######## header_filter ########
header_filter/layer_met1.png
Drawn at 3 px/um.
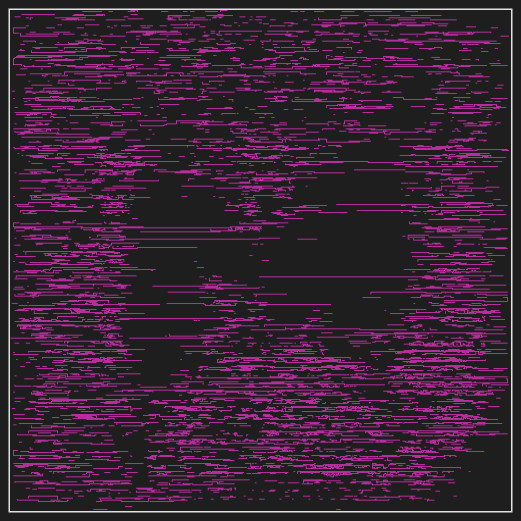

### src/rtl/packet_pkg.sv
// Shared packet-path types and constants for the header filter and its neighbours.
package packet_pkg;
    typedef logic [47:0] mac_t;
    typedef logic [15:0] etype_t;

    localparam etype_t ETYPE_IPV4 = 16'h0800;
    localparam etype_t ETYPE_IPV6 = 16'h86DD;
    localparam mac_t   MAC_BCAST  = 48'hFFFF_FFFF_FFFF;

    typedef enum logic [1:0] {
        IDLE = 2'd0,
        PASS = 2'd1,
        DROP = 2'd2
    } filter_state_e;
endpackage

### src/rtl/sat_counter.sv
// Statistics counter that stops at all-ones; clr has priority over inc.
module sat_counter #(
    parameter int unsigned W = 16
) (
    input  logic         clk,
    input  logic         rst_n,
    input  logic         inc,
    input  logic         clr,
    output logic [W-1:0] count
);
    always_ff @(posedge clk or negedge rst_n) begin
        if (!rst_n) begin
            count <= '0;
        end else if (clr) begin
            count <= '0;
        end else if (inc && (count != {W{1'b1}})) begin
            count <= count + W'(1);
        end
    end
endmodule

### src/rtl/header_filter.sv
// Per-packet pass/drop filter on destination MAC and EtherType, one registered stage.
// Build option: HEADER_FILTER_BCAST_EN also accepts the broadcast destination.
module header_filter
    import packet_pkg::*;
#(
    parameter int unsigned CNT_W   = 16,
    parameter etype_t      ETYPE_0 = ETYPE_IPV4,
    parameter etype_t      ETYPE_1 = ETYPE_IPV6
) (
    input  logic             iClk,
    input  logic             iReset,
    input  logic [47:0]      iLocal_mac,
    input  logic [47:0]      iHeader_A,
    input  logic             iHeader_A_valid,
    input  logic [47:0]      iHeader_B,
    input  logic             iHeader_B_valid,
    input  logic [15:0]      iHeader_C,
    input  logic             iHeader_C_valid,
    input  logic [63:0]      iPayload,
    input  logic             iPayload_valid,
    input  logic             iSop,
    input  logic             iEop,
    input  logic [7:0]       iByte_enable,
    output logic [63:0]      oPayload,
    output logic             oPayload_valid,
    output logic             oSop,
    output logic             oEop,
    output logic [7:0]       oByte_enable,
    output logic [47:0]      oSrc_mac,
    output logic             oAbort,
    output logic [CNT_W-1:0] oPass_count,
    output logic [CNT_W-1:0] oDrop_count,
    output logic [CNT_W-1:0] oError_count
);
    filter_state_e state_q, state_d;
    mac_t          a_q, b_q;
    etype_t        c_q;
    logic          a_seen_q, b_seen_q, c_seen_q;
    logic          err_q, err_d;

    logic   decide, cap_en, a_take, b_take, c_take, all_seen, a_ok, c_ok;
    mac_t   a_cur, b_cur;
    etype_t c_cur;
    logic   fwd, pass_inc, drop_inc, err_inc, abort_d, seen_clr, src_ld;

    assign decide = iPayload_valid & iSop;
    assign cap_en = (state_q == IDLE) | decide;
    assign a_take = iHeader_A_valid & cap_en;
    assign b_take = iHeader_B_valid & cap_en;
    assign c_take = iHeader_C_valid & cap_en;

    // Same-cycle header writes take part in the decision.
    assign a_cur    = a_take ? iHeader_A : a_q;
    assign b_cur    = b_take ? iHeader_B : b_q;
    assign c_cur    = c_take ? iHeader_C : c_q;
    assign all_seen = (a_seen_q | a_take) & (b_seen_q | b_take) & (c_seen_q | c_take);

`ifdef HEADER_FILTER_BCAST_EN
    assign a_ok = (a_cur == iLocal_mac) || (a_cur == MAC_BCAST);
`else
    assign a_ok = (a_cur == iLocal_mac);
`endif
    assign c_ok = (c_cur == ETYPE_0) || (c_cur == ETYPE_1);

    always_comb begin
        state_d  = state_q;
        err_d    = err_q;
        fwd      = 1'b0;
        pass_inc = 1'b0;
        drop_inc = 1'b0;
        err_inc  = 1'b0;
        abort_d  = 1'b0;
        seen_clr = 1'b0;
        src_ld   = 1'b0;
        if (iPayload_valid) begin
            if (iSop) begin
                // A new sop abandons any open packet; that packet is never counted.
                abort_d  = (state_q == PASS);
                seen_clr = 1'b1;
                if (!all_seen) begin
                    err_inc = 1'b1;
                    err_d   = 1'b1;
                    state_d = DROP;
                end else if (a_ok && c_ok) begin
                    fwd      = 1'b1;
                    src_ld   = 1'b1;
                    pass_inc = iEop;
                    state_d  = PASS;
                end else begin
                    err_d    = 1'b0;
                    drop_inc = iEop;
                    state_d  = DROP;
                end
                if (iEop) state_d = IDLE;
            end else begin
                case (state_q)
                    PASS: begin
                        fwd = 1'b1;
                        if (iEop) begin
                            pass_inc = 1'b1;
                            seen_clr = 1'b1;
                            state_d  = IDLE;
                        end
                    end
                    DROP: begin
                        if (iEop) begin
                            drop_inc = !err_q;
                            seen_clr = 1'b1;
                            state_d  = IDLE;
                        end
                    end
                    default: ;
                endcase
            end
        end
    end

    always_ff @(posedge iClk or negedge iReset) begin
        if (!iReset) begin
            state_q  <= IDLE;
            err_q    <= 1'b0;
            a_q      <= '0;
            b_q      <= '0;
            c_q      <= '0;
            a_seen_q <= 1'b0;
            b_seen_q <= 1'b0;
            c_seen_q <= 1'b0;
        end else begin
            state_q  <= state_d;
            err_q    <= err_d;
            a_q      <= a_cur;
            b_q      <= b_cur;
            c_q      <= c_cur;
            a_seen_q <= !seen_clr & (a_seen_q | a_take);
            b_seen_q <= !seen_clr & (b_seen_q | b_take);
            c_seen_q <= !seen_clr & (c_seen_q | c_take);
        end
    end

    always_ff @(posedge iClk or negedge iReset) begin
        if (!iReset) begin
            oPayload       <= '0;
            oPayload_valid <= 1'b0;
            oSop           <= 1'b0;
            oEop           <= 1'b0;
            oByte_enable   <= '0;
            oSrc_mac       <= '0;
            oAbort         <= 1'b0;
        end else begin
            oPayload_valid <= fwd;
            oSop           <= fwd & iSop;
            oEop           <= fwd & iEop;
            oAbort         <= abort_d;
            if (fwd) begin
                oPayload     <= iPayload;
                oByte_enable <= iByte_enable;
            end
            if (src_ld) oSrc_mac <= b_cur;
        end
    end

    sat_counter #(.W(CNT_W)) u_pass_cnt (
        .clk  (iClk),
        .rst_n(iReset),
        .inc  (pass_inc),
        .clr  (1'b0),
        .count(oPass_count)
    );

    sat_counter #(.W(CNT_W)) u_drop_cnt (
        .clk  (iClk),
        .rst_n(iReset),
        .inc  (drop_inc),
        .clr  (1'b0),
        .count(oDrop_count)
    );

    sat_counter #(.W(CNT_W)) u_err_cnt (
        .clk  (iClk),
        .rst_n(iReset),
        .inc  (err_inc),
        .clr  (1'b0),
        .count(oError_count)
    );
endmodule

### config.mk
export PLATFORM = sky130hd
export DESIGN_NAME = header_filter
export DESIGN_NICKNAME = d
export VERILOG_FILES = /design/src/rtl/packet_pkg.sv /design/src/rtl/sat_counter.sv /design/src/rtl/header_filter.sv
export SDC_FILE = /design/constraint.sdc
export NUM_CORES = 1
export LEC_CHECK = 0
export CAP_MARGIN = 20
export CORE_MARGIN = 1
export CORE_UTILIZATION = 47
export CTS_CLUSTER_DIAMETER = 40
export DETAILED_ROUTE_END_ITERATION = 7
export HOLD_SLACK_MARGIN = 0.02
export PLACE_DENSITY = 0.91
export RECOVER_POWER = 50
export REMOVE_ABC_BUFFERS = 1
export SETUP_SLACK_MARGIN = 0.15
export SYNTH_ARGS = -nofsm -noshare
export SYNTH_HDL_FRONTEND = slang
export SYNTH_SLANG_ARGS = --single-unit
### constraint.sdc
create_clock -name iClk -period 4.29 [get_ports iClk]
set_clock_uncertainty 0.05 [all_clocks]
set_input_delay 1.287 -clock iClk [delete_from_list [all_inputs] [get_ports iClk]]
set_output_delay 1.287 -clock iClk [all_outputs]
set_load 0.02 [all_outputs]
######## lfsr_period_meter ########
## src/rtl/lfsr_period_meter.sv

```systemverilog
// Period meter for an external LFSR: loads a seed, lets the LFSR free-run and
// counts cycles until its output returns to the seed, or gives up at TIMEOUT.
module lfsr_period_meter #(
  parameter int WIDTH   = 8,
  parameter int CNT_W   = 9,
  parameter int TIMEOUT = 256
) (
  input  logic             clk_i,
  input  logic             rst_i,
  input  logic [WIDTH-1:0] seed_i,
  input  logic             start_i,
  input  logic [WIDTH-1:0] lfsr_val_i,
  output logic [WIDTH-1:0] lfsr_seed_o,
  output logic             lfsr_en_o,
  output logic             busy_o,
  output logic             done_o,
  output logic [CNT_W-1:0] period_o,
  output logic             timeout_o
);

  typedef enum logic [1:0] {
    IDLE = 2'd0,
    RUN  = 2'd1,
    DONE = 2'd2
  } state_t;

  localparam logic [CNT_W-1:0] TIMEOUT_CNT = CNT_W'(TIMEOUT);

  state_t           state;
  state_t           state_next;
  logic [WIDTH-1:0] seed_q;
  logic [CNT_W-1:0] cnt;
  logic [CNT_W-1:0] period_q;
  logic             timeout_q;
  logic             match;
  logic             expire;

  // At RUN entry the LFSR still shows the unstepped seed, so cnt==0 never matches.
  assign match  = (cnt != '0) && (lfsr_val_i == seed_q);
  assign expire = (cnt == TIMEOUT_CNT);

  // NOTE: sequential state uses non-blocking assignments so every register
  // samples the pre-edge values, independent of statement order.
  always_ff @(posedge clk_i) begin
    if (!rst_i) state <= IDLE;
    else        state <= state_next;
  end

  // NOTE: state_next gets its default first so no path leaves it unassigned
  // and no latch is inferred.
  always_comb begin
    state_next = state;
    unique case (state)
      IDLE:    if (start_i)         state_next = RUN;
      RUN:     if (match || expire) state_next = DONE;
      DONE:                         state_next = IDLE;
      default:                      state_next = IDLE;
    endcase
  end

  always_ff @(posedge clk_i) begin
    if (!rst_i) begin
      seed_q    <= '0;
      cnt       <= '0;
      period_q  <= '0;
      timeout_q <= 1'b0;
    end else begin
      unique case (state)
        IDLE: begin
          if (start_i) begin
            seed_q    <= seed_i;
            cnt       <= '0;
            period_q  <= '0;
            timeout_q <= 1'b0;
          end
        end
        RUN: begin
          // A match on the final counted cycle wins over the timeout.
          if (match) begin
            period_q <= cnt;
          end else if (expire) begin
            timeout_q <= 1'b1;
            period_q  <= '0;
          end else begin
            cnt <= cnt + CNT_W'(1);
          end
        end
        default: ;
      endcase
    end
  end

  assign lfsr_seed_o = seed_q;
  assign lfsr_en_o   = (state == RUN);
  assign busy_o      = (state == RUN);
  assign done_o      = (state == DONE);
  assign period_o    = period_q;
  assign timeout_o   = timeout_q;

endmodule
```

## config.mk

```make
export PLATFORM = sky130hd
export DESIGN_NAME = lfsr_period_meter
export DESIGN_NICKNAME = d
export VERILOG_FILES = /design/src/rtl/lfsr_period_meter.sv
export SDC_FILE = /design/constraint.sdc
export NUM_CORES = 1
export LEC_CHECK = 0
export ABC_CLOCK_PERIOD_IN_PS = 3800
export CAP_MARGIN = 20
export CORE_MARGIN = 1.5
export CORE_UTILIZATION = 45
export CTS_BUF_LIST = sky130_fd_sc_hd__clkbuf_8
export CTS_CLUSTER_SIZE = 30
export DETAILED_ROUTE_END_ITERATION = 16
export PLACE_DENSITY_LB_ADDON = 0.2
export SLEW_MARGIN = 40
export SYNTH_ARGS = -nofsm -noshare
export SYNTH_HDL_FRONTEND = slang
export SYNTH_SLANG_ARGS = --single-unit
```

## constraint.sdc

```tcl
create_clock -name clk_i -period 3.8 [get_ports clk_i]
set_input_delay 0.38 -clock clk_i [delete_from_list [all_inputs] [get_ports clk_i]]
set_output_delay 0.38 -clock clk_i [all_outputs]
set_load 0.05 [all_outputs]
```

######## score_display_scan_flat ########
==> src/rtl/score_display_scan_if.sv <==
// Score/display bundle between the score tracker side and the display scanner.
interface score_display_scan_if;
   logic [3:0] left_tens;
   logic [3:0] left_ones;
   logic [3:0] right_tens;
   logic [3:0] right_ones;
   logic       lz_en;
   logic       sep_en;
   logic [7:0] segments;
   logic [3:0] anodes;
   logic       flashing;

   modport master (
      output left_tens, left_ones, right_tens, right_ones, lz_en, sep_en,
      input  segments, anodes, flashing
   );

   modport slave (
      input  left_tens, left_ones, right_tens, right_ones, lz_en, sep_en,
      output segments, anodes, flashing
   );
endinterface

==> src/rtl/score_display_scan.sv <==
// Four-digit multiplexed seven-segment scanner for two BCD scores, with
// ghosting guard, leading-zero blanking and a flash sequence on score change.
module score_display_scan #(
   parameter int unsigned REFRESH_BITS = 16,
   parameter int unsigned GUARD_CYCLES = 16,
   parameter int unsigned FLASH_HALF   = 12,
   parameter int unsigned FLASH_PHASES = 6
) (
   input  logic                 clk25,
   input  logic                 reset,
   score_display_scan_if.slave  bus
);

   localparam int unsigned SLOT_BITS = REFRESH_BITS - 2;
   localparam int unsigned PHASE_W   = $clog2(FLASH_PHASES + 1);
   localparam int unsigned FRAME_W   = (FLASH_HALF > 1) ? $clog2(FLASH_HALF) : 1;

   localparam logic [0:0] ST_IDLE  = 1'b0;
   localparam logic [0:0] ST_FLASH = 1'b1;

   logic [REFRESH_BITS-1:0] r_refresh_cnt;
   logic [15:0]             r_snap;
   logic [0:0]              r_state;
   logic [PHASE_W-1:0]      r_phase;
   logic [FRAME_W-1:0]      r_frame;
   logic                    r_flashing;
   logic [7:0]              r_segments;
   logic [3:0]              r_anodes;

   logic [1:0]              w_idx;
   logic [SLOT_BITS-1:0]    w_slot_pos;
   logic                    w_frame_tick;
   logic                    w_guard;
   logic [15:0]             w_digits;
   logic                    w_change;
   logic                    w_dark;
   logic [0:0]              w_state_nxt;
   logic [PHASE_W-1:0]      w_phase_nxt;
   logic [FRAME_W-1:0]      w_frame_nxt;
   logic [3:0]              w_digit;
   logic                    w_is_tens;
   logic [7:0]              w_seg_nxt;
   logic [3:0]              w_an_nxt;

   function automatic logic [6:0] seg7(input logic [3:0] d);
      case (d)
         4'd0:    return 7'b1000000;
         4'd1:    return 7'b1111001;
         4'd2:    return 7'b0100100;
         4'd3:    return 7'b0110000;
         4'd4:    return 7'b0011001;
         4'd5:    return 7'b0010010;
         4'd6:    return 7'b0000010;
         4'd7:    return 7'b1111000;
         4'd8:    return 7'b0000000;
         4'd9:    return 7'b0010000;
         default: return 7'b0111111;
      endcase
   endfunction

   assign w_idx        = r_refresh_cnt[REFRESH_BITS-1 -: 2];
   assign w_slot_pos   = r_refresh_cnt[SLOT_BITS-1:0];
   assign w_frame_tick = &r_refresh_cnt;
   assign w_guard      = w_slot_pos < SLOT_BITS'(GUARD_CYCLES);
   assign w_digits     = {bus.left_tens, bus.left_ones, bus.right_tens, bus.right_ones};
   assign w_change     = w_digits != r_snap;
   assign w_dark       = (r_state == ST_FLASH) && r_phase[0];

   // Snapshot follows inputs even in reset so a score present at reset is not a change.
   always_ff @(posedge clk25) begin
      if (reset) begin
         r_refresh_cnt <= '0;
         r_snap        <= w_digits;
      end else begin
         r_refresh_cnt <= r_refresh_cnt + REFRESH_BITS'(1);
         r_snap        <= w_digits;
      end
   end

   always_ff @(posedge clk25) begin
      if (reset) begin
         r_state    <= ST_IDLE;
         r_phase    <= '0;
         r_frame    <= '0;
         r_flashing <= 1'b0;
      end else begin
         r_state    <= w_state_nxt;
         r_phase    <= w_phase_nxt;
         r_frame    <= w_frame_nxt;
         r_flashing <= (w_state_nxt == ST_FLASH);
      end
   end

   // Change detect outranks the frame tick, so a change always restarts the sequence.
   always_comb begin
      w_state_nxt = r_state;
      w_phase_nxt = r_phase;
      w_frame_nxt = r_frame;
      if (w_change) begin
         w_state_nxt = ST_FLASH;
         w_phase_nxt = PHASE_W'(FLASH_PHASES);
         w_frame_nxt = '0;
      end else begin
         case (r_state)
            ST_FLASH: begin
               if (w_frame_tick) begin
                  if (r_frame == FRAME_W'(FLASH_HALF - 1)) begin
                     w_frame_nxt = '0;
                     w_phase_nxt = r_phase - PHASE_W'(1);
                     if (r_phase == PHASE_W'(1)) begin
                        w_state_nxt = ST_IDLE;
                     end
                  end else begin
                     w_frame_nxt = r_frame + FRAME_W'(1);
                  end
               end
            end
            default: ;
         endcase
      end
   end

   always_comb begin
      w_digit   = bus.right_ones;
      w_is_tens = 1'b0;
      case (w_idx)
         2'd0: begin w_digit = bus.right_ones; w_is_tens = 1'b0; end
         2'd1: begin w_digit = bus.right_tens; w_is_tens = 1'b1; end
         2'd2: begin w_digit = bus.left_ones;  w_is_tens = 1'b0; end
         default: begin w_digit = bus.left_tens; w_is_tens = 1'b1; end
      endcase

      w_seg_nxt = {1'b1, seg7(w_digit)};
      if ((w_idx == 2'd2) && bus.sep_en && !w_guard) begin
         w_seg_nxt[7] = 1'b0;
      end
      if (w_is_tens && bus.lz_en && (w_digit == 4'd0)) begin
         w_seg_nxt = 8'hFF;
      end
      if (w_dark) begin
         w_seg_nxt = 8'hFF;
      end

      w_an_nxt = ~(4'b0001 << w_idx);
      if (w_guard || w_dark) begin
         w_an_nxt = 4'hF;
      end
   end

   always_ff @(posedge clk25) begin
      if (reset) begin
         r_segments <= 8'hFF;
         r_anodes   <= 4'hF;
      end else begin
         r_segments <= w_seg_nxt;
         r_anodes   <= w_an_nxt;
      end
   end

   assign bus.segments = r_segments;
   assign bus.anodes   = r_anodes;
   assign bus.flashing = r_flashing;

endmodule

==> src/flat_wrapper.sv <==
// flat-port wrapper written by rule: the top's interface ports become plain ports
module score_display_scan_flat 
#(
   parameter int unsigned REFRESH_BITS = 16,
   parameter int unsigned GUARD_CYCLES = 16,
   parameter int unsigned FLASH_HALF   = 12,
   parameter int unsigned FLASH_PHASES = 6
)
  (clk25, reset, bus_left_tens, bus_left_ones, bus_right_tens, bus_right_ones, bus_lz_en, bus_sep_en, bus_segments, bus_anodes, bus_flashing);
  score_display_scan_if bus_i ();
  input  logic clk25;
  input  logic reset;
  input wire logic [$bits(bus_i.left_tens)-1:0] bus_left_tens;
  input wire logic [$bits(bus_i.left_ones)-1:0] bus_left_ones;
  input wire logic [$bits(bus_i.right_tens)-1:0] bus_right_tens;
  input wire logic [$bits(bus_i.right_ones)-1:0] bus_right_ones;
  input wire logic [$bits(bus_i.lz_en)-1:0] bus_lz_en;
  input wire logic [$bits(bus_i.sep_en)-1:0] bus_sep_en;
  output wire logic [$bits(bus_i.segments)-1:0] bus_segments;
  output wire logic [$bits(bus_i.anodes)-1:0] bus_anodes;
  output wire logic [$bits(bus_i.flashing)-1:0] bus_flashing;
  assign bus_i.left_tens = bus_left_tens;
  assign bus_i.left_ones = bus_left_ones;
  assign bus_i.right_tens = bus_right_tens;
  assign bus_i.right_ones = bus_right_ones;
  assign bus_i.lz_en = bus_lz_en;
  assign bus_i.sep_en = bus_sep_en;
  assign bus_segments = bus_i.segments;
  assign bus_anodes = bus_i.anodes;
  assign bus_flashing = bus_i.flashing;
  score_display_scan #(.REFRESH_BITS(REFRESH_BITS), .GUARD_CYCLES(GUARD_CYCLES), .FLASH_HALF(FLASH_HALF), .FLASH_PHASES(FLASH_PHASES)) u_core (.clk25(clk25), .reset(reset), .bus(bus_i));
endmodule
==> config.mk <==
export PLATFORM = sky130hd
export DESIGN_NAME = score_display_scan_flat
export DESIGN_NICKNAME = d
export VERILOG_FILES = /design/src/rtl/score_display_scan_if.sv /design/src/rtl/score_display_scan.sv /design/src/flat_wrapper.sv
export SDC_FILE = /design/constraint.sdc
export NUM_CORES = 1
export LEC_CHECK = 0
export CAP_MARGIN = 10
export CORE_ASPECT_RATIO = 1.75
export CORE_MARGIN = 2
export CORE_UTILIZATION = 25
export DETAILED_ROUTE_END_ITERATION = 6
export HOLD_SLACK_MARGIN = 0.06
export MAX_ROUTING_LAYER = met4
export PLACE_DENSITY = 0.5
export SLEW_MARGIN = 10
export SYNTH_ARGS = -nofsm -noshare
export SYNTH_HDL_FRONTEND = slang
export SYNTH_SLANG_ARGS = --single-unit
==> constraint.sdc <==
create_clock -name clk25 -period 4.5 [get_ports clk25]
set_input_delay 0.675 -clock clk25 [delete_from_list [all_inputs] [get_ports clk25]]
set_output_delay 0.675 -clock clk25 [all_outputs]
set_load 0.005 [all_outputs]
######## vfifo_sc_fifo_ctrl ########
**config.mk**
```make
export PLATFORM = sky130hd
export DESIGN_NAME = vfifo_sc_fifo_ctrl
export DESIGN_NICKNAME = d
export VERILOG_FILES = /design/src/rtl/vfifo_pkg.sv /design/src/rtl/vfifo_ptr_cnt.sv /design/src/rtl/vfifo_sc_fifo_ctrl.sv
export SDC_FILE = /design/constraint.sdc
export NUM_CORES = 1
export LEC_CHECK = 0
export ABC_AREA = 0
export CORE_MARGIN = 2
export CORE_UTILIZATION = 24
export DETAILED_ROUTE_END_ITERATION = 16
export PLACE_DENSITY = 0.5
export SYNTH_ARGS = -nofsm -noshare
export SYNTH_HDL_FRONTEND = slang
export SYNTH_SLANG_ARGS = --single-unit
```
**constraint.sdc**
```tcl
create_clock -name clk -period 2.9 [get_ports clk]
set_clock_uncertainty 0.05 [all_clocks]
set_input_delay 0.87 -clock clk [delete_from_list [all_inputs] [get_ports clk]]
set_output_delay 0.87 -clock clk [all_outputs]
set_load 0.01 [all_outputs]
```
**src/rtl/vfifo_pkg.sv**
```systemverilog
// vfifo_pkg: shared sizing helpers for the single-clock FIFO controller.
package vfifo_pkg;
  function automatic int ptr_w(int aw);
    return aw + 1;
  endfunction
  function automatic int depth(int aw);
    return 1 << aw;
  endfunction
endpackage

```
**src/rtl/vfifo_ptr_cnt.sv**
```systemverilog
// vfifo_ptr_cnt: wrap-bit binary pointer with increment and synchronous clear.
module vfifo_ptr_cnt import vfifo_pkg::*; #(
  parameter int ADDR_WIDTH = 4
) (
  input  logic                         clk,
  input  logic                         rst_n,
  input  logic                         inc,
  input  logic                         clr,
  output logic [ptr_w(ADDR_WIDTH)-1:0] ptr,
  output logic [ptr_w(ADDR_WIDTH)-1:0] ptr_next
);
  localparam int PW = ptr_w(ADDR_WIDTH);
  always_comb ptr_next = clr ? '0 : ptr + PW'(inc);
  always_ff @(posedge clk or negedge rst_n)
    if (!rst_n) ptr <= '0;
    else ptr <= ptr_next;
endmodule

```
**src/rtl/vfifo_sc_fifo_ctrl.sv**
```systemverilog
// vfifo_sc_fifo_ctrl: single-clock FIFO controller driving a dual-port RAM
// with first-word-fall-through reads via a registered read address.
module vfifo_sc_fifo_ctrl import vfifo_pkg::*; #(
  parameter int ADDR_WIDTH    = 4,
  parameter int AFULL_THRESH  = 12,
  parameter int AEMPTY_THRESH = 2
) (
  input  logic                  clk,
  input  logic                  rst_n,
  input  logic                  clear,
  input  logic                  wr_en,
  input  logic                  rd_en,
  output logic                  ram_we,
  output logic [ADDR_WIDTH-1:0] ram_wadr,
  output logic [ADDR_WIDTH-1:0] ram_radr,
  output logic                  full,
  output logic                  empty,
  output logic                  almost_full,
  output logic                  almost_empty,
  output logic [ADDR_WIDTH:0]   fill,
  output logic                  overflow,
  output logic                  underflow
);
  localparam int PW = ptr_w(ADDR_WIDTH);
  localparam logic [PW-1:0] DEPTH = PW'(depth(ADDR_WIDTH));
  localparam logic [PW-1:0] AF = PW'(AFULL_THRESH);
  localparam logic [PW-1:0] AE = PW'(AEMPTY_THRESH);
  logic push_ok, pop_ok;
  logic [PW-1:0] wr_ptr, wr_next, rd_ptr, rd_next, fill_next;
  logic unused_bits;
  vfifo_ptr_cnt #(.ADDR_WIDTH(ADDR_WIDTH)) u_wr (
    .clk(clk), .rst_n(rst_n), .inc(push_ok), .clr(clear), .ptr(wr_ptr), .ptr_next(wr_next)
  );
  vfifo_ptr_cnt #(.ADDR_WIDTH(ADDR_WIDTH)) u_rd (
    .clk(clk), .rst_n(rst_n), .inc(pop_ok), .clr(clear), .ptr(rd_ptr), .ptr_next(rd_next)
  );
  always_comb begin
    push_ok     = wr_en & (~full | rd_en);
    pop_ok      = rd_en & ~empty;
    ram_we      = push_ok & ~clear & rst_n;
    ram_wadr    = wr_ptr[ADDR_WIDTH-1:0];
    ram_radr    = rd_next[ADDR_WIDTH-1:0];
    fill_next   = clear ? '0 : fill + PW'(push_ok) - PW'(pop_ok);
    unused_bits = ^{wr_next, wr_ptr[ADDR_WIDTH], rd_ptr[ADDR_WIDTH]};
  end
  // Flags are derived from the next fill so they stay coherent with fill.
  always_ff @(posedge clk or negedge rst_n)
    if (!rst_n) begin
      fill         <= '0;
      full         <= 1'b0;
      empty        <= 1'b1;
      almost_full  <= 1'b0;
      almost_empty <= 1'b1;
      overflow     <= 1'b0;
      underflow    <= 1'b0;
    end else begin
      fill         <= fill_next;
      full         <= fill_next == DEPTH;
      empty        <= fill_next == '0;
      almost_full  <= fill_next >= AF;
      almost_empty <= fill_next <= AE;
      overflow     <= ~clear & (overflow | (wr_en & ~push_ok));
      underflow    <= ~clear & (underflow | (rd_en & ~pop_ok));
    end
endmodule
```
header_filter/congestion.png
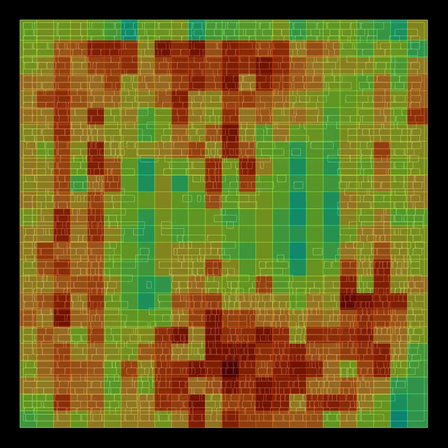
global-route usage over all layers: 28.7%
GR Util met2: 51.4%
wire per inst: 21.4 um

## Picture notes: header_filter/layer_met1.png
main direction: horizontal
nets with wire on the layer: 1,611
longest straight run: 58.9 um
wire length on this layer: 14,900 um

==> flow_metrics.env, header_filter <==
# implementation run metrics
export IMPL_fp_util_pct=47.7
export IMPL_ys_cells=1011
export IMPL_fin_crit_ns=4.10
export IMPL_syn_inst=1011
export IMPL_required_ns=4.63
export IMPL_yosysMostFrequentCell="dfrtp_1"
export IMPL_power_leader="the clock network"
export IMPL_clock_cell_area_share_pct=7.25
export IMPL_n_clock_buffer=51
export IMPL_crit_end="oSrc_mac[40]"
export IMPL_cp_common_cell="buf_12"
export IMPL_violations="max-capacitance violations, max-slew violations"
export IMPL_cts_buffers=42
export IMPL_pg_clk_mw=3.51
export IMPL_seq_share_pct=36.6
export IMPL_p_comb_share_pct=20.2
export IMPL_hold_ws_ns=0.436
export IMPL_min_path_type="flip-flop to flip-flop"
export IMPL_crit_path_end_kind="flip-flop"
export IMPL_signal_buffers=532
export IMPL_slew_headroom_pct=-68.5
export IMPL_intPower_mw=6.15
export IMPL_antenna_cells=1
export IMPL_drt_iter0_drc=754
export IMPL_ys_sh_mux_pct=18.8
export IMPL_nWellTaps=341
export IMPL_yosys_most_used_dff="dfrtp_1"
export IMPL_setup_tns_ns=0
export IMPL_outcome="finished with violations"
export IMPL_critical_path_class="primary input to flip-flop"
export IMPL_hpwl_um=27900
export IMPL_worst_slew_pin_slew_ns=2.53
export IMPL_crit_cells=13
export IMPL_netlist_area_mm2=0.0128
export IMPL_p_clk_share_pct=41.4
export IMPL_sh_comb_area_pct=27.2
export IMPL_antenna_left=0
export IMPL_nonClkBufAreaFrac_pct=26.6
export IMPL_largest_class="flip-flops and latches"
export IMPL_grt_pass1_wl_um=62900
export IMPL_synth_adder_area_share_pct=0.587
export IMPL_postSynthSeqShare_pct=56.7
export IMPL_post_cts_setup_buffer_count=5
export IMPL_simple_gate_share_pct=12.9
export IMPL_dp_cells=1825
export IMPL_cap_violations=1
export IMPL_rr_worst_depth=15
export IMPL_clock_sinks=290
export IMPL_cts_resized=33
export IMPL_hold_viol=0
export IMPL_clockBufferDepth=3
export IMPL_netlist_area_leader_share_pct=56.7
export IMPL_overflow=0
export IMPL_p_seq_share_pct=38.4
export IMPL_async_flop_share_pct=100
export IMPL_wl_um=41100
export IMPL_dr_pass1_iters=5
export IMPL_p_comb_mw=1.71
export IMPL_worstSetupStartpointType="primary input"
export IMPL_cp_slowest_cell="or4_4"
export IMPL_top_layer="met4"
export IMPL_cts_tree="yes"
export IMPL_wl_met2_um=20900
export IMPL_cts_clk_slew_worst_paths_ns=0.06
export IMPL_maxSlewViolCount=100
export IMPL_worstPathArrival_ns=4.44
export IMPL_critPathMaxStageDelay_ns=0.43
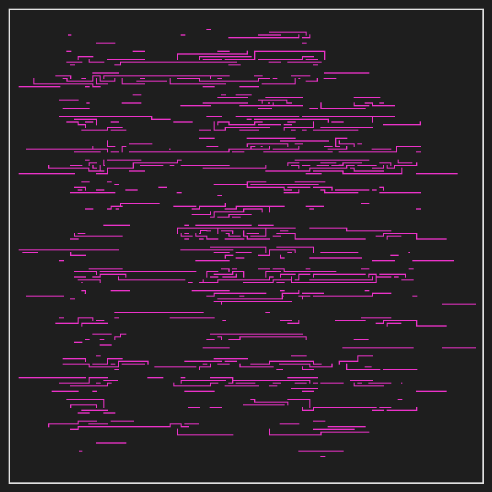
lfsr_period_meter/layer_met1.png
Drawn at 8 px/um.
share of all routed wire: 44%
nets with wire on the layer: 189
wire length on this layer: 1,440 um
longest straight run: 15.6 um

==> flow_metrics.env, lfsr_period_meter <==
# implementation run metrics
export IMPL_p_clk_share_pct=37.9
export IMPL_outcome="finished clean"
export IMPL_cts_tree="yes"
export IMPL_dp_cells=234
export IMPL_whs_endpoint="period_o[2]"
export IMPL_wl_met3_um=180
export IMPL_r2r_setup_slack_ns=1.73
export IMPL_power_leader="registers"
export IMPL_yosys_stat_area_mm2=0.00141
export IMPL_top_cells_by_area="dfxtp_1, nand2_1, a22o_1"
export IMPL_clock_root_buffer="clkbuf_8"
export IMPL_crit_family="buffers and inverters"
export IMPL_clock_skew_ns=0.00358
export IMPL_critPathMaxStageDelay_ns=0.86
export IMPL_yosysMostFrequentCell="nand2_1"
export IMPL_busiest_layer="met2"
export IMPL_nNonClkInverters=5
export IMPL_hold_depth=1
export IMPL_sh_comb_area_pct=40.8
export IMPL_ys_flops=29
export IMPL_post_route_period_util_pct=62.6
export IMPL_slew_headroom_pct=56.9
export IMPL_vias=1310
export IMPL_final_cell_count_no_fill=242
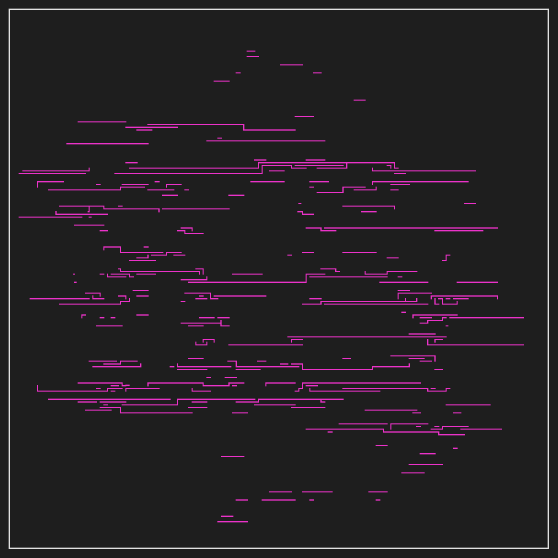
vfifo_sc_fifo_ctrl/layer_met1.png
Drawn at 8 px/um.
main direction: horizontal
share of all routed wire: 48%
wire length on this layer: 952 um
longest straight run: 21.6 um
nets with wire on the layer: 116

==> flow_metrics.env, vfifo_sc_fifo_ctrl <==
# implementation run metrics
export IMPL_outcome="finished clean"
export IMPL_r2r_start="empty"
export IMPL_track_usage_pct=9.83
export IMPL_nonClkBufAreaFrac_pct=21.6
export IMPL_fillers=391
export IMPL_top_layer="met4"
export IMPL_clock_sinks=19
export IMPL_ys_sh_xor_pct=10.7
export IMPL_wire_per_inst_um=11.6
export IMPL_wl_um=1970
export IMPL_route_detailed_drc=0
export IMPL_maxSlewViolCount=0
export IMPL_syn_area_per_cell_um2=11.4
export IMPL_grt_pass1_vias=742
export IMPL_crit_family="buffers and inverters"
export IMPL_r2r_setup_slack_ns=0.45
export IMPL_cts_clk_slew_worst_paths_ns=0.07
export IMPL_whs_endpoint="underflow"
export IMPL_antenna_found_initial=0
export IMPL_yosys_warnings=0
export IMPL_simple_gate_share_pct=12.5
export IMPL_cts_tree="yes"
export IMPL_final_core_util_pct=37.3
export IMPL_ys_sh_mux_pct=0
export IMPL_hold_viol=0
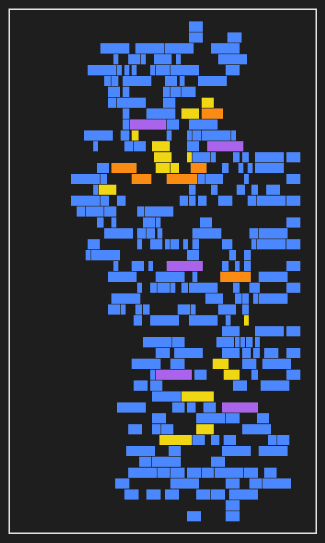
score_display_scan_flat/sizes.png
Drawn at 4 px/um.
[_6 and larger] purple | cells: 5 | share: 1.9%
[_3 and _4 cells] orange | cells: 6 | share: 2.3%
[_0 and _1 cells] blue | cells: 232 | share: 90%
[_2 cells] yellow | cells: 15 | share: 5.8%

==> flow_metrics.env, score_display_scan_flat <==
# implementation run metrics
export IMPL_num_io_pins=33
export IMPL_warnings=31
export IMPL_mostFrequentLayoutCell="dfxtp_1"
export IMPL_netlist_area_mm2=0.00229
export IMPL_yosysTopAreaCell="dfxtp_1"
export IMPL_yosys_top_cells_count="dfxtp_1, xnor2_1, nor2_1, nand3_1, nand2_1"
export IMPL_cts_clk_slew_worst_paths_ns=0.06
export IMPL_cts_buffers=5
export IMPL_power_uw=925
export IMPL_io_buffers=32
export IMPL_pg_clk_uw=362
export IMPL_min_path_type="flip-flop to flip-flop"
export IMPL_p_comb_share_pct=8.5
export IMPL_ys_flops=52
export IMPL_p_clk_share_pct=39.1
export IMPL_nNonClkInverters=9
export IMPL_sh_comb_area_pct=41.5
export IMPL_crit_buf_inv=1
export IMPL_postSynthSeqShare_pct=45.4
export IMPL_ys_sh_xor_pct=11.9
export IMPL_hold_buffers=0
export IMPL_critPathMaxFanout=5
export IMPL_p_comb_uw=78.6
export IMPL_r2r_setup_slack_ns=2.34
export IMPL_die_x_um=76.4
export IMPL_clock_latency_ns=0.29
export IMPL_power_leader="registers"
export IMPL_dr_pass1_iters=5
export IMPL_top_cells_by_area="dfxtp_1, xnor2_1, ha_1"
export IMPL_nFlopsAndLatches=52
export IMPL_die_h_um=131
export IMPL_outcome="finished clean"
export IMPL_grt_max_degree=22
export IMPL_wire_per_inst_um=12.8
export IMPL_finish_instance_area_mm2=0.00287
export IMPL_synth_adder_area_share_pct=4.92
export IMPL_antenna_found_initial=0
export IMPL_ys_cells=224
export IMPL_met2_usage_pct=21.4
export IMPL_fp_util_pct=25.5
export IMPL_synth_distinct_cells=44

######## uart_rx_fifo ########
===== config.mk =====
export PLATFORM = sky130hd
export DESIGN_NAME = uart_rx_fifo
export DESIGN_NICKNAME = d
export VERILOG_FILES = /design/src/rtl/uart_axis_pkg.sv /design/src/rtl/uart_fifo_ram.sv /design/src/rtl/uart_rx_fifo.sv
export SDC_FILE = /design/constraint.sdc
export NUM_CORES = 1
export LEC_CHECK = 0
export ABC_AREA = 1
export CAP_MARGIN = 30
export CORE_AREA = 2 2 131 101
export DETAILED_ROUTE_END_ITERATION = 16
export DIE_AREA = 0 0 133 103
export GPL_TIMING_DRIVEN = 0
export PLACE_DENSITY = 0.74
export SKIP_CTS_REPAIR_TIMING = 1
export SYNTH_ARGS = -nofsm -noshare
export SYNTH_HDL_FRONTEND = slang
export SYNTH_SLANG_ARGS = --single-unit

===== constraint.sdc =====
create_clock -name clk -period 3.5 [get_ports clk]
set_clock_uncertainty 0.15 [all_clocks]
set_input_delay 0.525 -clock clk [delete_from_list [all_inputs] [get_ports clk]]
set_output_delay 0.525 -clock clk [all_outputs]
set_load 0.01 [all_outputs]

===== src/rtl/uart_axis_pkg.sv =====
// uart_axis_pkg
//   Shared definitions for the UART receive-side stream logic.
//   UART_DATA_WIDTH : width of one UART character on the stream
//   ptr_w()         : width of a FIFO pointer that carries an extra wrap bit
//   uart_rx_status_t: status bundle for the CSR block. The field widths match
//                     the default FIFO parameters (DEPTH=16, CNT_WIDTH=8).
package uart_axis_pkg;

  localparam int UART_DATA_WIDTH = 8;

  function automatic int ptr_w(input int depth);
    return $clog2(depth) + 1;
  endfunction

  typedef struct packed {
    logic [4:0] level;
    logic       almost_full;
    logic       overflow;
    logic [7:0] drop_cnt;
  } uart_rx_status_t;

endpackage


===== src/rtl/uart_fifo_ram.sv =====
// uart_fifo_ram
//   Simple dual-port storage for the receive FIFO.
//   Writes are synchronous. Reads are asynchronous. The array is not reset.
//   clk        : system clock
//   i_wr_en    : write strobe
//   i_wr_addr  : write index
//   i_wr_data  : write data
//   i_rd_addr  : read index
//   o_rd_data  : combinational read data
module uart_fifo_ram #(
  parameter int DATA_WIDTH = 8,
  parameter int DEPTH      = 16,
  localparam int AW        = $clog2(DEPTH)
) (
  input  logic                  clk,
  input  logic                  i_wr_en,
  input  logic [AW-1:0]         i_wr_addr,
  input  logic [DATA_WIDTH-1:0] i_wr_data,
  input  logic [AW-1:0]         i_rd_addr,
  output logic [DATA_WIDTH-1:0] o_rd_data
);

  logic [DATA_WIDTH-1:0] r_mem [DEPTH];

  always_ff @(posedge clk) begin
    if (i_wr_en) r_mem[i_wr_addr] <= i_wr_data;
  end

  assign o_rd_data = r_mem[i_rd_addr];

endmodule


===== src/rtl/uart_rx_fifo.sv =====
// uart_rx_fifo
//   Elastic buffer placed after the UART receiver. The receiver pulses tvalid
//   for one cycle per byte and ignores tready. Every byte that fits is stored.
//   Bytes that arrive while the buffer is full are dropped and counted. The
//   stored bytes are presented on a fully compliant AXI-Stream master port.
//   clk, rst_n     : clock and asynchronous active-low reset
//   s_axis_*       : byte stream from the receiver (tready = !full, informational only)
//   m_axis_*       : byte stream to the consumer (tvalid = !empty)
//   level          : occupancy, 0..DEPTH
//   almost_full    : level >= AFULL_THRESH
//   overflow       : sticky flag, set when any byte has been dropped
//   overflow_clr   : clears overflow and drop_cnt. A drop in the same cycle takes priority.
//   drop_cnt       : saturating count of dropped bytes
module uart_rx_fifo
  import uart_axis_pkg::*;
#(
  parameter int DATA_WIDTH   = UART_DATA_WIDTH,
  parameter int DEPTH        = 16,
  parameter int AFULL_THRESH = 12,
  parameter int CNT_WIDTH    = 8
) (
  input  logic                     clk,
  input  logic                     rst_n,
  input  logic [DATA_WIDTH-1:0]    s_axis_tdata,
  input  logic                     s_axis_tvalid,
  output logic                     s_axis_tready,
  output logic [DATA_WIDTH-1:0]    m_axis_tdata,
  output logic                     m_axis_tvalid,
  input  logic                     m_axis_tready,
  output logic [$clog2(DEPTH):0]   level,
  output logic                     almost_full,
  output logic                     overflow,
  input  logic                     overflow_clr,
  output logic [CNT_WIDTH-1:0]     drop_cnt
);

  localparam int PW = ptr_w(DEPTH);
  localparam int AW = PW - 1;

  logic [PW-1:0]        r_wr_ptr;
  logic [PW-1:0]        r_rd_ptr;
  logic                 r_overflow;
  logic [CNT_WIDTH-1:0] r_drop_cnt;

  logic                 w_empty;
  logic                 w_full;
  logic                 w_push;
  logic                 w_pop;
  logic                 w_drop;
  logic [PW-1:0]        w_level;

  // The pointers are equal when the buffer is empty. When it is full, the
  // indices match and the wrap bits differ.
  assign w_empty = (r_wr_ptr == r_rd_ptr);
  assign w_full  = (r_wr_ptr[AW-1:0] == r_rd_ptr[AW-1:0]) &&
                   (r_wr_ptr[AW] != r_rd_ptr[AW]);

  // Full is judged from registered state only. A pop in the same cycle does
  // not make room for an incoming byte.
  assign w_push  = s_axis_tvalid && !w_full;
  assign w_drop  = s_axis_tvalid &&  w_full;
  assign w_pop   = !w_empty && m_axis_tready;

  assign w_level = r_wr_ptr - r_rd_ptr;

  uart_fifo_ram #(
    .DATA_WIDTH (DATA_WIDTH),
    .DEPTH      (DEPTH)
  ) u_ram (
    .clk       (clk),
    .i_wr_en   (w_push),
    .i_wr_addr (r_wr_ptr[AW-1:0]),
    .i_wr_data (s_axis_tdata),
    .i_rd_addr (r_rd_ptr[AW-1:0]),
    .o_rd_data (m_axis_tdata)
  );

  always_ff @(posedge clk or negedge rst_n) begin
    if (!rst_n) begin
      r_wr_ptr <= '0;
      r_rd_ptr <= '0;
    end else begin
      if (w_push) r_wr_ptr <= r_wr_ptr + 1'b1;
      if (w_pop)  r_rd_ptr <= r_rd_ptr + 1'b1;
    end
  end

  // Set has priority over clear. When both occur in the same cycle, the
  // count restarts at one.
  always_ff @(posedge clk or negedge rst_n) begin
    if (!rst_n) begin
      r_overflow <= 1'b0;
      r_drop_cnt <= '0;
    end else if (w_drop) begin
      r_overflow <= 1'b1;
      if (overflow_clr)
        r_drop_cnt <= CNT_WIDTH'(1);
      else if (r_drop_cnt != {CNT_WIDTH{1'b1}})
        r_drop_cnt <= r_drop_cnt + 1'b1;
    end else if (overflow_clr) begin
      r_overflow <= 1'b0;
      r_drop_cnt <= '0;
    end
  end

  assign s_axis_tready = !w_full;
  assign m_axis_tvalid = !w_empty;
  assign level         = w_level;
  assign almost_full   = (w_level >= PW'(AFULL_THRESH));
  assign overflow      = r_overflow;
  assign drop_cnt      = r_drop_cnt;

endmodule


######## rf_write_arbiter ########
$ cat config.mk
export PLATFORM = sky130hd
export DESIGN_NAME = rf_write_arbiter
export DESIGN_NICKNAME = d
export VERILOG_FILES = /design/src/rtl/cpu_pkg.sv /design/src/rtl/rf_scoreboard.sv /design/src/rtl/rf_write_arbiter.sv
export SDC_FILE = /design/constraint.sdc
export NUM_CORES = 1
export LEC_CHECK = 0
export ABC_AREA = 1
export CAP_MARGIN = 25
export CORE_MARGIN = 3
export CORE_UTILIZATION = 30
export CTS_CLUSTER_SIZE = 10
export DETAILED_ROUTE_END_ITERATION = 7
export GPL_ROUTABILITY_DRIVEN = 1
export PLACE_DENSITY = 0.62
export SLEW_MARGIN = 15
export SYNTH_ARGS = -nofsm -noshare
export SYNTH_HDL_FRONTEND = slang
export SYNTH_HIERARCHICAL = 1
export SYNTH_SLANG_ARGS = --single-unit
export TNS_END_PERCENT = 10
$ cat constraint.sdc
create_clock -name clk -period 2.5 [get_ports clk]
set_input_delay 0.375 -clock clk [delete_from_list [all_inputs] [get_ports clk]]
set_output_delay 0.375 -clock clk [all_outputs]
set_load 0.005 [all_outputs]
$ cat src/rtl/cpu_pkg.sv
`default_nettype none
// +------------------------------------------------------------------------+
// | Package     : cpu_pkg                                                  |
// | Description : Shared register-file geometry, arbiter defaults, grant   |
// |               encoding and an address-match helper.                   |
// | Revision    : 1.0 - initial release                                    |
// +------------------------------------------------------------------------+
package cpu_pkg;

  localparam int XLEN_DEFAULT     = 32;
  localparam int NREG             = 32;
  localparam int REG_ADDR_W       = 5;
  localparam int MAX_WAIT_DEFAULT = 4;

  // Wide enough for the largest supported MAX_WAIT (15).
  localparam int WAIT_W = 4;

  // Which requester owns the register-file write port this cycle.
  typedef enum logic [1:0] {
    GNT_NONE = 2'd0,
    GNT_A    = 2'd1,
    GNT_B    = 2'd2
  } grant_e;

  // x0 is hard-wired to zero, so it never matches anything.
  function automatic logic addr_hit(input logic [REG_ADDR_W-1:0] a,
                                    input logic [REG_ADDR_W-1:0] b);
    return (a == b) && (a != '0);
  endfunction

endpackage
`default_nettype wire

$ cat src/rtl/rf_scoreboard.sv
`default_nettype none
// +------------------------------------------------------------------------+
// | Module      : rf_scoreboard                                            |
// | Description : Pending-write mask for registers targeted by the         |
// |               long-latency unit, plus busy lookups.                    |
// | Ports       : clk, rst_n       - clock, async active-low reset         |
// |               set_en/set_rd    - mark rd pending (dispatch)            |
// |               clr_en/clr_rd    - clear rd (port-B write accepted)      |
// |               b_valid/b_rd     - result in flight, not yet accepted    |
// |               rs1/rs2          - decode source addresses               |
// |               rs1_busy/rs2_busy- source has an outstanding write       |
// |               a_rd/a_pending   - WAW lookup for the port-A request     |
// | Revision    : 1.0 - initial release                                    |
// +------------------------------------------------------------------------+
module rf_scoreboard
  import cpu_pkg::*;
(
  input  logic                  clk,
  input  logic                  rst_n,
  input  logic                  set_en,
  input  logic [REG_ADDR_W-1:0] set_rd,
  input  logic                  clr_en,
  input  logic [REG_ADDR_W-1:0] clr_rd,
  input  logic                  b_valid,
  input  logic [REG_ADDR_W-1:0] b_rd,
  input  logic [REG_ADDR_W-1:0] rs1,
  input  logic [REG_ADDR_W-1:0] rs2,
  input  logic [REG_ADDR_W-1:0] a_rd,
  output logic                  rs1_busy,
  output logic                  rs2_busy,
  output logic                  a_pending
);

  logic [NREG-1:0] r_pending;
  logic [NREG-1:0] w_pending_nxt;

  // Clear before set: a new dispatch to the same rd that retires this
  // cycle must remain pending.
  always_comb begin
    w_pending_nxt = r_pending;
    if (clr_en) w_pending_nxt[clr_rd] = 1'b0;
    if (set_en) w_pending_nxt[set_rd] = 1'b1;
    w_pending_nxt[0] = 1'b0;
  end

  always_ff @(posedge clk or negedge rst_n) begin
    if (!rst_n) r_pending <= '0;
    else        r_pending <= w_pending_nxt;
  end

  // A result sitting on port B still counts as busy until it is written.
  always_comb begin
    rs1_busy  = (rs1 != '0) && (r_pending[rs1] || (b_valid && addr_hit(b_rd, rs1)));
    rs2_busy  = (rs2 != '0) && (r_pending[rs2] || (b_valid && addr_hit(b_rd, rs2)));
    a_pending = (a_rd != '0) && r_pending[a_rd];
  end

endmodule
`default_nettype wire

$ cat src/rtl/rf_write_arbiter.sv
`default_nettype none
// +------------------------------------------------------------------------+
// | Module      : rf_write_arbiter                                         |
// | Description : Arbitrates the single register-file write port between  |
// |               pipeline write-back (A) and the long-latency unit (B),   |
// |               with starvation guard and WAW protection.                |
// | Ports       : clk, rst_n                - clock, async active-low rst |
// |               a_valid/a_rd/a_wdata/a_ready - pipeline write-back      |
// |               b_issue/b_issue_rd        - long-latency dispatch       |
// |               b_valid/b_rd/b_wdata/b_ready - long-latency result      |
// |               rs1/rs2, rs1_busy/rs2_busy - decode hazard lookup       |
// |               rf_wen/rf_rd/rf_wdata      - registered RF write port   |
// | Revision    : 1.0 - initial release                                    |
// +------------------------------------------------------------------------+
module rf_write_arbiter
  import cpu_pkg::*;
#(
  parameter int MAX_WAIT = MAX_WAIT_DEFAULT,
  parameter int XLEN     = XLEN_DEFAULT
) (
  input  logic                  clk,
  input  logic                  rst_n,
  input  logic                  a_valid,
  input  logic [REG_ADDR_W-1:0] a_rd,
  input  logic [XLEN-1:0]       a_wdata,
  output logic                  a_ready,
  input  logic                  b_issue,
  input  logic [REG_ADDR_W-1:0] b_issue_rd,
  input  logic                  b_valid,
  input  logic [REG_ADDR_W-1:0] b_rd,
  input  logic [XLEN-1:0]       b_wdata,
  output logic                  b_ready,
  input  logic [REG_ADDR_W-1:0] rs1,
  input  logic [REG_ADDR_W-1:0] rs2,
  output logic                  rs1_busy,
  output logic                  rs2_busy,
  output logic                  rf_wen,
  output logic [REG_ADDR_W-1:0] rf_rd,
  output logic [XLEN-1:0]       rf_wdata
);

  localparam logic [WAIT_W-1:0] MAX_WAIT_C = WAIT_W'(MAX_WAIT);

  logic [WAIT_W-1:0] r_wait_cnt;
  logic              w_force_b;
  logic              w_a_pending;
  logic              w_a_grant;
  logic              w_b_grant;
  grant_e            w_grant;

  rf_scoreboard u_scoreboard (
    .clk       (clk),
    .rst_n     (rst_n),
    .set_en    (b_issue),
    .set_rd    (b_issue_rd),
    .clr_en    (w_b_grant),
    .clr_rd    (b_rd),
    .b_valid   (b_valid),
    .b_rd      (b_rd),
    .rs1       (rs1),
    .rs2       (rs2),
    .a_rd      (a_rd),
    .rs1_busy  (rs1_busy),
    .rs2_busy  (rs2_busy),
    .a_pending (w_a_pending)
  );

  // Readies depend only on inputs, the wait counter and the pending mask,
  // never on the rf_* output register.
  always_comb begin
    w_force_b = b_valid && (r_wait_cnt == MAX_WAIT_C);
    // A stalls on a forced B grant, or when its rd still awaits a B write
    // (letting A through would be overwritten by the older B result).
    a_ready   = !w_force_b && !(a_valid && w_a_pending);
    w_a_grant = a_valid && a_ready;
    b_ready   = w_force_b || !w_a_grant;
    w_b_grant = b_valid && b_ready;
    w_grant   = GNT_NONE;
    if (w_a_grant)      w_grant = GNT_A;
    else if (w_b_grant) w_grant = GNT_B;
  end

  // Counts consecutive cycles B has been refused; saturates at MAX_WAIT.
  always_ff @(posedge clk or negedge rst_n) begin
    if (!rst_n) begin
      r_wait_cnt <= '0;
    end else if (!b_valid || w_b_grant) begin
      r_wait_cnt <= '0;
    end else if (r_wait_cnt != MAX_WAIT_C) begin
      r_wait_cnt <= r_wait_cnt + 1'b1;
    end
  end

  // Writes to x0 are accepted but suppressed at the RF port.
  always_ff @(posedge clk or negedge rst_n) begin
    if (!rst_n) begin
      rf_wen   <= 1'b0;
      rf_rd    <= '0;
      rf_wdata <= '0;
    end else begin
      case (w_grant)
        GNT_A: begin
          rf_wen   <= (a_rd != '0);
          rf_rd    <= a_rd;
          rf_wdata <= a_wdata;
        end
        GNT_B: begin
          rf_wen   <= (b_rd != '0);
          rf_rd    <= b_rd;
          rf_wdata <= b_wdata;
        end
        default: rf_wen <= 1'b0;
      endcase
    end
  end

endmodule
`default_nettype wire

######## iob_clint_tick_master ########
`config.mk`:
```
export PLATFORM = sky130hd
export DESIGN_NAME = iob_clint_tick_master
export DESIGN_NICKNAME = d
export VERILOG_FILES = /design/src/rtl/iob_clint_tick_master.sv
export SDC_FILE = /design/constraint.sdc
export NUM_CORES = 1
export LEC_CHECK = 0
export ABC_AREA = 1
export CAP_MARGIN = 30
export CORE_AREA = 3 3 159 161
export CTS_BUF_LIST = sky130_fd_sc_hd__clkbuf_4
export DETAILED_ROUTE_END_ITERATION = 6
export DIE_AREA = 0 0 162 164
export PLACE_DENSITY = 0.77
export SLEW_MARGIN = 20
export SYNTH_ARGS = -nofsm -noshare
export SYNTH_HDL_FRONTEND = slang
export SYNTH_SLANG_ARGS = --single-unit
```
`constraint.sdc`:
```
create_clock -name clk -period 4.7 [get_ports clk]
set_input_delay 0.94 -clock clk [delete_from_list [all_inputs] [get_ports clk]]
set_output_delay 0.94 -clock clk [all_outputs]
set_load 0.02 [all_outputs]
```
`src/rtl/iob_clint_tick_master.sv`:
```
// iob_clint_tick_master: hardware re-arm of the CLINT machine timer over the native bus.
// Define IOB_CLINT_TICK_MSIP_EN to also clear msip in hardware and pulse swi_tick.
module iob_clint_tick_master #(
  parameter int ADDR_W  = 16,
  parameter int DATA_W  = 32,
  parameter int HART_ID = 0
) (
  input  logic                clk,
  input  logic                rst_n,
  input  logic                enable,
  input  logic [31:0]         period,
  input  logic                mtip,
  input  logic                msip,
  output logic                valid,
  output logic [ADDR_W-1:0]   address,
  output logic [DATA_W-1:0]   wdata,
  output logic [DATA_W/8-1:0] wstrb,
  input  logic [DATA_W-1:0]   rdata,
  input  logic                ready,
  output logic                busy,
  output logic                tick,
  output logic [31:0]         tick_cnt,
  output logic                swi_tick
);
  typedef enum logic [3:0] {
    IDLE, RD_HI1, RD_LO, RD_HI2, CALC, WR_MAX, WR_LO, WR_HI, DONE
`ifdef IOB_CLINT_TICK_MSIP_EN
    , WR_MSIP, SWI_DONE
`endif
  } state_t;
  localparam logic [ADDR_W-1:0] MTIME_LO = ADDR_W'(32'hBFF8);
  localparam logic [ADDR_W-1:0] MTIME_HI = ADDR_W'(32'hBFFC);
  localparam logic [ADDR_W-1:0] CMP_LO   = ADDR_W'(32'h4000 + 8 * HART_ID);
  localparam logic [ADDR_W-1:0] CMP_HI   = ADDR_W'(32'h4004 + 8 * HART_ID);
`ifdef IOB_CLINT_TICK_MSIP_EN
  localparam logic [ADDR_W-1:0] MSIP    = ADDR_W'(4 * HART_ID);
`else
  logic unused_msip;
  assign unused_msip = msip;
`endif
  state_t              state_q, state_d;
  logic                valid_q, valid_d;
  logic [ADDR_W-1:0]   address_q, address_d;
  logic [DATA_W-1:0]   wdata_q, wdata_d;
  logic [DATA_W/8-1:0] wstrb_q, wstrb_d;
  logic [DATA_W-1:0]   hi1_q, hi1_d, lo_q, lo_d;
  logic [63:0]         next_q, next_d;
  logic [31:0]         tick_cnt_q, tick_cnt_d;
  logic                bus_req, bus_we, ack;
  logic [ADDR_W-1:0]   bus_addr;
  logic [DATA_W-1:0]   bus_wdata;
  logic [31:0]         eff_period;
  assign ack        = valid_q && ready;
  assign eff_period = (period == 32'd0) ? 32'd1 : period;
  always_comb begin
    state_d    = state_q;
    valid_d    = valid_q;
    address_d  = address_q;
    wdata_d    = wdata_q;
    wstrb_d    = wstrb_q;
    hi1_d      = hi1_q;
    lo_d       = lo_q;
    next_d     = next_q;
    tick_cnt_d = tick_cnt_q;
    bus_req    = 1'b0;
    bus_we     = 1'b0;
    bus_addr   = '0;
    bus_wdata  = '0;
    case (state_q)
      IDLE: begin
        if (enable && mtip) state_d = RD_HI1;
`ifdef IOB_CLINT_TICK_MSIP_EN
        else if (enable && msip) state_d = WR_MSIP;
`endif
      end
      RD_HI1: begin
        bus_req  = 1'b1;
        bus_addr = MTIME_HI;
        if (ack) begin
          hi1_d   = rdata;
          state_d = RD_LO;
        end
      end
      RD_LO: begin
        bus_req  = 1'b1;
        bus_addr = MTIME_LO;
        if (ack) begin
          lo_d    = rdata;
          state_d = RD_HI2;
        end
      end
      RD_HI2: begin
        bus_req  = 1'b1;
        bus_addr = MTIME_HI;
        // A changed high word means the low word rolled over between reads
        if (ack) begin
          hi1_d   = rdata;
          state_d = (rdata == hi1_q) ? CALC : RD_LO;
        end
      end
      CALC: begin
        next_d  = {hi1_q, lo_q} + {32'd0, eff_period};
        state_d = WR_MAX;
      end
      WR_MAX: begin
        bus_req   = 1'b1;
        bus_we    = 1'b1;
        bus_addr  = CMP_HI;
        bus_wdata = '1;
        state_d   = ack ? WR_LO : WR_MAX;
      end
      WR_LO: begin
        bus_req   = 1'b1;
        bus_we    = 1'b1;
        bus_addr  = CMP_LO;
        bus_wdata = next_q[31:0];
        state_d   = ack ? WR_HI : WR_LO;
      end
      WR_HI: begin
        bus_req   = 1'b1;
        bus_we    = 1'b1;
        bus_addr  = CMP_HI;
        bus_wdata = next_q[63:32];
        state_d   = ack ? DONE : WR_HI;
      end
      DONE: begin
        tick_cnt_d = tick_cnt_q + 32'd1;
        state_d    = IDLE;
      end
`ifdef IOB_CLINT_TICK_MSIP_EN
      WR_MSIP: begin
        bus_req  = 1'b1;
        bus_we   = 1'b1;
        bus_addr = MSIP;
        state_d  = ack ? SWI_DONE : WR_MSIP;
      end
      SWI_DONE: state_d = IDLE;
`endif
      default: state_d = IDLE;
    endcase
    // A request launches only from an idle bus, which guarantees the gap cycle
    if (bus_req && !valid_q) begin
      valid_d   = 1'b1;
      address_d = bus_addr;
      wdata_d   = bus_wdata;
      wstrb_d   = {(DATA_W/8){bus_we}};
    end
    if (ack) valid_d = 1'b0;
  end
  always_ff @(posedge clk or negedge rst_n) begin
    if (!rst_n) begin
      state_q    <= IDLE;
      valid_q    <= 1'b0;
      address_q  <= '0;
      wdata_q    <= '0;
      wstrb_q    <= '0;
      hi1_q      <= '0;
      lo_q       <= '0;
      next_q     <= '0;
      tick_cnt_q <= '0;
    end else begin
      state_q    <= state_d;
      valid_q    <= valid_d;
      address_q  <= address_d;
      wdata_q    <= wdata_d;
      wstrb_q    <= wstrb_d;
      hi1_q      <= hi1_d;
      lo_q       <= lo_d;
      next_q     <= next_d;
      tick_cnt_q <= tick_cnt_d;
    end
  end
  assign valid    = valid_q;
  assign address  = address_q;
  assign wdata    = wdata_q;
  assign wstrb    = wstrb_q;
  assign busy     = state_q != IDLE;
  assign tick     = state_q == DONE;
  assign tick_cnt = tick_cnt_q;
`ifdef IOB_CLINT_TICK_MSIP_EN
  assign swi_tick = state_q == SWI_DONE;
`else
  assign swi_tick = 1'b0;
`endif
endmodule
```
######## led_matrix_scanner ########
## src/rtl/led_matrix_scanner.sv

```systemverilog
// led_matrix_scanner: multi-panel LED matrix scan engine.
// A frame is shifted serially into a shadow buffer. On commit, the shadow
// buffer is swapped into the active buffer at the end of the current frame.
// Panels and columns are then time-multiplexed, with blanking between columns.
// Optional per-frame brightness gating is enabled by defining LED_SCAN_BRIGHTNESS_EN.
module led_matrix_scanner #(
  parameter int NUM_PANELS   = 2,
  parameter int ROWS         = 8,
  parameter int COLS         = 8,
  parameter int SCAN_DIV     = 16384,
  parameter int BLANK_CYCLES = 4
) (
  input  logic                       clk,
  input  logic                       reset,
  input  logic                       shift_en,
  input  logic                       shift_data,
  input  logic                       commit,
`ifdef LED_SCAN_BRIGHTNESS_EN
  input  logic [3:0]                 brightness,
`endif
  output logic                       shift_ready,
  output logic                       frame_err,
  output logic                       frame_start,
  output logic [ROWS-1:0]            row,
  output logic [NUM_PANELS*COLS-1:0] col
);

  localparam int FRAME_BITS = NUM_PANELS * COLS * ROWS;
  localparam int NUM_COLS   = NUM_PANELS * COLS;
  localparam int CNT_W      = $clog2(FRAME_BITS + 2);
  localparam int PANEL_W    = (NUM_PANELS > 1) ? $clog2(NUM_PANELS) : 1;
  localparam int COL_W      = (COLS > 1) ? $clog2(COLS) : 1;
  localparam int SEL_W      = (NUM_COLS > 1) ? $clog2(NUM_COLS) : 1;
  localparam int DWELL_W    = $clog2(SCAN_DIV);
  localparam int BLANK_W    = (BLANK_CYCLES > 1) ? $clog2(BLANK_CYCLES) : 1;

  typedef enum logic {S_BLANK, S_ON} state_t;

  state_t                state_q, state_d;
  logic [PANEL_W-1:0]    panel_idx_q, panel_idx_d;
  logic [COL_W-1:0]      col_idx_q, col_idx_d;
  logic [DWELL_W-1:0]    dwell_cnt_q, dwell_cnt_d;
  logic [BLANK_W-1:0]    blank_cnt_q, blank_cnt_d;
  logic [FRAME_BITS-1:0] shadow_q, shadow_d;
  logic [FRAME_BITS-1:0] active_q, active_d;
  logic [CNT_W-1:0]      bit_cnt_q, bit_cnt_d;
  logic                  pending_q, pending_d;
  logic                  shift_ready_q, shift_ready_d;
  logic                  frame_err_q, frame_err_d;
  logic                  frame_start_q, frame_start_d;
  logic [ROWS-1:0]       row_q, row_d;
  logic [NUM_COLS-1:0]   col_q, col_d;
  logic                  swap;
  logic                  lit;
  logic [SEL_W-1:0]      sel;

  // Scan sequencing: blank/on phases, column and panel stepping, frame boundary
  always_comb begin
    state_d       = state_q;
    panel_idx_d   = panel_idx_q;
    col_idx_d     = col_idx_q;
    dwell_cnt_d   = dwell_cnt_q;
    blank_cnt_d   = blank_cnt_q;
    frame_start_d = 1'b0;
    swap          = 1'b0;
    case (state_q)
      S_BLANK: begin
        if (blank_cnt_q == BLANK_W'(BLANK_CYCLES - 1)) begin
          state_d     = S_ON;
          blank_cnt_d = '0;
          dwell_cnt_d = '0;
        end else begin
          blank_cnt_d = blank_cnt_q + 1'b1;
        end
      end
      S_ON: begin
        if (dwell_cnt_q == DWELL_W'(SCAN_DIV - 1)) begin
          state_d     = S_BLANK;
          dwell_cnt_d = '0;
          blank_cnt_d = '0;
          if (col_idx_q == COL_W'(COLS - 1)) begin
            col_idx_d = '0;
            if (panel_idx_q == PANEL_W'(NUM_PANELS - 1)) begin
              panel_idx_d   = '0;
              frame_start_d = 1'b1;
              swap          = pending_q;
            end else begin
              panel_idx_d = panel_idx_q + 1'b1;
            end
          end else begin
            col_idx_d = col_idx_q + 1'b1;
          end
        end else begin
          dwell_cnt_d = dwell_cnt_q + 1'b1;
        end
      end
      default: state_d = S_BLANK;
    endcase
  end

  // Frame loader: shift, commit validation, and tear-free swap at frame end
  always_comb begin
    shadow_d    = shadow_q;
    active_d    = active_q;
    bit_cnt_d   = bit_cnt_q;
    pending_d   = pending_q;
    frame_err_d = 1'b0;
    if (swap) begin
      active_d  = shadow_q;
      pending_d = 1'b0;
      bit_cnt_d = '0;
    end else if (shift_ready_q && commit) begin
      if (bit_cnt_q == CNT_W'(FRAME_BITS)) begin
        pending_d = 1'b1;
      end else begin
        frame_err_d = 1'b1;
        bit_cnt_d   = '0;
      end
    end else if (shift_ready_q && shift_en) begin
      shadow_d = {shadow_q[FRAME_BITS-2:0], shift_data};
      if (bit_cnt_q != CNT_W'(FRAME_BITS + 1)) begin
        bit_cnt_d = bit_cnt_q + 1'b1;
      end
    end
    shift_ready_d = ~pending_d;
  end

`ifdef LED_SCAN_BRIGHTNESS_EN
  logic [3:0]  brightness_q, brightness_d;
  logic [31:0] lit_limit;

  // Brightness is taken from the input during the frame_start cycle and held for the frame
  always_comb begin
    brightness_d = frame_start_q ? brightness : brightness_q;
    lit_limit    = ((32'(brightness_d) + 32'd1) * 32'(SCAN_DIV)) >> 4;
    lit          = (32'(dwell_cnt_d) < lit_limit);
  end

  // Brightness holding register
  always_ff @(posedge clk or negedge reset) begin
    if (!reset) brightness_q <= 4'hF;
    else        brightness_q <= brightness_d;
  end
`else
  assign lit = 1'b1;
`endif

  // Registered outputs are derived from the next scan state, so they change exactly at state boundaries
  always_comb begin
    row_d = '0;
    col_d = '0;
    sel   = SEL_W'(panel_idx_d) * SEL_W'(COLS) + SEL_W'(col_idx_d);
    if (state_d == S_ON && lit) begin
      col_d[sel] = 1'b1;
      for (int k = 0; k < NUM_COLS; k++) begin
        if (SEL_W'(k) == sel) row_d = active_q[k*ROWS +: ROWS];
      end
    end
  end

  // State, buffers and output registers
  always_ff @(posedge clk or negedge reset) begin
    if (!reset) begin
      state_q       <= S_BLANK;
      panel_idx_q   <= '0;
      col_idx_q     <= '0;
      dwell_cnt_q   <= '0;
      blank_cnt_q   <= '0;
      shadow_q      <= '0;
      active_q      <= '0;
      bit_cnt_q     <= '0;
      pending_q     <= 1'b0;
      shift_ready_q <= 1'b1;
      frame_err_q   <= 1'b0;
      frame_start_q <= 1'b1;
      row_q         <= '0;
      col_q         <= '0;
    end else begin
      state_q       <= state_d;
      panel_idx_q   <= panel_idx_d;
      col_idx_q     <= col_idx_d;
      dwell_cnt_q   <= dwell_cnt_d;
      blank_cnt_q   <= blank_cnt_d;
      shadow_q      <= shadow_d;
      active_q      <= active_d;
      bit_cnt_q     <= bit_cnt_d;
      pending_q     <= pending_d;
      shift_ready_q <= shift_ready_d;
      frame_err_q   <= frame_err_d;
      frame_start_q <= frame_start_d;
      row_q         <= row_d;
      col_q         <= col_d;
    end
  end

  assign shift_ready = shift_ready_q;
  assign frame_err   = frame_err_q;
  assign frame_start = frame_start_q;
  assign row         = row_q;
  assign col         = col_q;

endmodule
```

## config.mk

```make
export PLATFORM = sky130hd
export DESIGN_NAME = led_matrix_scanner
export DESIGN_NICKNAME = d
export VERILOG_FILES = /design/src/rtl/led_matrix_scanner.sv
export SDC_FILE = /design/constraint.sdc
export NUM_CORES = 1
export LEC_CHECK = 0
export ABC_AREA = 1
export CAP_MARGIN = 10
export CORE_ASPECT_RATIO = 1.75
export CORE_MARGIN = 3
export CORE_UTILIZATION = 50
export CTS_CLUSTER_DIAMETER = 150
export CTS_CLUSTER_SIZE = 16
export DETAILED_ROUTE_END_ITERATION = 8
export PLACE_DENSITY_LB_ADDON = 0.08
export SYNTH_ARGS = -nofsm -noshare
export SYNTH_HDL_FRONTEND = slang
export SYNTH_SLANG_ARGS = --single-unit
```

## constraint.sdc

```tcl
create_clock -name clk -period 3 [get_ports clk]
set_clock_uncertainty 0.15 [all_clocks]
set_input_delay 0.6 -clock clk [delete_from_list [all_inputs] [get_ports clk]]
set_output_delay 0.6 -clock clk [all_outputs]
set_load 0.01 [all_outputs]
```


==> gallery <==
Placement by cell class.
Plate I
Drawn at 2 px/um.
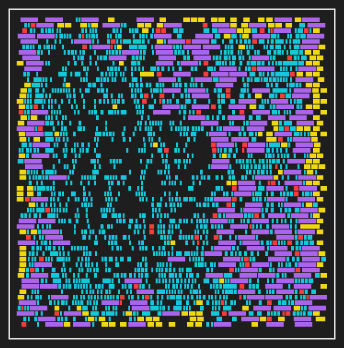
Plate II
Drawn at 2 px/um.
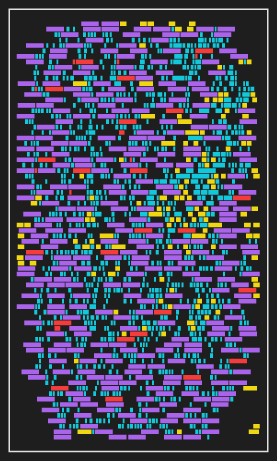
Plate III
Drawn at 3 px/um.
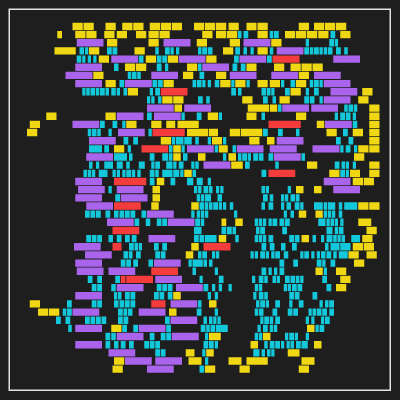
Plate IV
Drawn at 3 px/um.
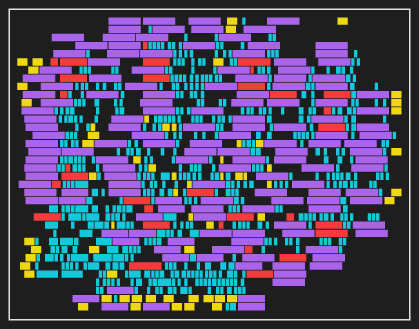
The one with the most sequential cells is Plate II.
The one with the most cells is Plate I.
iob_clint_tick_master: Plate I
rf_write_arbiter: Plate III
uart_rx_fifo: Plate IV
led_matrix_scanner: Plate II

iob_clint_tick_master/congestion.png
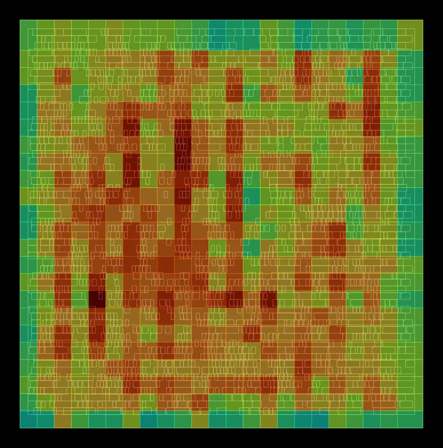
busiest layer in global routing: met2
global-route usage over all layers: 32.3%
met3 usage: 5.42%
met1 Use GR: 45.7%
wire per inst: 17.6 um

==> flow_metrics.env, iob_clint_tick_master <==
# implementation run metrics
export IMPL_nNonClkInverters=261
export IMPL_cts_clk_slew_worst_paths_ns=0.07
export IMPL_final_cell_count_no_fill=2417
export IMPL_antenna_cells=1
export IMPL_place_area_mm2=0.0148
export IMPL_powerSeq_mw=2.40
export IMPL_syn_inst=1927
export IMPL_drt_iter0_drc=1214
export IMPL_p_seq_share_pct=35.4
export IMPL_top_cells_by_area="dfrtp_1, nand2_1, inv_1"
export IMPL_signal_buffers=173
export IMPL_outcome="finished clean"
export IMPL_clock_sinks=201
export IMPL_p_comb_mw=3.01
export IMPL_power_leader="combinational logic"
export IMPL_critPathMaxFanout=29
export IMPL_yosys_area_share_aoi_pct=9.23
export IMPL_vias=13000
export IMPL_hold_ws_ns=0.383
export IMPL_lay_top_cells="nand2_1, inv_1, dfrtp_1"
export IMPL_ys_cells=1927
export IMPL_overflow=0
export IMPL_nWellTaps=324
export IMPL_finish_instance_area_mm2=0.0154
export IMPL_final_core_util_pct=63.7
export IMPL_yosysTopAreaCell="dfrtp_1"
export IMPL_met2_usage_pct=50.7
export IMPL_top_layer="met4"
export IMPL_regMostFlops="next_q"
export IMPL_wl_met3_um=3490
export IMPL_netlist_area_leader_share_pct=38.6
export IMPL_nonClkBufAreaFrac_pct=11.2
export IMPL_largest_class="multi-input combinational cells"
export IMPL_n_clock_buffer=69
export IMPL_hold_buffers=0
export IMPL_crit_cells=5
export IMPL_power_mw=6.80
export IMPL_ys_sh_mux_pct=0
export IMPL_r2r_start="state_q[1]"
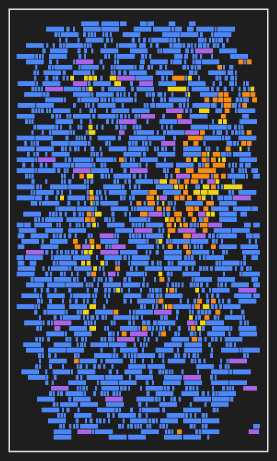
led_matrix_scanner/sizes.png
Drawn at 2 px/um.
[_6 and larger] purple | cells: 46 | share: 2.9%
[_3 and _4 cells] orange | cells: 105 | share: 6.6%
[_2 cells] yellow | cells: 65 | share: 4.1%
[_0 and _1 cells] blue | cells: 1,366 | share: 86%

==> flow_metrics.env, led_matrix_scanner <==
# implementation run metrics
export IMPL_outcome="finished with violations"
export IMPL_violations="negative setup slack"
export IMPL_rsz0062_at_grt="yes"
export IMPL_logic_area_mm2=0.00446
export IMPL_final_core_util_pct=60.0
export IMPL_powerSeq_mw=4.30
export IMPL_worst_slew_pin_slew_ns=0.809
export IMPL_crit_family="simple AND/OR/NAND/NOR gates"
export IMPL_worst_slack_ns=-0.0925
export IMPL_clock_sinks=313
export IMPL_ys_sh_xor_pct=0.400
export IMPL_netlist_area_leader_share_pct=59.3
export IMPL_vias=9662
export IMPL_signal_buffers=131
export IMPL_cts_resized=19
export IMPL_use_met3_pct=2.39
export IMPL_ys_cells=1482
export IMPL_critPathMaxFanout=9
export IMPL_htreeDepth=1
export IMPL_wl_met3_um=864
export IMPL_wl_met2_um=14800
export IMPL_fmax_ghz=0.323
export IMPL_power_mw=7.40
export IMPL_simple_gate_share_pct=19.3
export IMPL_yosys_area_share_aoi_pct=11.9
export IMPL_fp_coreArea_mm2=0.0255
export IMPL_worstSetupStartpointType="flip-flop"
export IMPL_multi_input_comb_cells=902
export IMPL_p_sw_mw=1.66
export IMPL_route_detailed_drc=0
export IMPL_routed_via_density=5.09
export IMPL_setup_violations=4
export IMPL_p_comb_uw=259
export IMPL_die_area_mm2=0.0283
export IMPL_final_cell_count_no_fill=1898
export IMPL_cts_buffers=23
export IMPL_dp_cells=1839
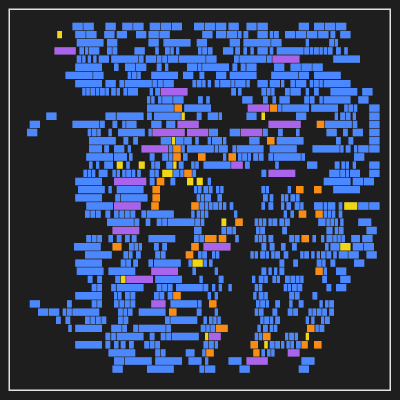
rf_write_arbiter/sizes.png
Drawn at 3 px/um.
[_6 and larger] purple | cells: 22 | share: 2.8%
[_3 and _4 cells] orange | cells: 37 | share: 4.7%
[_2 cells] yellow | cells: 18 | share: 2.3%
[_0 and _1 cells] blue | cells: 707 | share: 90%

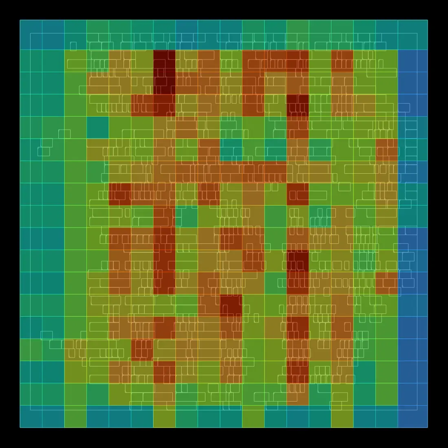
rf_write_arbiter/congestion.png
met3 usage: 3.58%
met1 Use GR: 27.1%

==> flow_metrics.env, rf_write_arbiter <==
# implementation run metrics
export IMPL_overflow=0
export IMPL_clock_skew_ns=0.00937
export IMPL_cap_violations=0
export IMPL_final_core_util_pct=46.5
export IMPL_yosys_most_used_dff="dfrtp_1"
export IMPL_wl_um=16400
export IMPL_place_gp_congestion=0.906
export IMPL_finish_instance_area_mm2=0.00653
export IMPL_busiest_layer="met2"
export IMPL_ys_cells=616
export IMPL_antenna_cells=0
export IMPL_edf_count=0
export IMPL_cp_slowest_cell="clkdlybuf4s50_1"
export IMPL_wl_met3_um=1040
export IMPL_setup_tns_ns=0
export IMPL_worst_slack_ns=0.112
export IMPL_clock_cell_area_share_pct=5.25
export IMPL_crit_buf_inv=3
export IMPL_seq_share_pct=28.0
export IMPL_outcome="finished clean"
export IMPL_rsz0062_at_grt="no"
export IMPL_largest_class="multi-input combinational cells"
export IMPL_die_h_um=127
export IMPL_crit_path_cell_trace="clkdlybuf4s50_1 > inv_1 > nand2_1 > nand4_1 > nor3_2 > nand2_1 > nand3_1 > clkdlybuf4s50_1"
export IMPL_post_cts_setup_buffer_count=0
export IMPL_hpwl_um=12500
export IMPL_power_mw=4.25
export IMPL_netlist_area_leader_share_pct=41.9
export IMPL_fp_nets=712
export IMPL_powerSeq_mw=1.63
export IMPL_syn_to_final_growth_pct=49.9
export IMPL_p_seq_share_pct=38.5
export IMPL_cts_clk_slew_worst_paths_ns=0.06
export IMPL_grt_pass1_vias=4841
export IMPL_wire_per_inst_um=17.0
export IMPL_grt_pass1_wl_um=25500
export IMPL_r2r_end="rf_wdata[20]"
export IMPL_signal_buffers=177
export IMPL_clock_root_buffer="clkbuf_16"
export IMPL_slew_headroom_pct=72.8
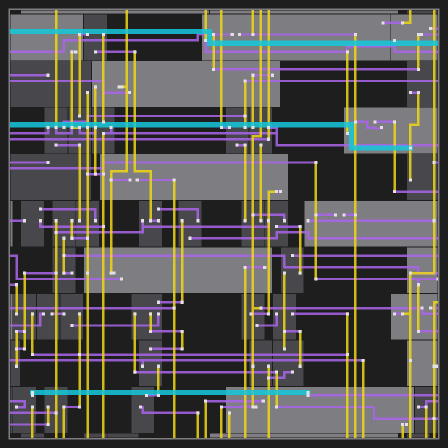
uart_rx_fifo/detail.png
Region (21, 65) to (46, 90) um. Cells in grey, sequential cells in the stronger grey; small squares are vias.
[metal 1] purple
[metal 2] yellow
[metal 3] cyan
sequential cells in the window: 6
most frequent: nand2_1 (22), edfxtp_1 (6), inv_1 (3)
netlist names of flops here include: u_ram.r_mem (6)
cells with their middle in the window: 36

==> flow_metrics.env, uart_rx_fifo <==
# implementation run metrics
export IMPL_cp_common_cell="nand2_1"
export IMPL_route_detailed_drc=0
export IMPL_power_leader="combinational logic"
export IMPL_cap_violations=0
export IMPL_num_io_pins=38
export IMPL_required_ns=2.82
export IMPL_cts_clk_slew_worst_paths_ns=0.06
export IMPL_nNonClkInverters=53
export IMPL_htreeDepth=4
export IMPL_clock_cell_area_share_pct=7.42
export IMPL_p_comb_share_pct=41.8
export IMPL_netlist_area_mm2=0.00676
export IMPL_ys_cells=694
export IMPL_yosysMostFrequentCell="nand2_1"
export IMPL_yosys_most_used_dff="edfxtp_1"
export IMPL_multi_input_comb_cells=470
export IMPL_top_cells_by_area="edfxtp_1, nand2_1, dfrtp_1"
export IMPL_regMostFlops="u_ram.r_mem"
export IMPL_clock_sinks=147
export IMPL_mostFrequentLayoutCell="nand2_1"
export IMPL_wl_met3_um=1130
export IMPL_p_leak_nw=3.43
export IMPL_yosys_top_cells_count="nand2_1, edfxtp_1, inv_1, nand3_1, nor2_1"
export IMPL_hold_depth=2
export IMPL_crit_buf_inv=5
export IMPL_ys_flops=147
export IMPL_fp_nets=718
export IMPL_critical_path_class="flip-flop to primary output"
export IMPL_die_area_mm2=0.0137
export IMPL_yosys_area_share_aoi_pct=1.30
export IMPL_track_usage_pct=23.7
export IMPL_critPathLaunch="r_rd_ptr[1]"
export IMPL_critPathMaxFanout=11
export IMPL_outcome="finished clean"
export IMPL_r2r_end="u_ram.r_mem[5][2]"

######## lfsr_rng_arbiter ########
lfsr_rng_arbiter/congestion.png
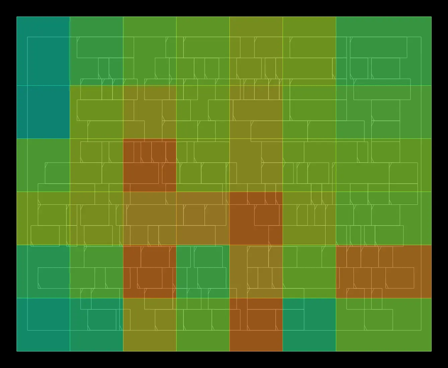

### src/rtl/lfsr_rng_arbiter.sv
// lfsr_rng_arbiter: shared 4-bit maximal-length Fibonacci LFSR served
// round-robin to NUM_REQ requesters, one value per grant, with seeding
// and a post-reset / post-seed warm-up phase.
//
// Handshake: req[i] is a level request held until served. The grant
// appears registered: req sampled at edge k yields gnt/rnd/rnd_valid for
// the cycle after edge k. A requester must drop req in the cycle after it
// sees its gnt bit, otherwise the still-high req counts as a new request.
// There is no back-pressure; rnd is only meaningful while rnd_valid is 1.
module lfsr_rng_arbiter #(
  parameter int         NUM_REQ = 4,
  parameter logic [3:0] SEED    = 4'b0001,
  parameter int         WARMUP  = 2
) (
  input  logic               clk,
  input  logic               rst,
  input  logic [NUM_REQ-1:0] req,
  input  logic               seed_load,
  input  logic [3:0]         seed_in,
  output logic [NUM_REQ-1:0] gnt,
  output logic [3:0]         rnd,
  output logic               rnd_valid,
  output logic               busy,
  output logic               fsm_state
);

  localparam int PW = (NUM_REQ > 1) ? $clog2(NUM_REQ) : 1;

  typedef enum logic {
    S_WARMUP = 1'b0,
    S_IDLE   = 1'b1
  } state_t;

  // With no warm-up requested the block comes up ready to grant.
  localparam state_t     START_STATE = (WARMUP == 0) ? S_IDLE : S_WARMUP;
  localparam logic       START_BUSY  = (WARMUP != 0);
  localparam logic [7:0] LAST_CNT    = (WARMUP == 0) ? 8'd0 : 8'(WARMUP - 1);

  state_t          state;
  logic [3:0]      lfsr;
  logic [7:0]      cnt;
  logic [PW-1:0]   rr_ptr;

  logic [3:0]         lfsr_next;
  logic [PW-1:0]      winner;
  logic [PW-1:0]      ptr_next;
  logic [NUM_REQ-1:0] onehot;
  logic               found;
  logic [PW-1:0]      cand;
  int                 idx;

  // Fibonacci step; taps chosen so the sequence has period 15 and never
  // reaches all-zero from a non-zero start.
  assign lfsr_next = {lfsr[2:0], lfsr[3] ^ lfsr[2]};

  assign fsm_state = state;

  // Round-robin search: first set req bit at or above rr_ptr, wrapping.
  always_comb begin
    found  = 1'b0;
    winner = rr_ptr;
    idx    = 0;
    cand   = '0;
    for (int i = 0; i < NUM_REQ; i++) begin
      idx = int'(rr_ptr) + i;
      if (idx >= NUM_REQ) idx = idx - NUM_REQ;
      cand = PW'(idx);
      if (!found && req[cand]) begin
        found  = 1'b1;
        winner = cand;
      end
    end
  end

  assign ptr_next = (winner == PW'(NUM_REQ - 1)) ? '0 : winner + PW'(1);
  assign onehot   = NUM_REQ'(1) << winner;

  // Single FSM: reset, seed load, warm-up stepping and grant issue.
  always_ff @(posedge clk) begin
    if (rst) begin
      lfsr      <= SEED;
      cnt       <= 8'd0;
      rr_ptr    <= '0;
      gnt       <= '0;
      rnd       <= 4'd0;
      rnd_valid <= 1'b0;
      state     <= START_STATE;
      busy      <= START_BUSY;
    end else if (seed_load) begin
      // A zero seed would lock the LFSR, so substitute the default.
      lfsr      <= (seed_in == 4'd0) ? SEED : seed_in;
      cnt       <= 8'd0;
      gnt       <= '0;
      rnd_valid <= 1'b0;
      state     <= START_STATE;
      busy      <= START_BUSY;
    end else begin
      case (state)
        S_WARMUP: begin
          lfsr      <= lfsr_next;
          cnt       <= cnt + 8'd1;
          gnt       <= '0;
          rnd_valid <= 1'b0;
          if (cnt == LAST_CNT) begin
            state <= S_IDLE;
            busy  <= 1'b0;
          end
        end
        S_IDLE: begin
          if (found) begin
            gnt       <= onehot;
            rnd       <= lfsr;
            rnd_valid <= 1'b1;
            lfsr      <= lfsr_next;
            rr_ptr    <= ptr_next;
          end else begin
            gnt       <= '0;
            rnd_valid <= 1'b0;
          end
        end
        default: begin
          state <= START_STATE;
          busy  <= START_BUSY;
        end
      endcase
    end
  end

endmodule

### config.mk
export PLATFORM = sky130hd
export DESIGN_NAME = lfsr_rng_arbiter
export DESIGN_NICKNAME = d
export VERILOG_FILES = /design/src/rtl/lfsr_rng_arbiter.sv
export SDC_FILE = /design/constraint.sdc
export NUM_CORES = 1
export LEC_CHECK = 0
export CAP_MARGIN = 20
export CORE_ASPECT_RATIO = 0.8
export CORE_UTILIZATION = 50
export DETAILED_ROUTE_END_ITERATION = 12
export PLACE_DENSITY = 0.83
export SETUP_SLACK_MARGIN = 0.15
export SLEW_MARGIN = 20
export SYNTH_ARGS = -nofsm -noshare
export SYNTH_HDL_FRONTEND = slang
export SYNTH_SLANG_ARGS = --single-unit
### constraint.sdc
create_clock -name clk -period 4.45 [get_ports clk]
set_input_delay 1.335 -clock clk [delete_from_list [all_inputs] [get_ports clk]]
set_output_delay 1.335 -clock clk [all_outputs]
set_load 0.05 [all_outputs]
######## tx_sample_feeder ########
--- config.mk ---
export PLATFORM = sky130hd
export DESIGN_NAME = tx_sample_feeder
export DESIGN_NICKNAME = d
export VERILOG_FILES = /design/src/rtl/tx_sample_feeder_pkg.sv /design/src/rtl/tx_sample_feeder_pair_buf.sv /design/src/rtl/tx_sample_feeder.sv
export SDC_FILE = /design/constraint.sdc
export NUM_CORES = 1
export LEC_CHECK = 0
export CAP_MARGIN = 10
export CORE_ASPECT_RATIO = 2
export CORE_MARGIN = 2
export CORE_UTILIZATION = 40
export CTS_CLUSTER_DIAMETER = 120
export DETAILED_ROUTE_END_ITERATION = 7
export REMOVE_ABC_BUFFERS = 1
export SLEW_MARGIN = 5
export SYNTH_ARGS = -nofsm -noshare
export SYNTH_HDL_FRONTEND = slang
export SYNTH_SLANG_ARGS = --single-unit
--- constraint.sdc ---
create_clock -name wclk -period 2.7 [get_ports wclk]
set_input_delay 0.27 -clock wclk [delete_from_list [all_inputs] [get_ports wclk]]
set_output_delay 0.27 -clock wclk [all_outputs]
set_load 0.02 [all_outputs]
--- src/rtl/tx_sample_feeder_pkg.sv ---
// tx_sample_feeder_pkg: shared types for the I2S Tx sample feeder
//   frame_size_t / OP_t : operating params (only frame_size is consumed here)
//   chan_t              : sample channel tag
//   feed_state_t        : feeder FSM states
package tx_sample_feeder_pkg;
  typedef enum logic {f16bits, f32bits} frame_size_t;
  typedef struct packed {
    frame_size_t frame_size;
  } OP_t;
  typedef enum logic {CH_L, CH_R} chan_t;
  typedef enum logic {EXP_L, EXP_R} feed_state_t;
endpackage

--- src/rtl/tx_sample_feeder_pair_buf.sv ---
// pair_buf: 2-entry register FIFO, loaded a whole pair at a time, drained one word per pop
//   wclk, rst_ : clock, async active-low reset
//   push, a, b : load {a, b} (only when empty)
//   pop        : drop head (only when cnt != 0)
//   cnt, head  : occupancy and head word
module pair_buf #(
  parameter int WIDTH = 32
) (
  input  logic             wclk,
  input  logic             rst_,
  input  logic             push,
  input  logic             pop,
  input  logic [WIDTH-1:0] a,
  input  logic [WIDTH-1:0] b,
  output logic [1:0]       cnt,
  output logic [WIDTH-1:0] head
);
  logic [WIDTH-1:0] e0_q, e0_d, e1_q, e1_d;
  logic [1:0] cnt_q, cnt_d;
  always_comb begin
    e0_d  = push ? a : pop ? e1_q : e0_q;
    e1_d  = push ? b : e1_q;
    cnt_d = push ? 2'd2 : pop ? cnt_q - 2'd1 : cnt_q;
  end
  always_ff @(posedge wclk or negedge rst_)
    if (!rst_) begin
      e0_q  <= '0;
      e1_q  <= '0;
      cnt_q <= '0;
    end else begin
      e0_q  <= e0_d;
      e1_q  <= e1_d;
      cnt_q <= cnt_d;
    end
  assign cnt  = cnt_q;
  assign head = e0_q;
endmodule

--- src/rtl/tx_sample_feeder.sv ---
// tx_sample_feeder: pairs L/R host samples, formats them and writes whole pairs to the Tx FIFO
//   wclk, rst_                : write clock, async active-low reset
//   en, OP                    : enable, frame size
//   s_valid/s_ready/s_data/s_chan : host sample stream
//   fifo_full, wr_en, din     : Tx FIFO write port
//   err_order, err_clr        : sticky out-of-order flag and its clear
//   pair_cnt                  : pairs enqueued (wraps)
module tx_sample_feeder
  import tx_sample_feeder_pkg::*;
#(
  parameter int WIDTH = 32,
  parameter int CNT_W = 16
) (
  input  logic             wclk,
  input  logic             rst_,
  input  logic             en,
  input  OP_t              OP,
  input  logic             s_valid,
  output logic             s_ready,
  input  logic [WIDTH-1:0] s_data,
  input  chan_t            s_chan,
  input  logic             fifo_full,
  output logic             wr_en,
  output logic [WIDTH-1:0] din,
  output logic             err_order,
  input  logic             err_clr,
  output logic [CNT_W-1:0] pair_cnt
);
  feed_state_t state_q, state_d;
  frame_size_t fs_pair_q, fs_pair_d;
  logic lpend_v_q, lpend_v_d, err_order_q, err_order_d;
  logic [WIDTH-1:0] lpend_q, lpend_d;
  logic [CNT_W-1:0] pair_cnt_q, pair_cnt_d;
  logic [1:0] cnt;
  logic xfer, bad, good, push;
  function automatic logic [WIDTH-1:0] fmt(input logic [WIDTH-1:0] d, input frame_size_t fs);
    return fs == f16bits ? {{(WIDTH-16){1'b0}}, d[15:0]} : d;
  endfunction
  always_comb begin
    s_ready     = en && (state_q == EXP_L ? !lpend_v_q : cnt == 2'd0);
    xfer        = s_valid && s_ready;
    // a wrong-channel sample is consumed but dropped; the FSM stays put
    bad         = xfer && ((s_chan == CH_R) != (state_q == EXP_R));
    good        = xfer && !bad;
    push        = good && state_q == EXP_R;
    state_d     = !en ? EXP_L : good ? (state_q == EXP_L ? EXP_R : EXP_L) : state_q;
    lpend_v_d   = en && (good ? state_q == EXP_L : lpend_v_q);
    lpend_d     = good && state_q == EXP_L ? fmt(s_data, OP.frame_size) : lpend_q;
    // the R half reuses the L half's frame size so a pair is never split
    fs_pair_d   = good && state_q == EXP_L ? OP.frame_size : fs_pair_q;
    err_order_d = bad || (err_order_q && !err_clr);
    pair_cnt_d  = pair_cnt_q + {{(CNT_W-1){1'b0}}, push};
    wr_en       = cnt != 2'd0 && !fifo_full;
  end
  always_ff @(posedge wclk or negedge rst_)
    if (!rst_) begin
      state_q     <= EXP_L;
      fs_pair_q   <= f16bits;
      lpend_v_q   <= 1'b0;
      lpend_q     <= '0;
      err_order_q <= 1'b0;
      pair_cnt_q  <= '0;
    end else begin
      state_q     <= state_d;
      fs_pair_q   <= fs_pair_d;
      lpend_v_q   <= lpend_v_d;
      lpend_q     <= lpend_d;
      err_order_q <= err_order_d;
      pair_cnt_q  <= pair_cnt_d;
    end
  pair_buf #(.WIDTH(WIDTH)) u_buf (
    .wclk (wclk),
    .rst_ (rst_),
    .push (push),
    .pop  (wr_en),
    .a    (lpend_q),
    .b    (fmt(s_data, fs_pair_q)),
    .cnt  (cnt),
    .head (din)
  );
  assign err_order = err_order_q;
  assign pair_cnt  = pair_cnt_q;
endmodule

######## game_mode_ctrl ########
[config.mk]
export PLATFORM = sky130hd
export DESIGN_NAME = game_mode_ctrl
export DESIGN_NICKNAME = d
export VERILOG_FILES = /design/src/rtl/game_pkg.sv /design/src/rtl/board_scan.sv /design/src/rtl/game_mode_ctrl.sv
export SDC_FILE = /design/constraint.sdc
export NUM_CORES = 1
export LEC_CHECK = 0
export ABC_AREA = 1
export CAP_MARGIN = 20
export CORE_MARGIN = 1.5
export CORE_UTILIZATION = 40
export CTS_CLUSTER_DIAMETER = 150
export CTS_CLUSTER_SIZE = 28
export DETAILED_ROUTE_END_ITERATION = 8
export PLACE_DENSITY = 0.75
export SYNTH_ARGS = -nofsm -noshare
export SYNTH_HDL_FRONTEND = slang
export SYNTH_SLANG_ARGS = --single-unit
[constraint.sdc]
create_clock -name clk -period 5.65 [get_ports clk]
set_input_delay 1.4125 -clock clk [delete_from_list [all_inputs] [get_ports clk]]
set_output_delay 1.4125 -clock clk [all_outputs]
set_load 0.1 [all_outputs]
[src/rtl/game_pkg.sv]
`default_nettype none
// ============================================================================
//  Module : game_pkg
//  Brief  : Shared definitions for the 2048 game blocks. Holds the screen
//           mode encodings and the default PS/2 scan codes. The display and
//           board blocks import the same package.
//  Rev    : 1.0  initial release
// ============================================================================
package game_pkg;

  // Screen/mode encodings. The numeric values are visible on the mode port,
  // so they must not be reordered.
  typedef enum logic [3:0] {
    MODE_TITLE = 4'd0,
    MODE_LOSE  = 4'd1,
    MODE_WIN   = 4'd2,
    MODE_P1    = 4'd3,
    MODE_P2    = 4'd4,
    MODE_PAUSE = 4'd5
  } mode_e;

  // Default PS/2 set-2 make codes.
  localparam logic [7:0] SC_P1    = 8'h16;  // '1'
  localparam logic [7:0] SC_P2    = 8'h1E;  // '2'
  localparam logic [7:0] SC_ESC   = 8'h76;
  localparam logic [7:0] SC_ENT   = 8'h5A;
  localparam logic [7:0] SC_PAUSE = 8'h4D;  // 'P'

endpackage : game_pkg
`default_nettype wire

[src/rtl/board_scan.sv]
`default_nettype none
// ============================================================================
//  Module : board_scan
//  Brief  : Combinational reduction over all board cells: win detection
//           (any exponent >= WIN_EXP), largest exponent, and "no move
//           anywhere" (AND of all per-cell judge bits).
//  Ports  : num_i       packed cell exponents, cell i at [i*CELL_W +: CELL_W]
//           judge_i     per-cell "no legal move" flags
//           any_win_o   some cell has reached WIN_EXP
//           max_exp_o   largest exponent on the board
//           judge_all_o every cell reports no legal move
//  Rev    : 1.0  initial release
// ============================================================================
module board_scan #(
  parameter int unsigned GRID_N  = 4,
  parameter int unsigned CELL_W  = 4,
  parameter int unsigned WIN_EXP = 11
) (
  input  logic [GRID_N*GRID_N*CELL_W-1:0] num_i,
  input  logic [GRID_N*GRID_N-1:0]        judge_i,
  output logic                            any_win_o,
  output logic [CELL_W-1:0]               max_exp_o,
  output logic                            judge_all_o
);

  localparam int unsigned CELLS = GRID_N * GRID_N;

  always_comb begin
    any_win_o = 1'b0;
    max_exp_o = '0;
    for (int i = 0; i < CELLS; i++) begin
      // Widen before comparing so a WIN_EXP beyond the cell range never wins.
      if (32'(num_i[i*CELL_W +: CELL_W]) >= WIN_EXP) begin
        any_win_o = 1'b1;
      end
      if (num_i[i*CELL_W +: CELL_W] > max_exp_o) begin
        max_exp_o = num_i[i*CELL_W +: CELL_W];
      end
    end
  end

  assign judge_all_o = &judge_i;

endmodule : board_scan
`default_nettype wire

[src/rtl/game_mode_ctrl.sv]
`default_nettype none
// ============================================================================
//  Module : game_mode_ctrl
//  Brief  : Screen/mode sequencer for the 2048 game: title, play (P1/P2),
//           pause, win and lose. Keys act on their press edge only.
//  Ports  : clk         system clock
//           rst_n       asynchronous active-low reset
//           mode_key_i  current scan code (held while key down, 0 = none)
//           num_i       packed cell exponents
//           judge_i     per-cell "no legal move" flags
//           mode_o      0 title, 1 lose, 2 win, 3 play P1, 4 play P2, 5 pause
//           player_o    last player started (0 = P1, 1 = P2)
//           new_game_o  one-cycle board-clear pulse on title -> play
//           max_exp_o   registered largest exponent on the board
//  Rev    : 1.0  initial release
// ============================================================================
module game_mode_ctrl
  import game_pkg::*;
#(
  parameter int unsigned GRID_N    = 4,
  parameter int unsigned CELL_W    = 4,
  parameter int unsigned WIN_EXP   = 11,
  parameter int unsigned LOSE_CYC  = 4,
  parameter logic [7:0]  KEY_P1    = SC_P1,
  parameter logic [7:0]  KEY_P2    = SC_P2,
  parameter logic [7:0]  KEY_ESC   = SC_ESC,
  parameter logic [7:0]  KEY_ENT   = SC_ENT,
  parameter logic [7:0]  KEY_PAUSE = SC_PAUSE
) (
  input  logic                            clk,
  input  logic                            rst_n,
  input  logic [7:0]                      mode_key_i,
  input  logic [GRID_N*GRID_N*CELL_W-1:0] num_i,
  input  logic [GRID_N*GRID_N-1:0]        judge_i,
  output logic [3:0]                      mode_o,
  output logic                            player_o,
  output logic                            new_game_o,
  output logic [CELL_W-1:0]               max_exp_o
);

  localparam int unsigned CNT_W = $clog2(LOSE_CYC + 1);

  mode_e             mode_q, mode_d;
  mode_e             resume_q, resume_d;
  logic              player_q, player_d;
  logic              cont_q, cont_d;
  logic              new_game_q, new_game_d;
  logic [7:0]        key_prev_q;
  logic [CNT_W-1:0]  lose_cnt_q, lose_cnt_d;
  logic [CELL_W-1:0] max_exp_q, max_exp_d;

  logic              any_win;
  logic              judge_all;
  logic [CELL_W-1:0] scan_max;
  logic              key_ev;
  logic              in_play;
  logic              lose_hit;
  logic              start;

  board_scan #(
    .GRID_N  (GRID_N),
    .CELL_W  (CELL_W),
    .WIN_EXP (WIN_EXP)
  ) u_board_scan (
    .num_i       (num_i),
    .judge_i     (judge_i),
    .any_win_o   (any_win),
    .max_exp_o   (scan_max),
    .judge_all_o (judge_all)
  );

  assign key_ev  = (mode_key_i != key_prev_q) && (mode_key_i != 8'h00);
  assign in_play = (mode_q == MODE_P1) || (mode_q == MODE_P2);
  // The current all-ones cycle counts toward LOSE_CYC, so lose lands on the
  // edge that completes the run rather than one cycle later.
  assign lose_hit = judge_all && (lose_cnt_q >= CNT_W'(LOSE_CYC - 1));

  always_comb begin
    mode_d   = mode_q;
    resume_d = resume_q;
    player_d = player_q;
    cont_d   = cont_q;
    start    = 1'b0;

    case (mode_q)
      MODE_TITLE: begin
        if (key_ev && mode_key_i == KEY_P1) begin
          mode_d   = MODE_P1;
          player_d = 1'b0;
          start    = 1'b1;
        end else if (key_ev && mode_key_i == KEY_P2) begin
          mode_d   = MODE_P2;
          player_d = 1'b1;
          start    = 1'b1;
        end
      end
      MODE_P1, MODE_P2: begin
        if (key_ev && mode_key_i == KEY_ESC) begin
          mode_d = MODE_TITLE;
        end else if (key_ev && mode_key_i == KEY_PAUSE) begin
          mode_d   = MODE_PAUSE;
          resume_d = mode_q;
        end else if (any_win && !cont_q) begin
          mode_d = MODE_WIN;
        end else if (lose_hit) begin
          mode_d = MODE_LOSE;
        end
      end
      MODE_PAUSE: begin
        if (key_ev && mode_key_i == KEY_PAUSE) begin
          mode_d = resume_q;
        end else if (key_ev && mode_key_i == KEY_ESC) begin
          mode_d = MODE_TITLE;
        end
      end
      MODE_WIN: begin
        if (key_ev && mode_key_i == KEY_ENT) begin
          mode_d = player_q ? MODE_P2 : MODE_P1;
          cont_d = 1'b1;
        end else if (key_ev && mode_key_i == KEY_ESC) begin
          mode_d = MODE_TITLE;
        end
      end
      MODE_LOSE: begin
        if (key_ev && (mode_key_i == KEY_ENT || mode_key_i == KEY_ESC)) begin
          mode_d = MODE_TITLE;
        end
      end
      default: mode_d = MODE_TITLE;
    endcase

    if (start) begin
      cont_d = 1'b0;
    end

    // Lose run length: tracks judge in play, frozen in pause, zero elsewhere.
    lose_cnt_d = '0;
    if (in_play) begin
      if (judge_all) begin
        lose_cnt_d = (lose_cnt_q == CNT_W'(LOSE_CYC)) ? lose_cnt_q
                                                      : lose_cnt_q + CNT_W'(1);
      end
      if (mode_d == MODE_TITLE || mode_d == MODE_WIN || mode_d == MODE_LOSE) begin
        lose_cnt_d = '0;
      end
    end else if (mode_q == MODE_PAUSE) begin
      lose_cnt_d = lose_cnt_q;
    end

    new_game_d = start;
    if (start) begin
      max_exp_d = '0;
    end else if (in_play) begin
      max_exp_d = scan_max;
    end else begin
      max_exp_d = max_exp_q;
    end
  end

  always_ff @(posedge clk or negedge rst_n) begin
    if (!rst_n) begin
      mode_q     <= MODE_TITLE;
      resume_q   <= MODE_P1;
      player_q   <= 1'b0;
      cont_q     <= 1'b0;
      new_game_q <= 1'b0;
      key_prev_q <= 8'h00;
      lose_cnt_q <= '0;
      max_exp_q  <= '0;
    end else begin
      mode_q     <= mode_d;
      resume_q   <= resume_d;
      player_q   <= player_d;
      cont_q     <= cont_d;
      new_game_q <= new_game_d;
      key_prev_q <= mode_key_i;
      lose_cnt_q <= lose_cnt_d;
      max_exp_q  <= max_exp_d;
    end
  end

  assign mode_o     = mode_q;
  assign player_o   = player_q;
  assign new_game_o = new_game_q;
  assign max_exp_o  = max_exp_q;

endmodule : game_mode_ctrl
`default_nettype wire

game_mode_ctrl/congestion.png
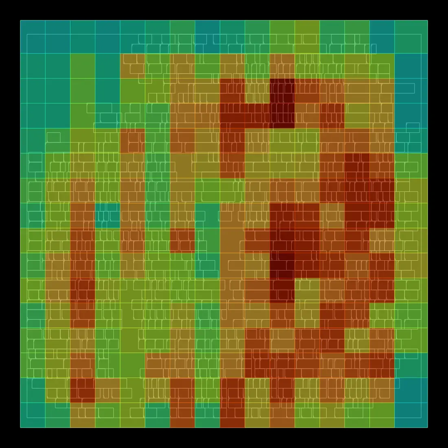
Util after Layout: 73.0%
met3 usage: 2.59%
met1 Use GR: 27.1%
GR Util met2: 45.0%

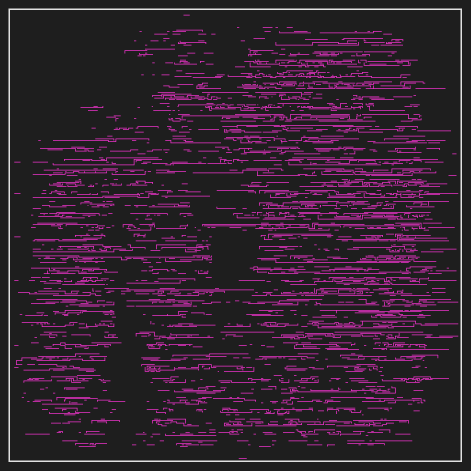
game_mode_ctrl/layer_met1.png
Drawn at 4 px/um.
longest straight run: 32.7 um
share of all routed wire: 41%

==> flow_metrics.env, game_mode_ctrl <==
# implementation run metrics
export IMPL_yosysMostFrequentCell="nand2_1"
export IMPL_hp_start="resume_q[0]"
export IMPL_nets=1196
export IMPL_yosysTopAreaCell="nand2_1"
export IMPL_cts_resized=80
export IMPL_top_cells_by_area="nand2_1, dfrtp_1, inv_1"
export IMPL_slew_headroom_pct=30.9
export IMPL_setup_violations=4
export IMPL_hold_buffers=0
export IMPL_cap_violations=0
export IMPL_outcome="finished with violations"
export IMPL_critPathLaunch="num_i[3]"
export IMPL_seq_area_um2=653
export IMPL_syn_inst=755
export IMPL_violations="negative setup slack"
export IMPL_post_cts_setup_buffer_count=41
export IMPL_yosys_area_share_aoi_pct=11.3
export IMPL_synth_distinct_cells=40
export IMPL_rsz0062_at_grt="yes"
export IMPL_worst_slack_ns=-8.91
export IMPL_syn_area_per_cell_um2=6.37
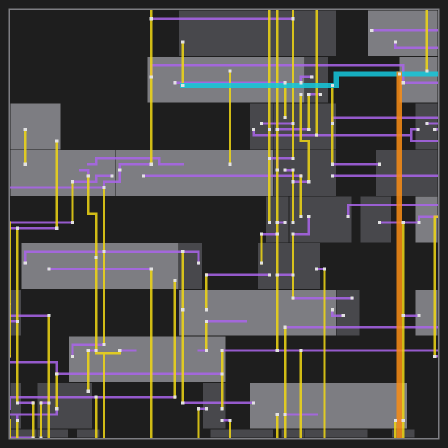
tx_sample_feeder/detail.png
Region (9, 111) to (34, 136) um. Cells in grey, sequential cells in the stronger grey; small squares are vias.
[metal 2] yellow
[metal 3] cyan
[metal 1] purple
[metal 4] orange
sequential cells in the window: 7
cells with their middle in the window: 21
netlist names of flops here include: pair_cnt (3), lpend_q (2)
most frequent: dfrtp_1 (7), mux2i_1 (4), nand2_1 (4)

==> flow_metrics.env, tx_sample_feeder <==
# implementation run metrics
export IMPL_mostFrequentLayoutCell="dfrtp_1"
export IMPL_num_io_pins=91
export IMPL_fp_coreArea_mm2=0.0126
export IMPL_ys_sh_mux_pct=26.5
export IMPL_largest_class="flip-flops and latches"
export IMPL_r2r_end="u_buf.head[10]"
export IMPL_grt_pass1_wl_um=18100
export IMPL_cts_tree="yes"
export IMPL_crit_path_end_kind="primary output"
export IMPL_yosysTopAreaCell="dfrtp_1"
export IMPL_outcome="finished clean"
export IMPL_nFlopsAndLatches=118
export IMPL_critPathMaxFanout=10
export IMPL_cts_clk_slew_worst_paths_ns=0.06
export IMPL_antenna_found_initial=0
export IMPL_crit_path_cell_trace="inv_1 > ha_1 > nor2_4 > clkdlybuf4s50_1"
export IMPL_r2r_setup_slack_ns=0.46
export IMPL_cap_violations=0
export IMPL_fmax_ghz=0.417
export IMPL_seq_share_pct=43.0
export IMPL_drt_iter0_drc=154
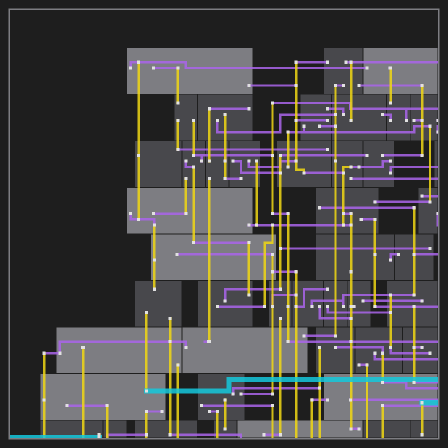
lfsr_rng_arbiter/detail.png
Region (1, 18) to (26, 43) um. Cells in grey, sequential cells in the stronger grey; small squares are vias.
[metal 2] yellow
[metal 1] purple
[metal 3] cyan
cells with their middle in the window: 36
most frequent: dfxtp_1 (8), nor2_1 (6), nand3_1 (4)
netlist names of flops here include: cnt (5), rnd (2)
sequential cells in the window: 8

Notes on lfsr_rng_arbiter/congestion.png above:
met3 usage: 7.37%
global-route usage over all layers: 20.8%
wire per inst: 12.4 um
met1 Use GR: 27.5%

==> flow_metrics.env, lfsr_rng_arbiter <==
# implementation run metrics
export IMPL_final_cell_count_no_fill=164
export IMPL_setup_tns_ns=0
export IMPL_regMostFlops="cnt"
export IMPL_slew_headroom_pct=48.5
export IMPL_top_layer="met4"
export IMPL_finish_instance_area_mm2=0.00133
export IMPL_clock_skew_ns=0.0163
export IMPL_overflow=0
export IMPL_syn_area_per_cell_um2=9.01
export IMPL_die_x_um=53.8
export IMPL_worst_slack_ns=1.38
export IMPL_setup_violations=0
export IMPL_grt_pass1_vias=762
export IMPL_ys_cells=119
export IMPL_synth_adder_area_share_pct=2.33
export IMPL_cts_buffers=3
export IMPL_mostFrequentLayoutCell="dfxtp_1"
export IMPL_r2r_end="rr_ptr[1]"
export IMPL_cap_violations=0
export IMPL_antenna_found_initial=0
export IMPL_yosysMostFrequentCell="dfxtp_1"
export IMPL_hold_buffers=0
export IMPL_met2_usage_pct=31.6
export IMPL_min_path_type="flip-flop to flip-flop"
export IMPL_synth_distinct_cells=31
export IMPL_nWellTaps=24
export IMPL_rr_worst_depth=4
export IMPL_crit_family="buffers and inverters"
export IMPL_outcome="finished clean"

==> notes/layouts.md <==
Pictures saved along the way, in no particular order.

Placement by cell class.
(a)
Drawn at 3 px/um.
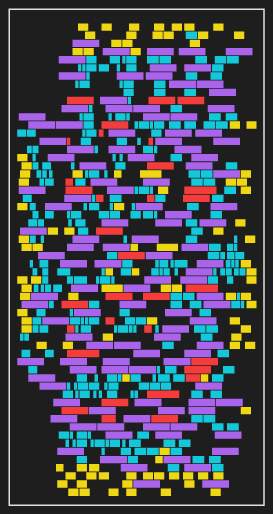
(b)
Drawn at 6 px/um.
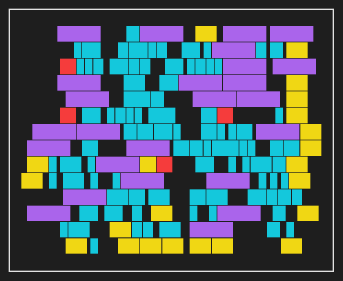
(c)
Drawn at 3 px/um.
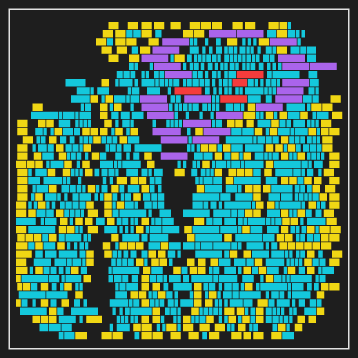
The one with the most cells is (c).
The one with the most sequential cells is (a).
tx_sample_feeder -> (a)
lfsr_rng_arbiter -> (b)
game_mode_ctrl -> (c)


######## pipe_hazard_ctrl ########
$ cat src/rtl/pipe_hazard_ctrl_pkg.sv
// Shared pipeline definitions: hazard-controller state encoding, memory timeout
// default and the saturating counter helper.
package pipe_hazard_ctrl_pkg;

  typedef enum logic [1:0] {
    ST_RUN      = 2'd0,
    ST_MEM_WAIT = 2'd1,
    ST_RELEASE  = 2'd2
  } state_e;

  localparam int MEM_TIMEOUT_DEFAULT = 255;
  localparam int WAIT_W              = 8;
  localparam int CNT_W               = 16;
  localparam int REG_W               = 4;

  // Statistics counters stick at all-ones instead of wrapping.
  function automatic logic [CNT_W-1:0] sat_inc(input logic [CNT_W-1:0] v);
    return (v == '1) ? v : v + 16'd1;
  endfunction

endpackage

$ cat src/rtl/pipe_hazard_ctrl_hazard_detect.sv
// Combinational RAW hazard check between the ID-stage sources and the EX/MEM
// destinations, with or without operand forwarding.
module hazard_detect
  import pipe_hazard_ctrl_pkg::*;
(
  input  logic             fwd_en,
  input  logic             id_valid,
  input  logic [REG_W-1:0] id_src1,
  input  logic [REG_W-1:0] id_src2,
  input  logic             id_two_src,
  input  logic             exe_wb_en,
  input  logic             exe_mem_r_en,
  input  logic [REG_W-1:0] exe_dest,
  input  logic             mem_wb_en,
  input  logic [REG_W-1:0] mem_dest,
  output logic             hazard
);

  logic exe_match;
  logic mem_match;

  assign exe_match = (exe_dest == id_src1) || (id_two_src && (exe_dest == id_src2));
  assign mem_match = (mem_dest == id_src1) || (id_two_src && (mem_dest == id_src2));

  // With forwarding only a load in EX cannot supply its result in time.
  assign hazard = id_valid && (fwd_en ? (exe_mem_r_en && exe_match)
                                      : ((exe_wb_en && exe_match) || (mem_wb_en && mem_match)));

endmodule

$ cat src/rtl/pipe_hazard_ctrl.sv
// Pipeline hazard controller: memory-wait FSM, branch flush / data-hazard stall
// decode, and saturating stall statistics.
module pipe_hazard_ctrl
  import pipe_hazard_ctrl_pkg::*;
#(
  parameter int MEM_TIMEOUT = MEM_TIMEOUT_DEFAULT
) (
  input  logic             clk,
  input  logic             rst,
  input  logic             fwd_en,
  input  logic             id_valid,
  input  logic [REG_W-1:0] id_src1,
  input  logic [REG_W-1:0] id_src2,
  input  logic             id_two_src,
  input  logic             exe_wb_en,
  input  logic             exe_mem_r_en,
  input  logic [REG_W-1:0] exe_dest,
  input  logic             exe_branch_taken,
  input  logic             mem_wb_en,
  input  logic [REG_W-1:0] mem_dest,
  input  logic             mem_req,
  input  logic             mem_ready,
  output logic             mem_start,
  output logic             freeze_all,
  output logic             freeze_front,
  output logic             flush_if_id,
  output logic             flush_id_exe,
  output logic             mem_timeout_err,
  output logic [CNT_W-1:0] hz_stall_cnt,
  output logic [CNT_W-1:0] mem_wait_cnt
);

  // wait_cnt counts completed wait cycles, so MEM_WAIT lasts at most MEM_TIMEOUT cycles.
  localparam logic [WAIT_W-1:0] TIMEOUT_LAST = WAIT_W'(MEM_TIMEOUT - 1);

  state_e              state, state_nxt;
  logic [WAIT_W-1:0]   wait_cnt, wait_cnt_nxt;
  logic                timeout_hit;
  logic                hazard;

  hazard_detect u_hazard_detect (
    .fwd_en       (fwd_en),
    .id_valid     (id_valid),
    .id_src1      (id_src1),
    .id_src2      (id_src2),
    .id_two_src   (id_two_src),
    .exe_wb_en    (exe_wb_en),
    .exe_mem_r_en (exe_mem_r_en),
    .exe_dest     (exe_dest),
    .mem_wb_en    (mem_wb_en),
    .mem_dest     (mem_dest),
    .hazard       (hazard)
  );

  always_comb begin
    // NOTE: every output of this block gets a default first so no path can infer a latch.
    state_nxt    = state;
    wait_cnt_nxt = wait_cnt;
    timeout_hit  = 1'b0;
    mem_start    = 1'b0;
    freeze_all   = 1'b0;
    freeze_front = 1'b0;
    flush_if_id  = 1'b0;
    flush_id_exe = 1'b0;

    unique case (state)
      ST_RUN: begin
        wait_cnt_nxt = '0;
        if (mem_req) begin
          mem_start = 1'b1;
          state_nxt = ST_MEM_WAIT;
        end
      end
      ST_MEM_WAIT: begin
        freeze_all = 1'b1;
        if (mem_ready) begin
          state_nxt = ST_RELEASE;
        end else if (wait_cnt == TIMEOUT_LAST) begin
          timeout_hit = 1'b1;
          state_nxt   = ST_RELEASE;
        end else begin
          wait_cnt_nxt = wait_cnt + 1'b1;
        end
      end
      ST_RELEASE: state_nxt = ST_RUN;
      default:    state_nxt = ST_RUN;
    endcase

    // Branch beats hazard; a branch held during a freeze flushes once the freeze drops.
    if (!freeze_all) begin
      if (exe_branch_taken) begin
        flush_if_id  = 1'b1;
        flush_id_exe = 1'b1;
      end else if (hazard) begin
        freeze_front = 1'b1;
        flush_id_exe = 1'b1;
      end
    end

    if (!rst) begin
      mem_start    = 1'b0;
      freeze_all   = 1'b0;
      freeze_front = 1'b0;
      flush_if_id  = 1'b0;
      flush_id_exe = 1'b0;
    end
  end

  always_ff @(posedge clk) begin
    // NOTE: sequential state uses non-blocking assignments so all registers see pre-edge values.
    if (!rst) begin
      state           <= ST_RUN;
      wait_cnt        <= '0;
      mem_timeout_err <= 1'b0;
      hz_stall_cnt    <= '0;
      mem_wait_cnt    <= '0;
    end else begin
      state    <= state_nxt;
      wait_cnt <= wait_cnt_nxt;
      if (timeout_hit)          mem_timeout_err <= 1'b1;
      if (freeze_front)         hz_stall_cnt    <= sat_inc(hz_stall_cnt);
      if (state == ST_MEM_WAIT) mem_wait_cnt    <= sat_inc(mem_wait_cnt);
    end
  end

endmodule

$ cat config.mk
export PLATFORM = sky130hd
export DESIGN_NAME = pipe_hazard_ctrl
export DESIGN_NICKNAME = d
export VERILOG_FILES = /design/src/rtl/pipe_hazard_ctrl_pkg.sv /design/src/rtl/pipe_hazard_ctrl_hazard_detect.sv /design/src/rtl/pipe_hazard_ctrl.sv
export SDC_FILE = /design/constraint.sdc
export NUM_CORES = 1
export LEC_CHECK = 0
export CORE_ASPECT_RATIO = 0.7
export CORE_MARGIN = 4
export CORE_UTILIZATION = 44
export DETAILED_ROUTE_END_ITERATION = 12
export HOLD_SLACK_MARGIN = 0.05
export PLACE_DENSITY = 0.86
export SLEW_MARGIN = 10
export SYNTH_ARGS = -nofsm -noshare
export SYNTH_HDL_FRONTEND = slang
export SYNTH_SLANG_ARGS = --single-unit
$ cat constraint.sdc
create_clock -name clk -period 1.8 [get_ports clk]
set_input_delay 0.27 -clock clk [delete_from_list [all_inputs] [get_ports clk]]
set_output_delay 0.27 -clock clk [all_outputs]
set_load 0.02 [all_outputs]
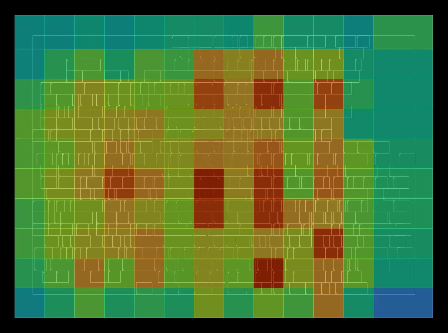
pipe_hazard_ctrl/congestion.png
global-route usage over all layers: 20.8%
Util after Layout: 71.5%
met3 usage: 3.88%
met1 Use GR: 29.4%
GR Util met2: 32.9%

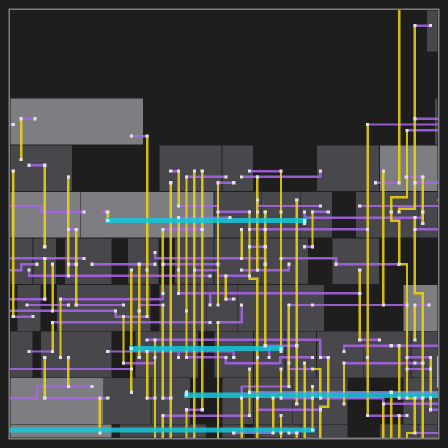
pipe_hazard_ctrl/detail.png
Region (12, 40) to (37, 65) um. Cells in grey, sequential cells in the stronger grey; small squares are vias.
[metal 3] cyan
[metal 2] yellow
[metal 1] purple
cells with their middle in the window: 39
most frequent: buf_4 (6), dfxtp_2 (4)
sequential cells in the window: 4
netlist names of flops here include: hz_stall_cnt (4)

==> flow_metrics.env <==
# implementation run metrics
export IMPL_yosysTopAreaCell="dfxtp_1"
export IMPL_largest_class="multi-input combinational cells"
export IMPL_hp_start="hz_stall_cnt[4]"
export IMPL_intPower_mw=1.58
export IMPL_cts_tree="yes"
export IMPL_worstSetupStartpointType="primary input"
export IMPL_p_seq_share_pct=46.1
export IMPL_hold_ws_ns=0.476
export IMPL_hold_buffers=0
export IMPL_clockBufferDepth=2
export IMPL_outcome="finished with violations"
export IMPL_overflow=0
export IMPL_hold_viol=0
export IMPL_worst_slack_ns=-0.0298
export IMPL_p_leak_nw=1.47
export IMPL_cts_resized=80
export IMPL_nNonClkInverters=5
export IMPL_p_comb_uw=356
export IMPL_setup_violations=4
export IMPL_signal_buffers=117
export IMPL_violations="negative setup slack"
export IMPL_yosys_warnings=0
export IMPL_crit_buf_inv=2
export IMPL_syn_area_per_cell_um2=8.59
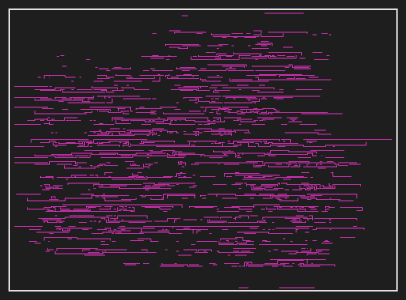
pipe_hazard_ctrl/layer_met1.png
Drawn at 4 px/um.
wire length on this layer: 3,170 um
longest straight run: 29.9 um
nets with wire on the layer: 390



==> notes/layouts.md <==
Pictures saved along the way, in no particular order.

A small window of the routed layout.
shot_01.png
Region (28, 110) to (53, 135) um. Cells in grey, sequential cells in the stronger grey; small squares are vias.
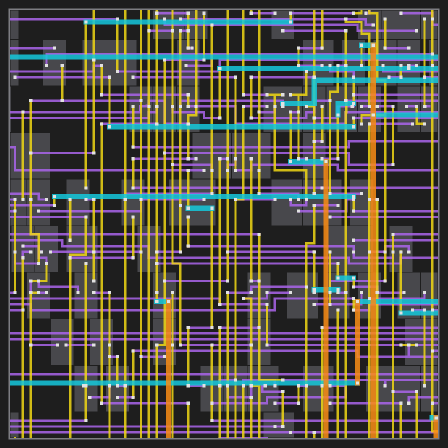
shot_02.png
Region (19, 82) to (44, 107) um. Cells in grey, sequential cells in the stronger grey; small squares are vias.
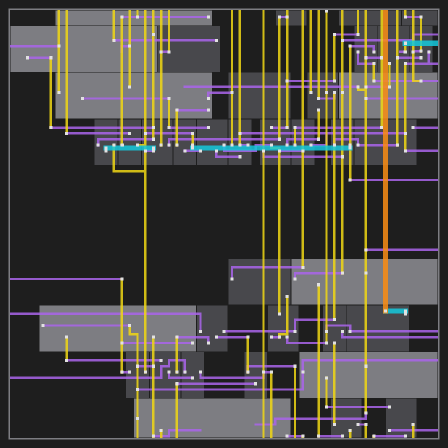
shot_03.png
Region (16, 72) to (41, 97) um. Cells in grey, sequential cells in the stronger grey; small squares are vias.
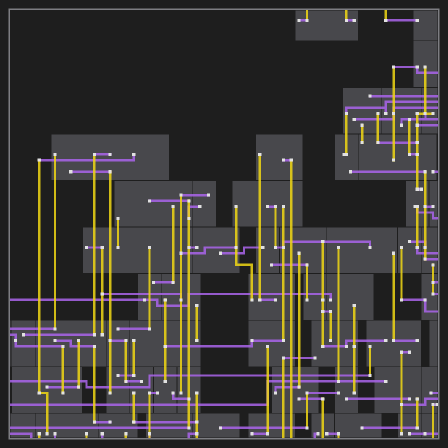
shot_04.png
Region (2, 32) to (27, 57) um. Cells in grey, sequential cells in the stronger grey; small squares are vias.
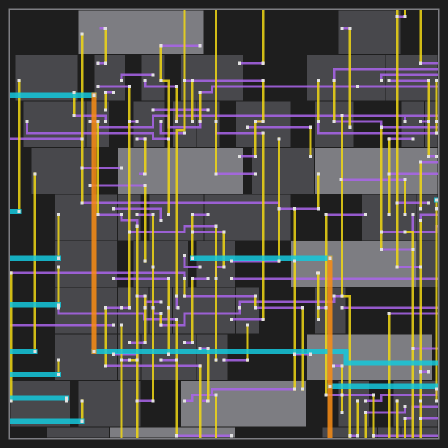
shot_05.png
Region (7, 85) to (32, 110) um. Cells in grey, sequential cells in the stronger grey; small squares are vias.
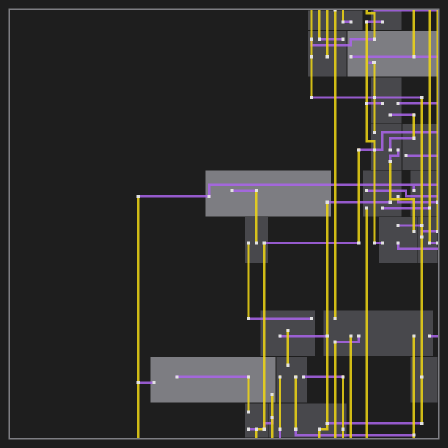
shot_06.png
Region (4, 38) to (29, 63) um. Cells in grey, sequential cells in the stronger grey; small squares are vias.
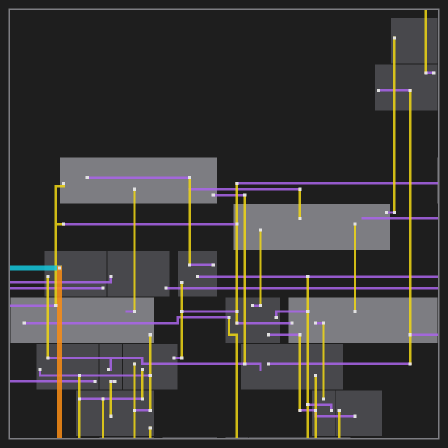
vfifo_sc_fifo_ctrl -> shot_06.png
iob_clint_tick_master -> shot_01.png
lfsr_period_meter -> shot_04.png
score_display_scan_flat -> shot_05.png
rf_write_arbiter -> shot_02.png
game_mode_ctrl -> shot_03.png


==> notes/layouts.md <==
Pictures saved along the way, in no particular order.

Placement by cell class.
image #1
Drawn at 4 px/um.
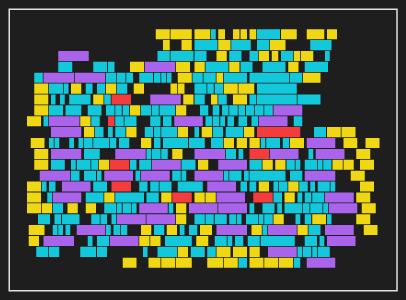
image #2
Drawn at 2 px/um.
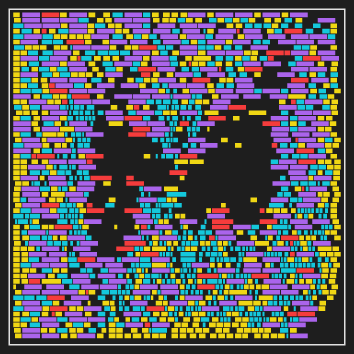
image #3
Drawn at 6 px/um.
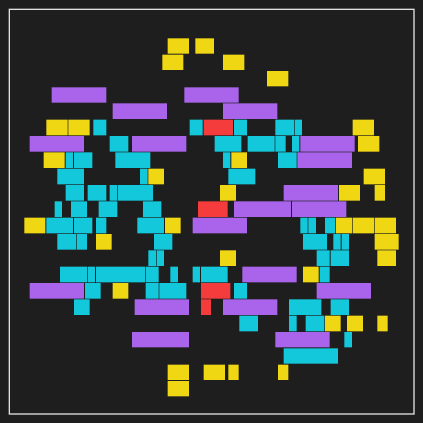
image #4
Drawn at 4 px/um.
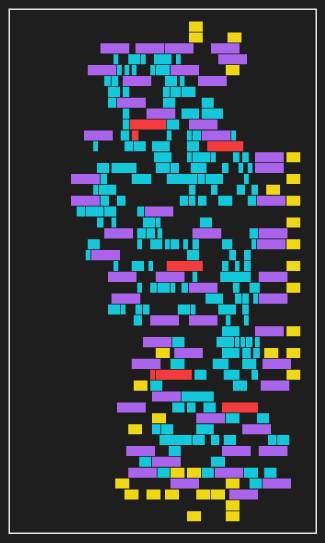
image #5
Drawn at 6 px/um.
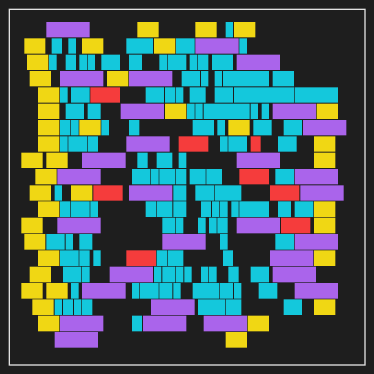
Image #4 is score_display_scan_flat.
Image #5 is lfsr_period_meter.
Image #3 is vfifo_sc_fifo_ctrl.
Image #2 is header_filter.
Image #1 is pipe_hazard_ctrl.
- most cells: image #2
- fewest cells: image #3

Key to image #3:
[combinational and other logic] cyan | cells: 63 | share of their area: 38%
[clock drivers and dummy loads] red | cells: 4 | share of their area: 3.5%
[sequential cells] purple | cells: 19 | share of their area: 36%
[remaining buffers and delay cells] yellow | cells: 35 | share of their area: 23%

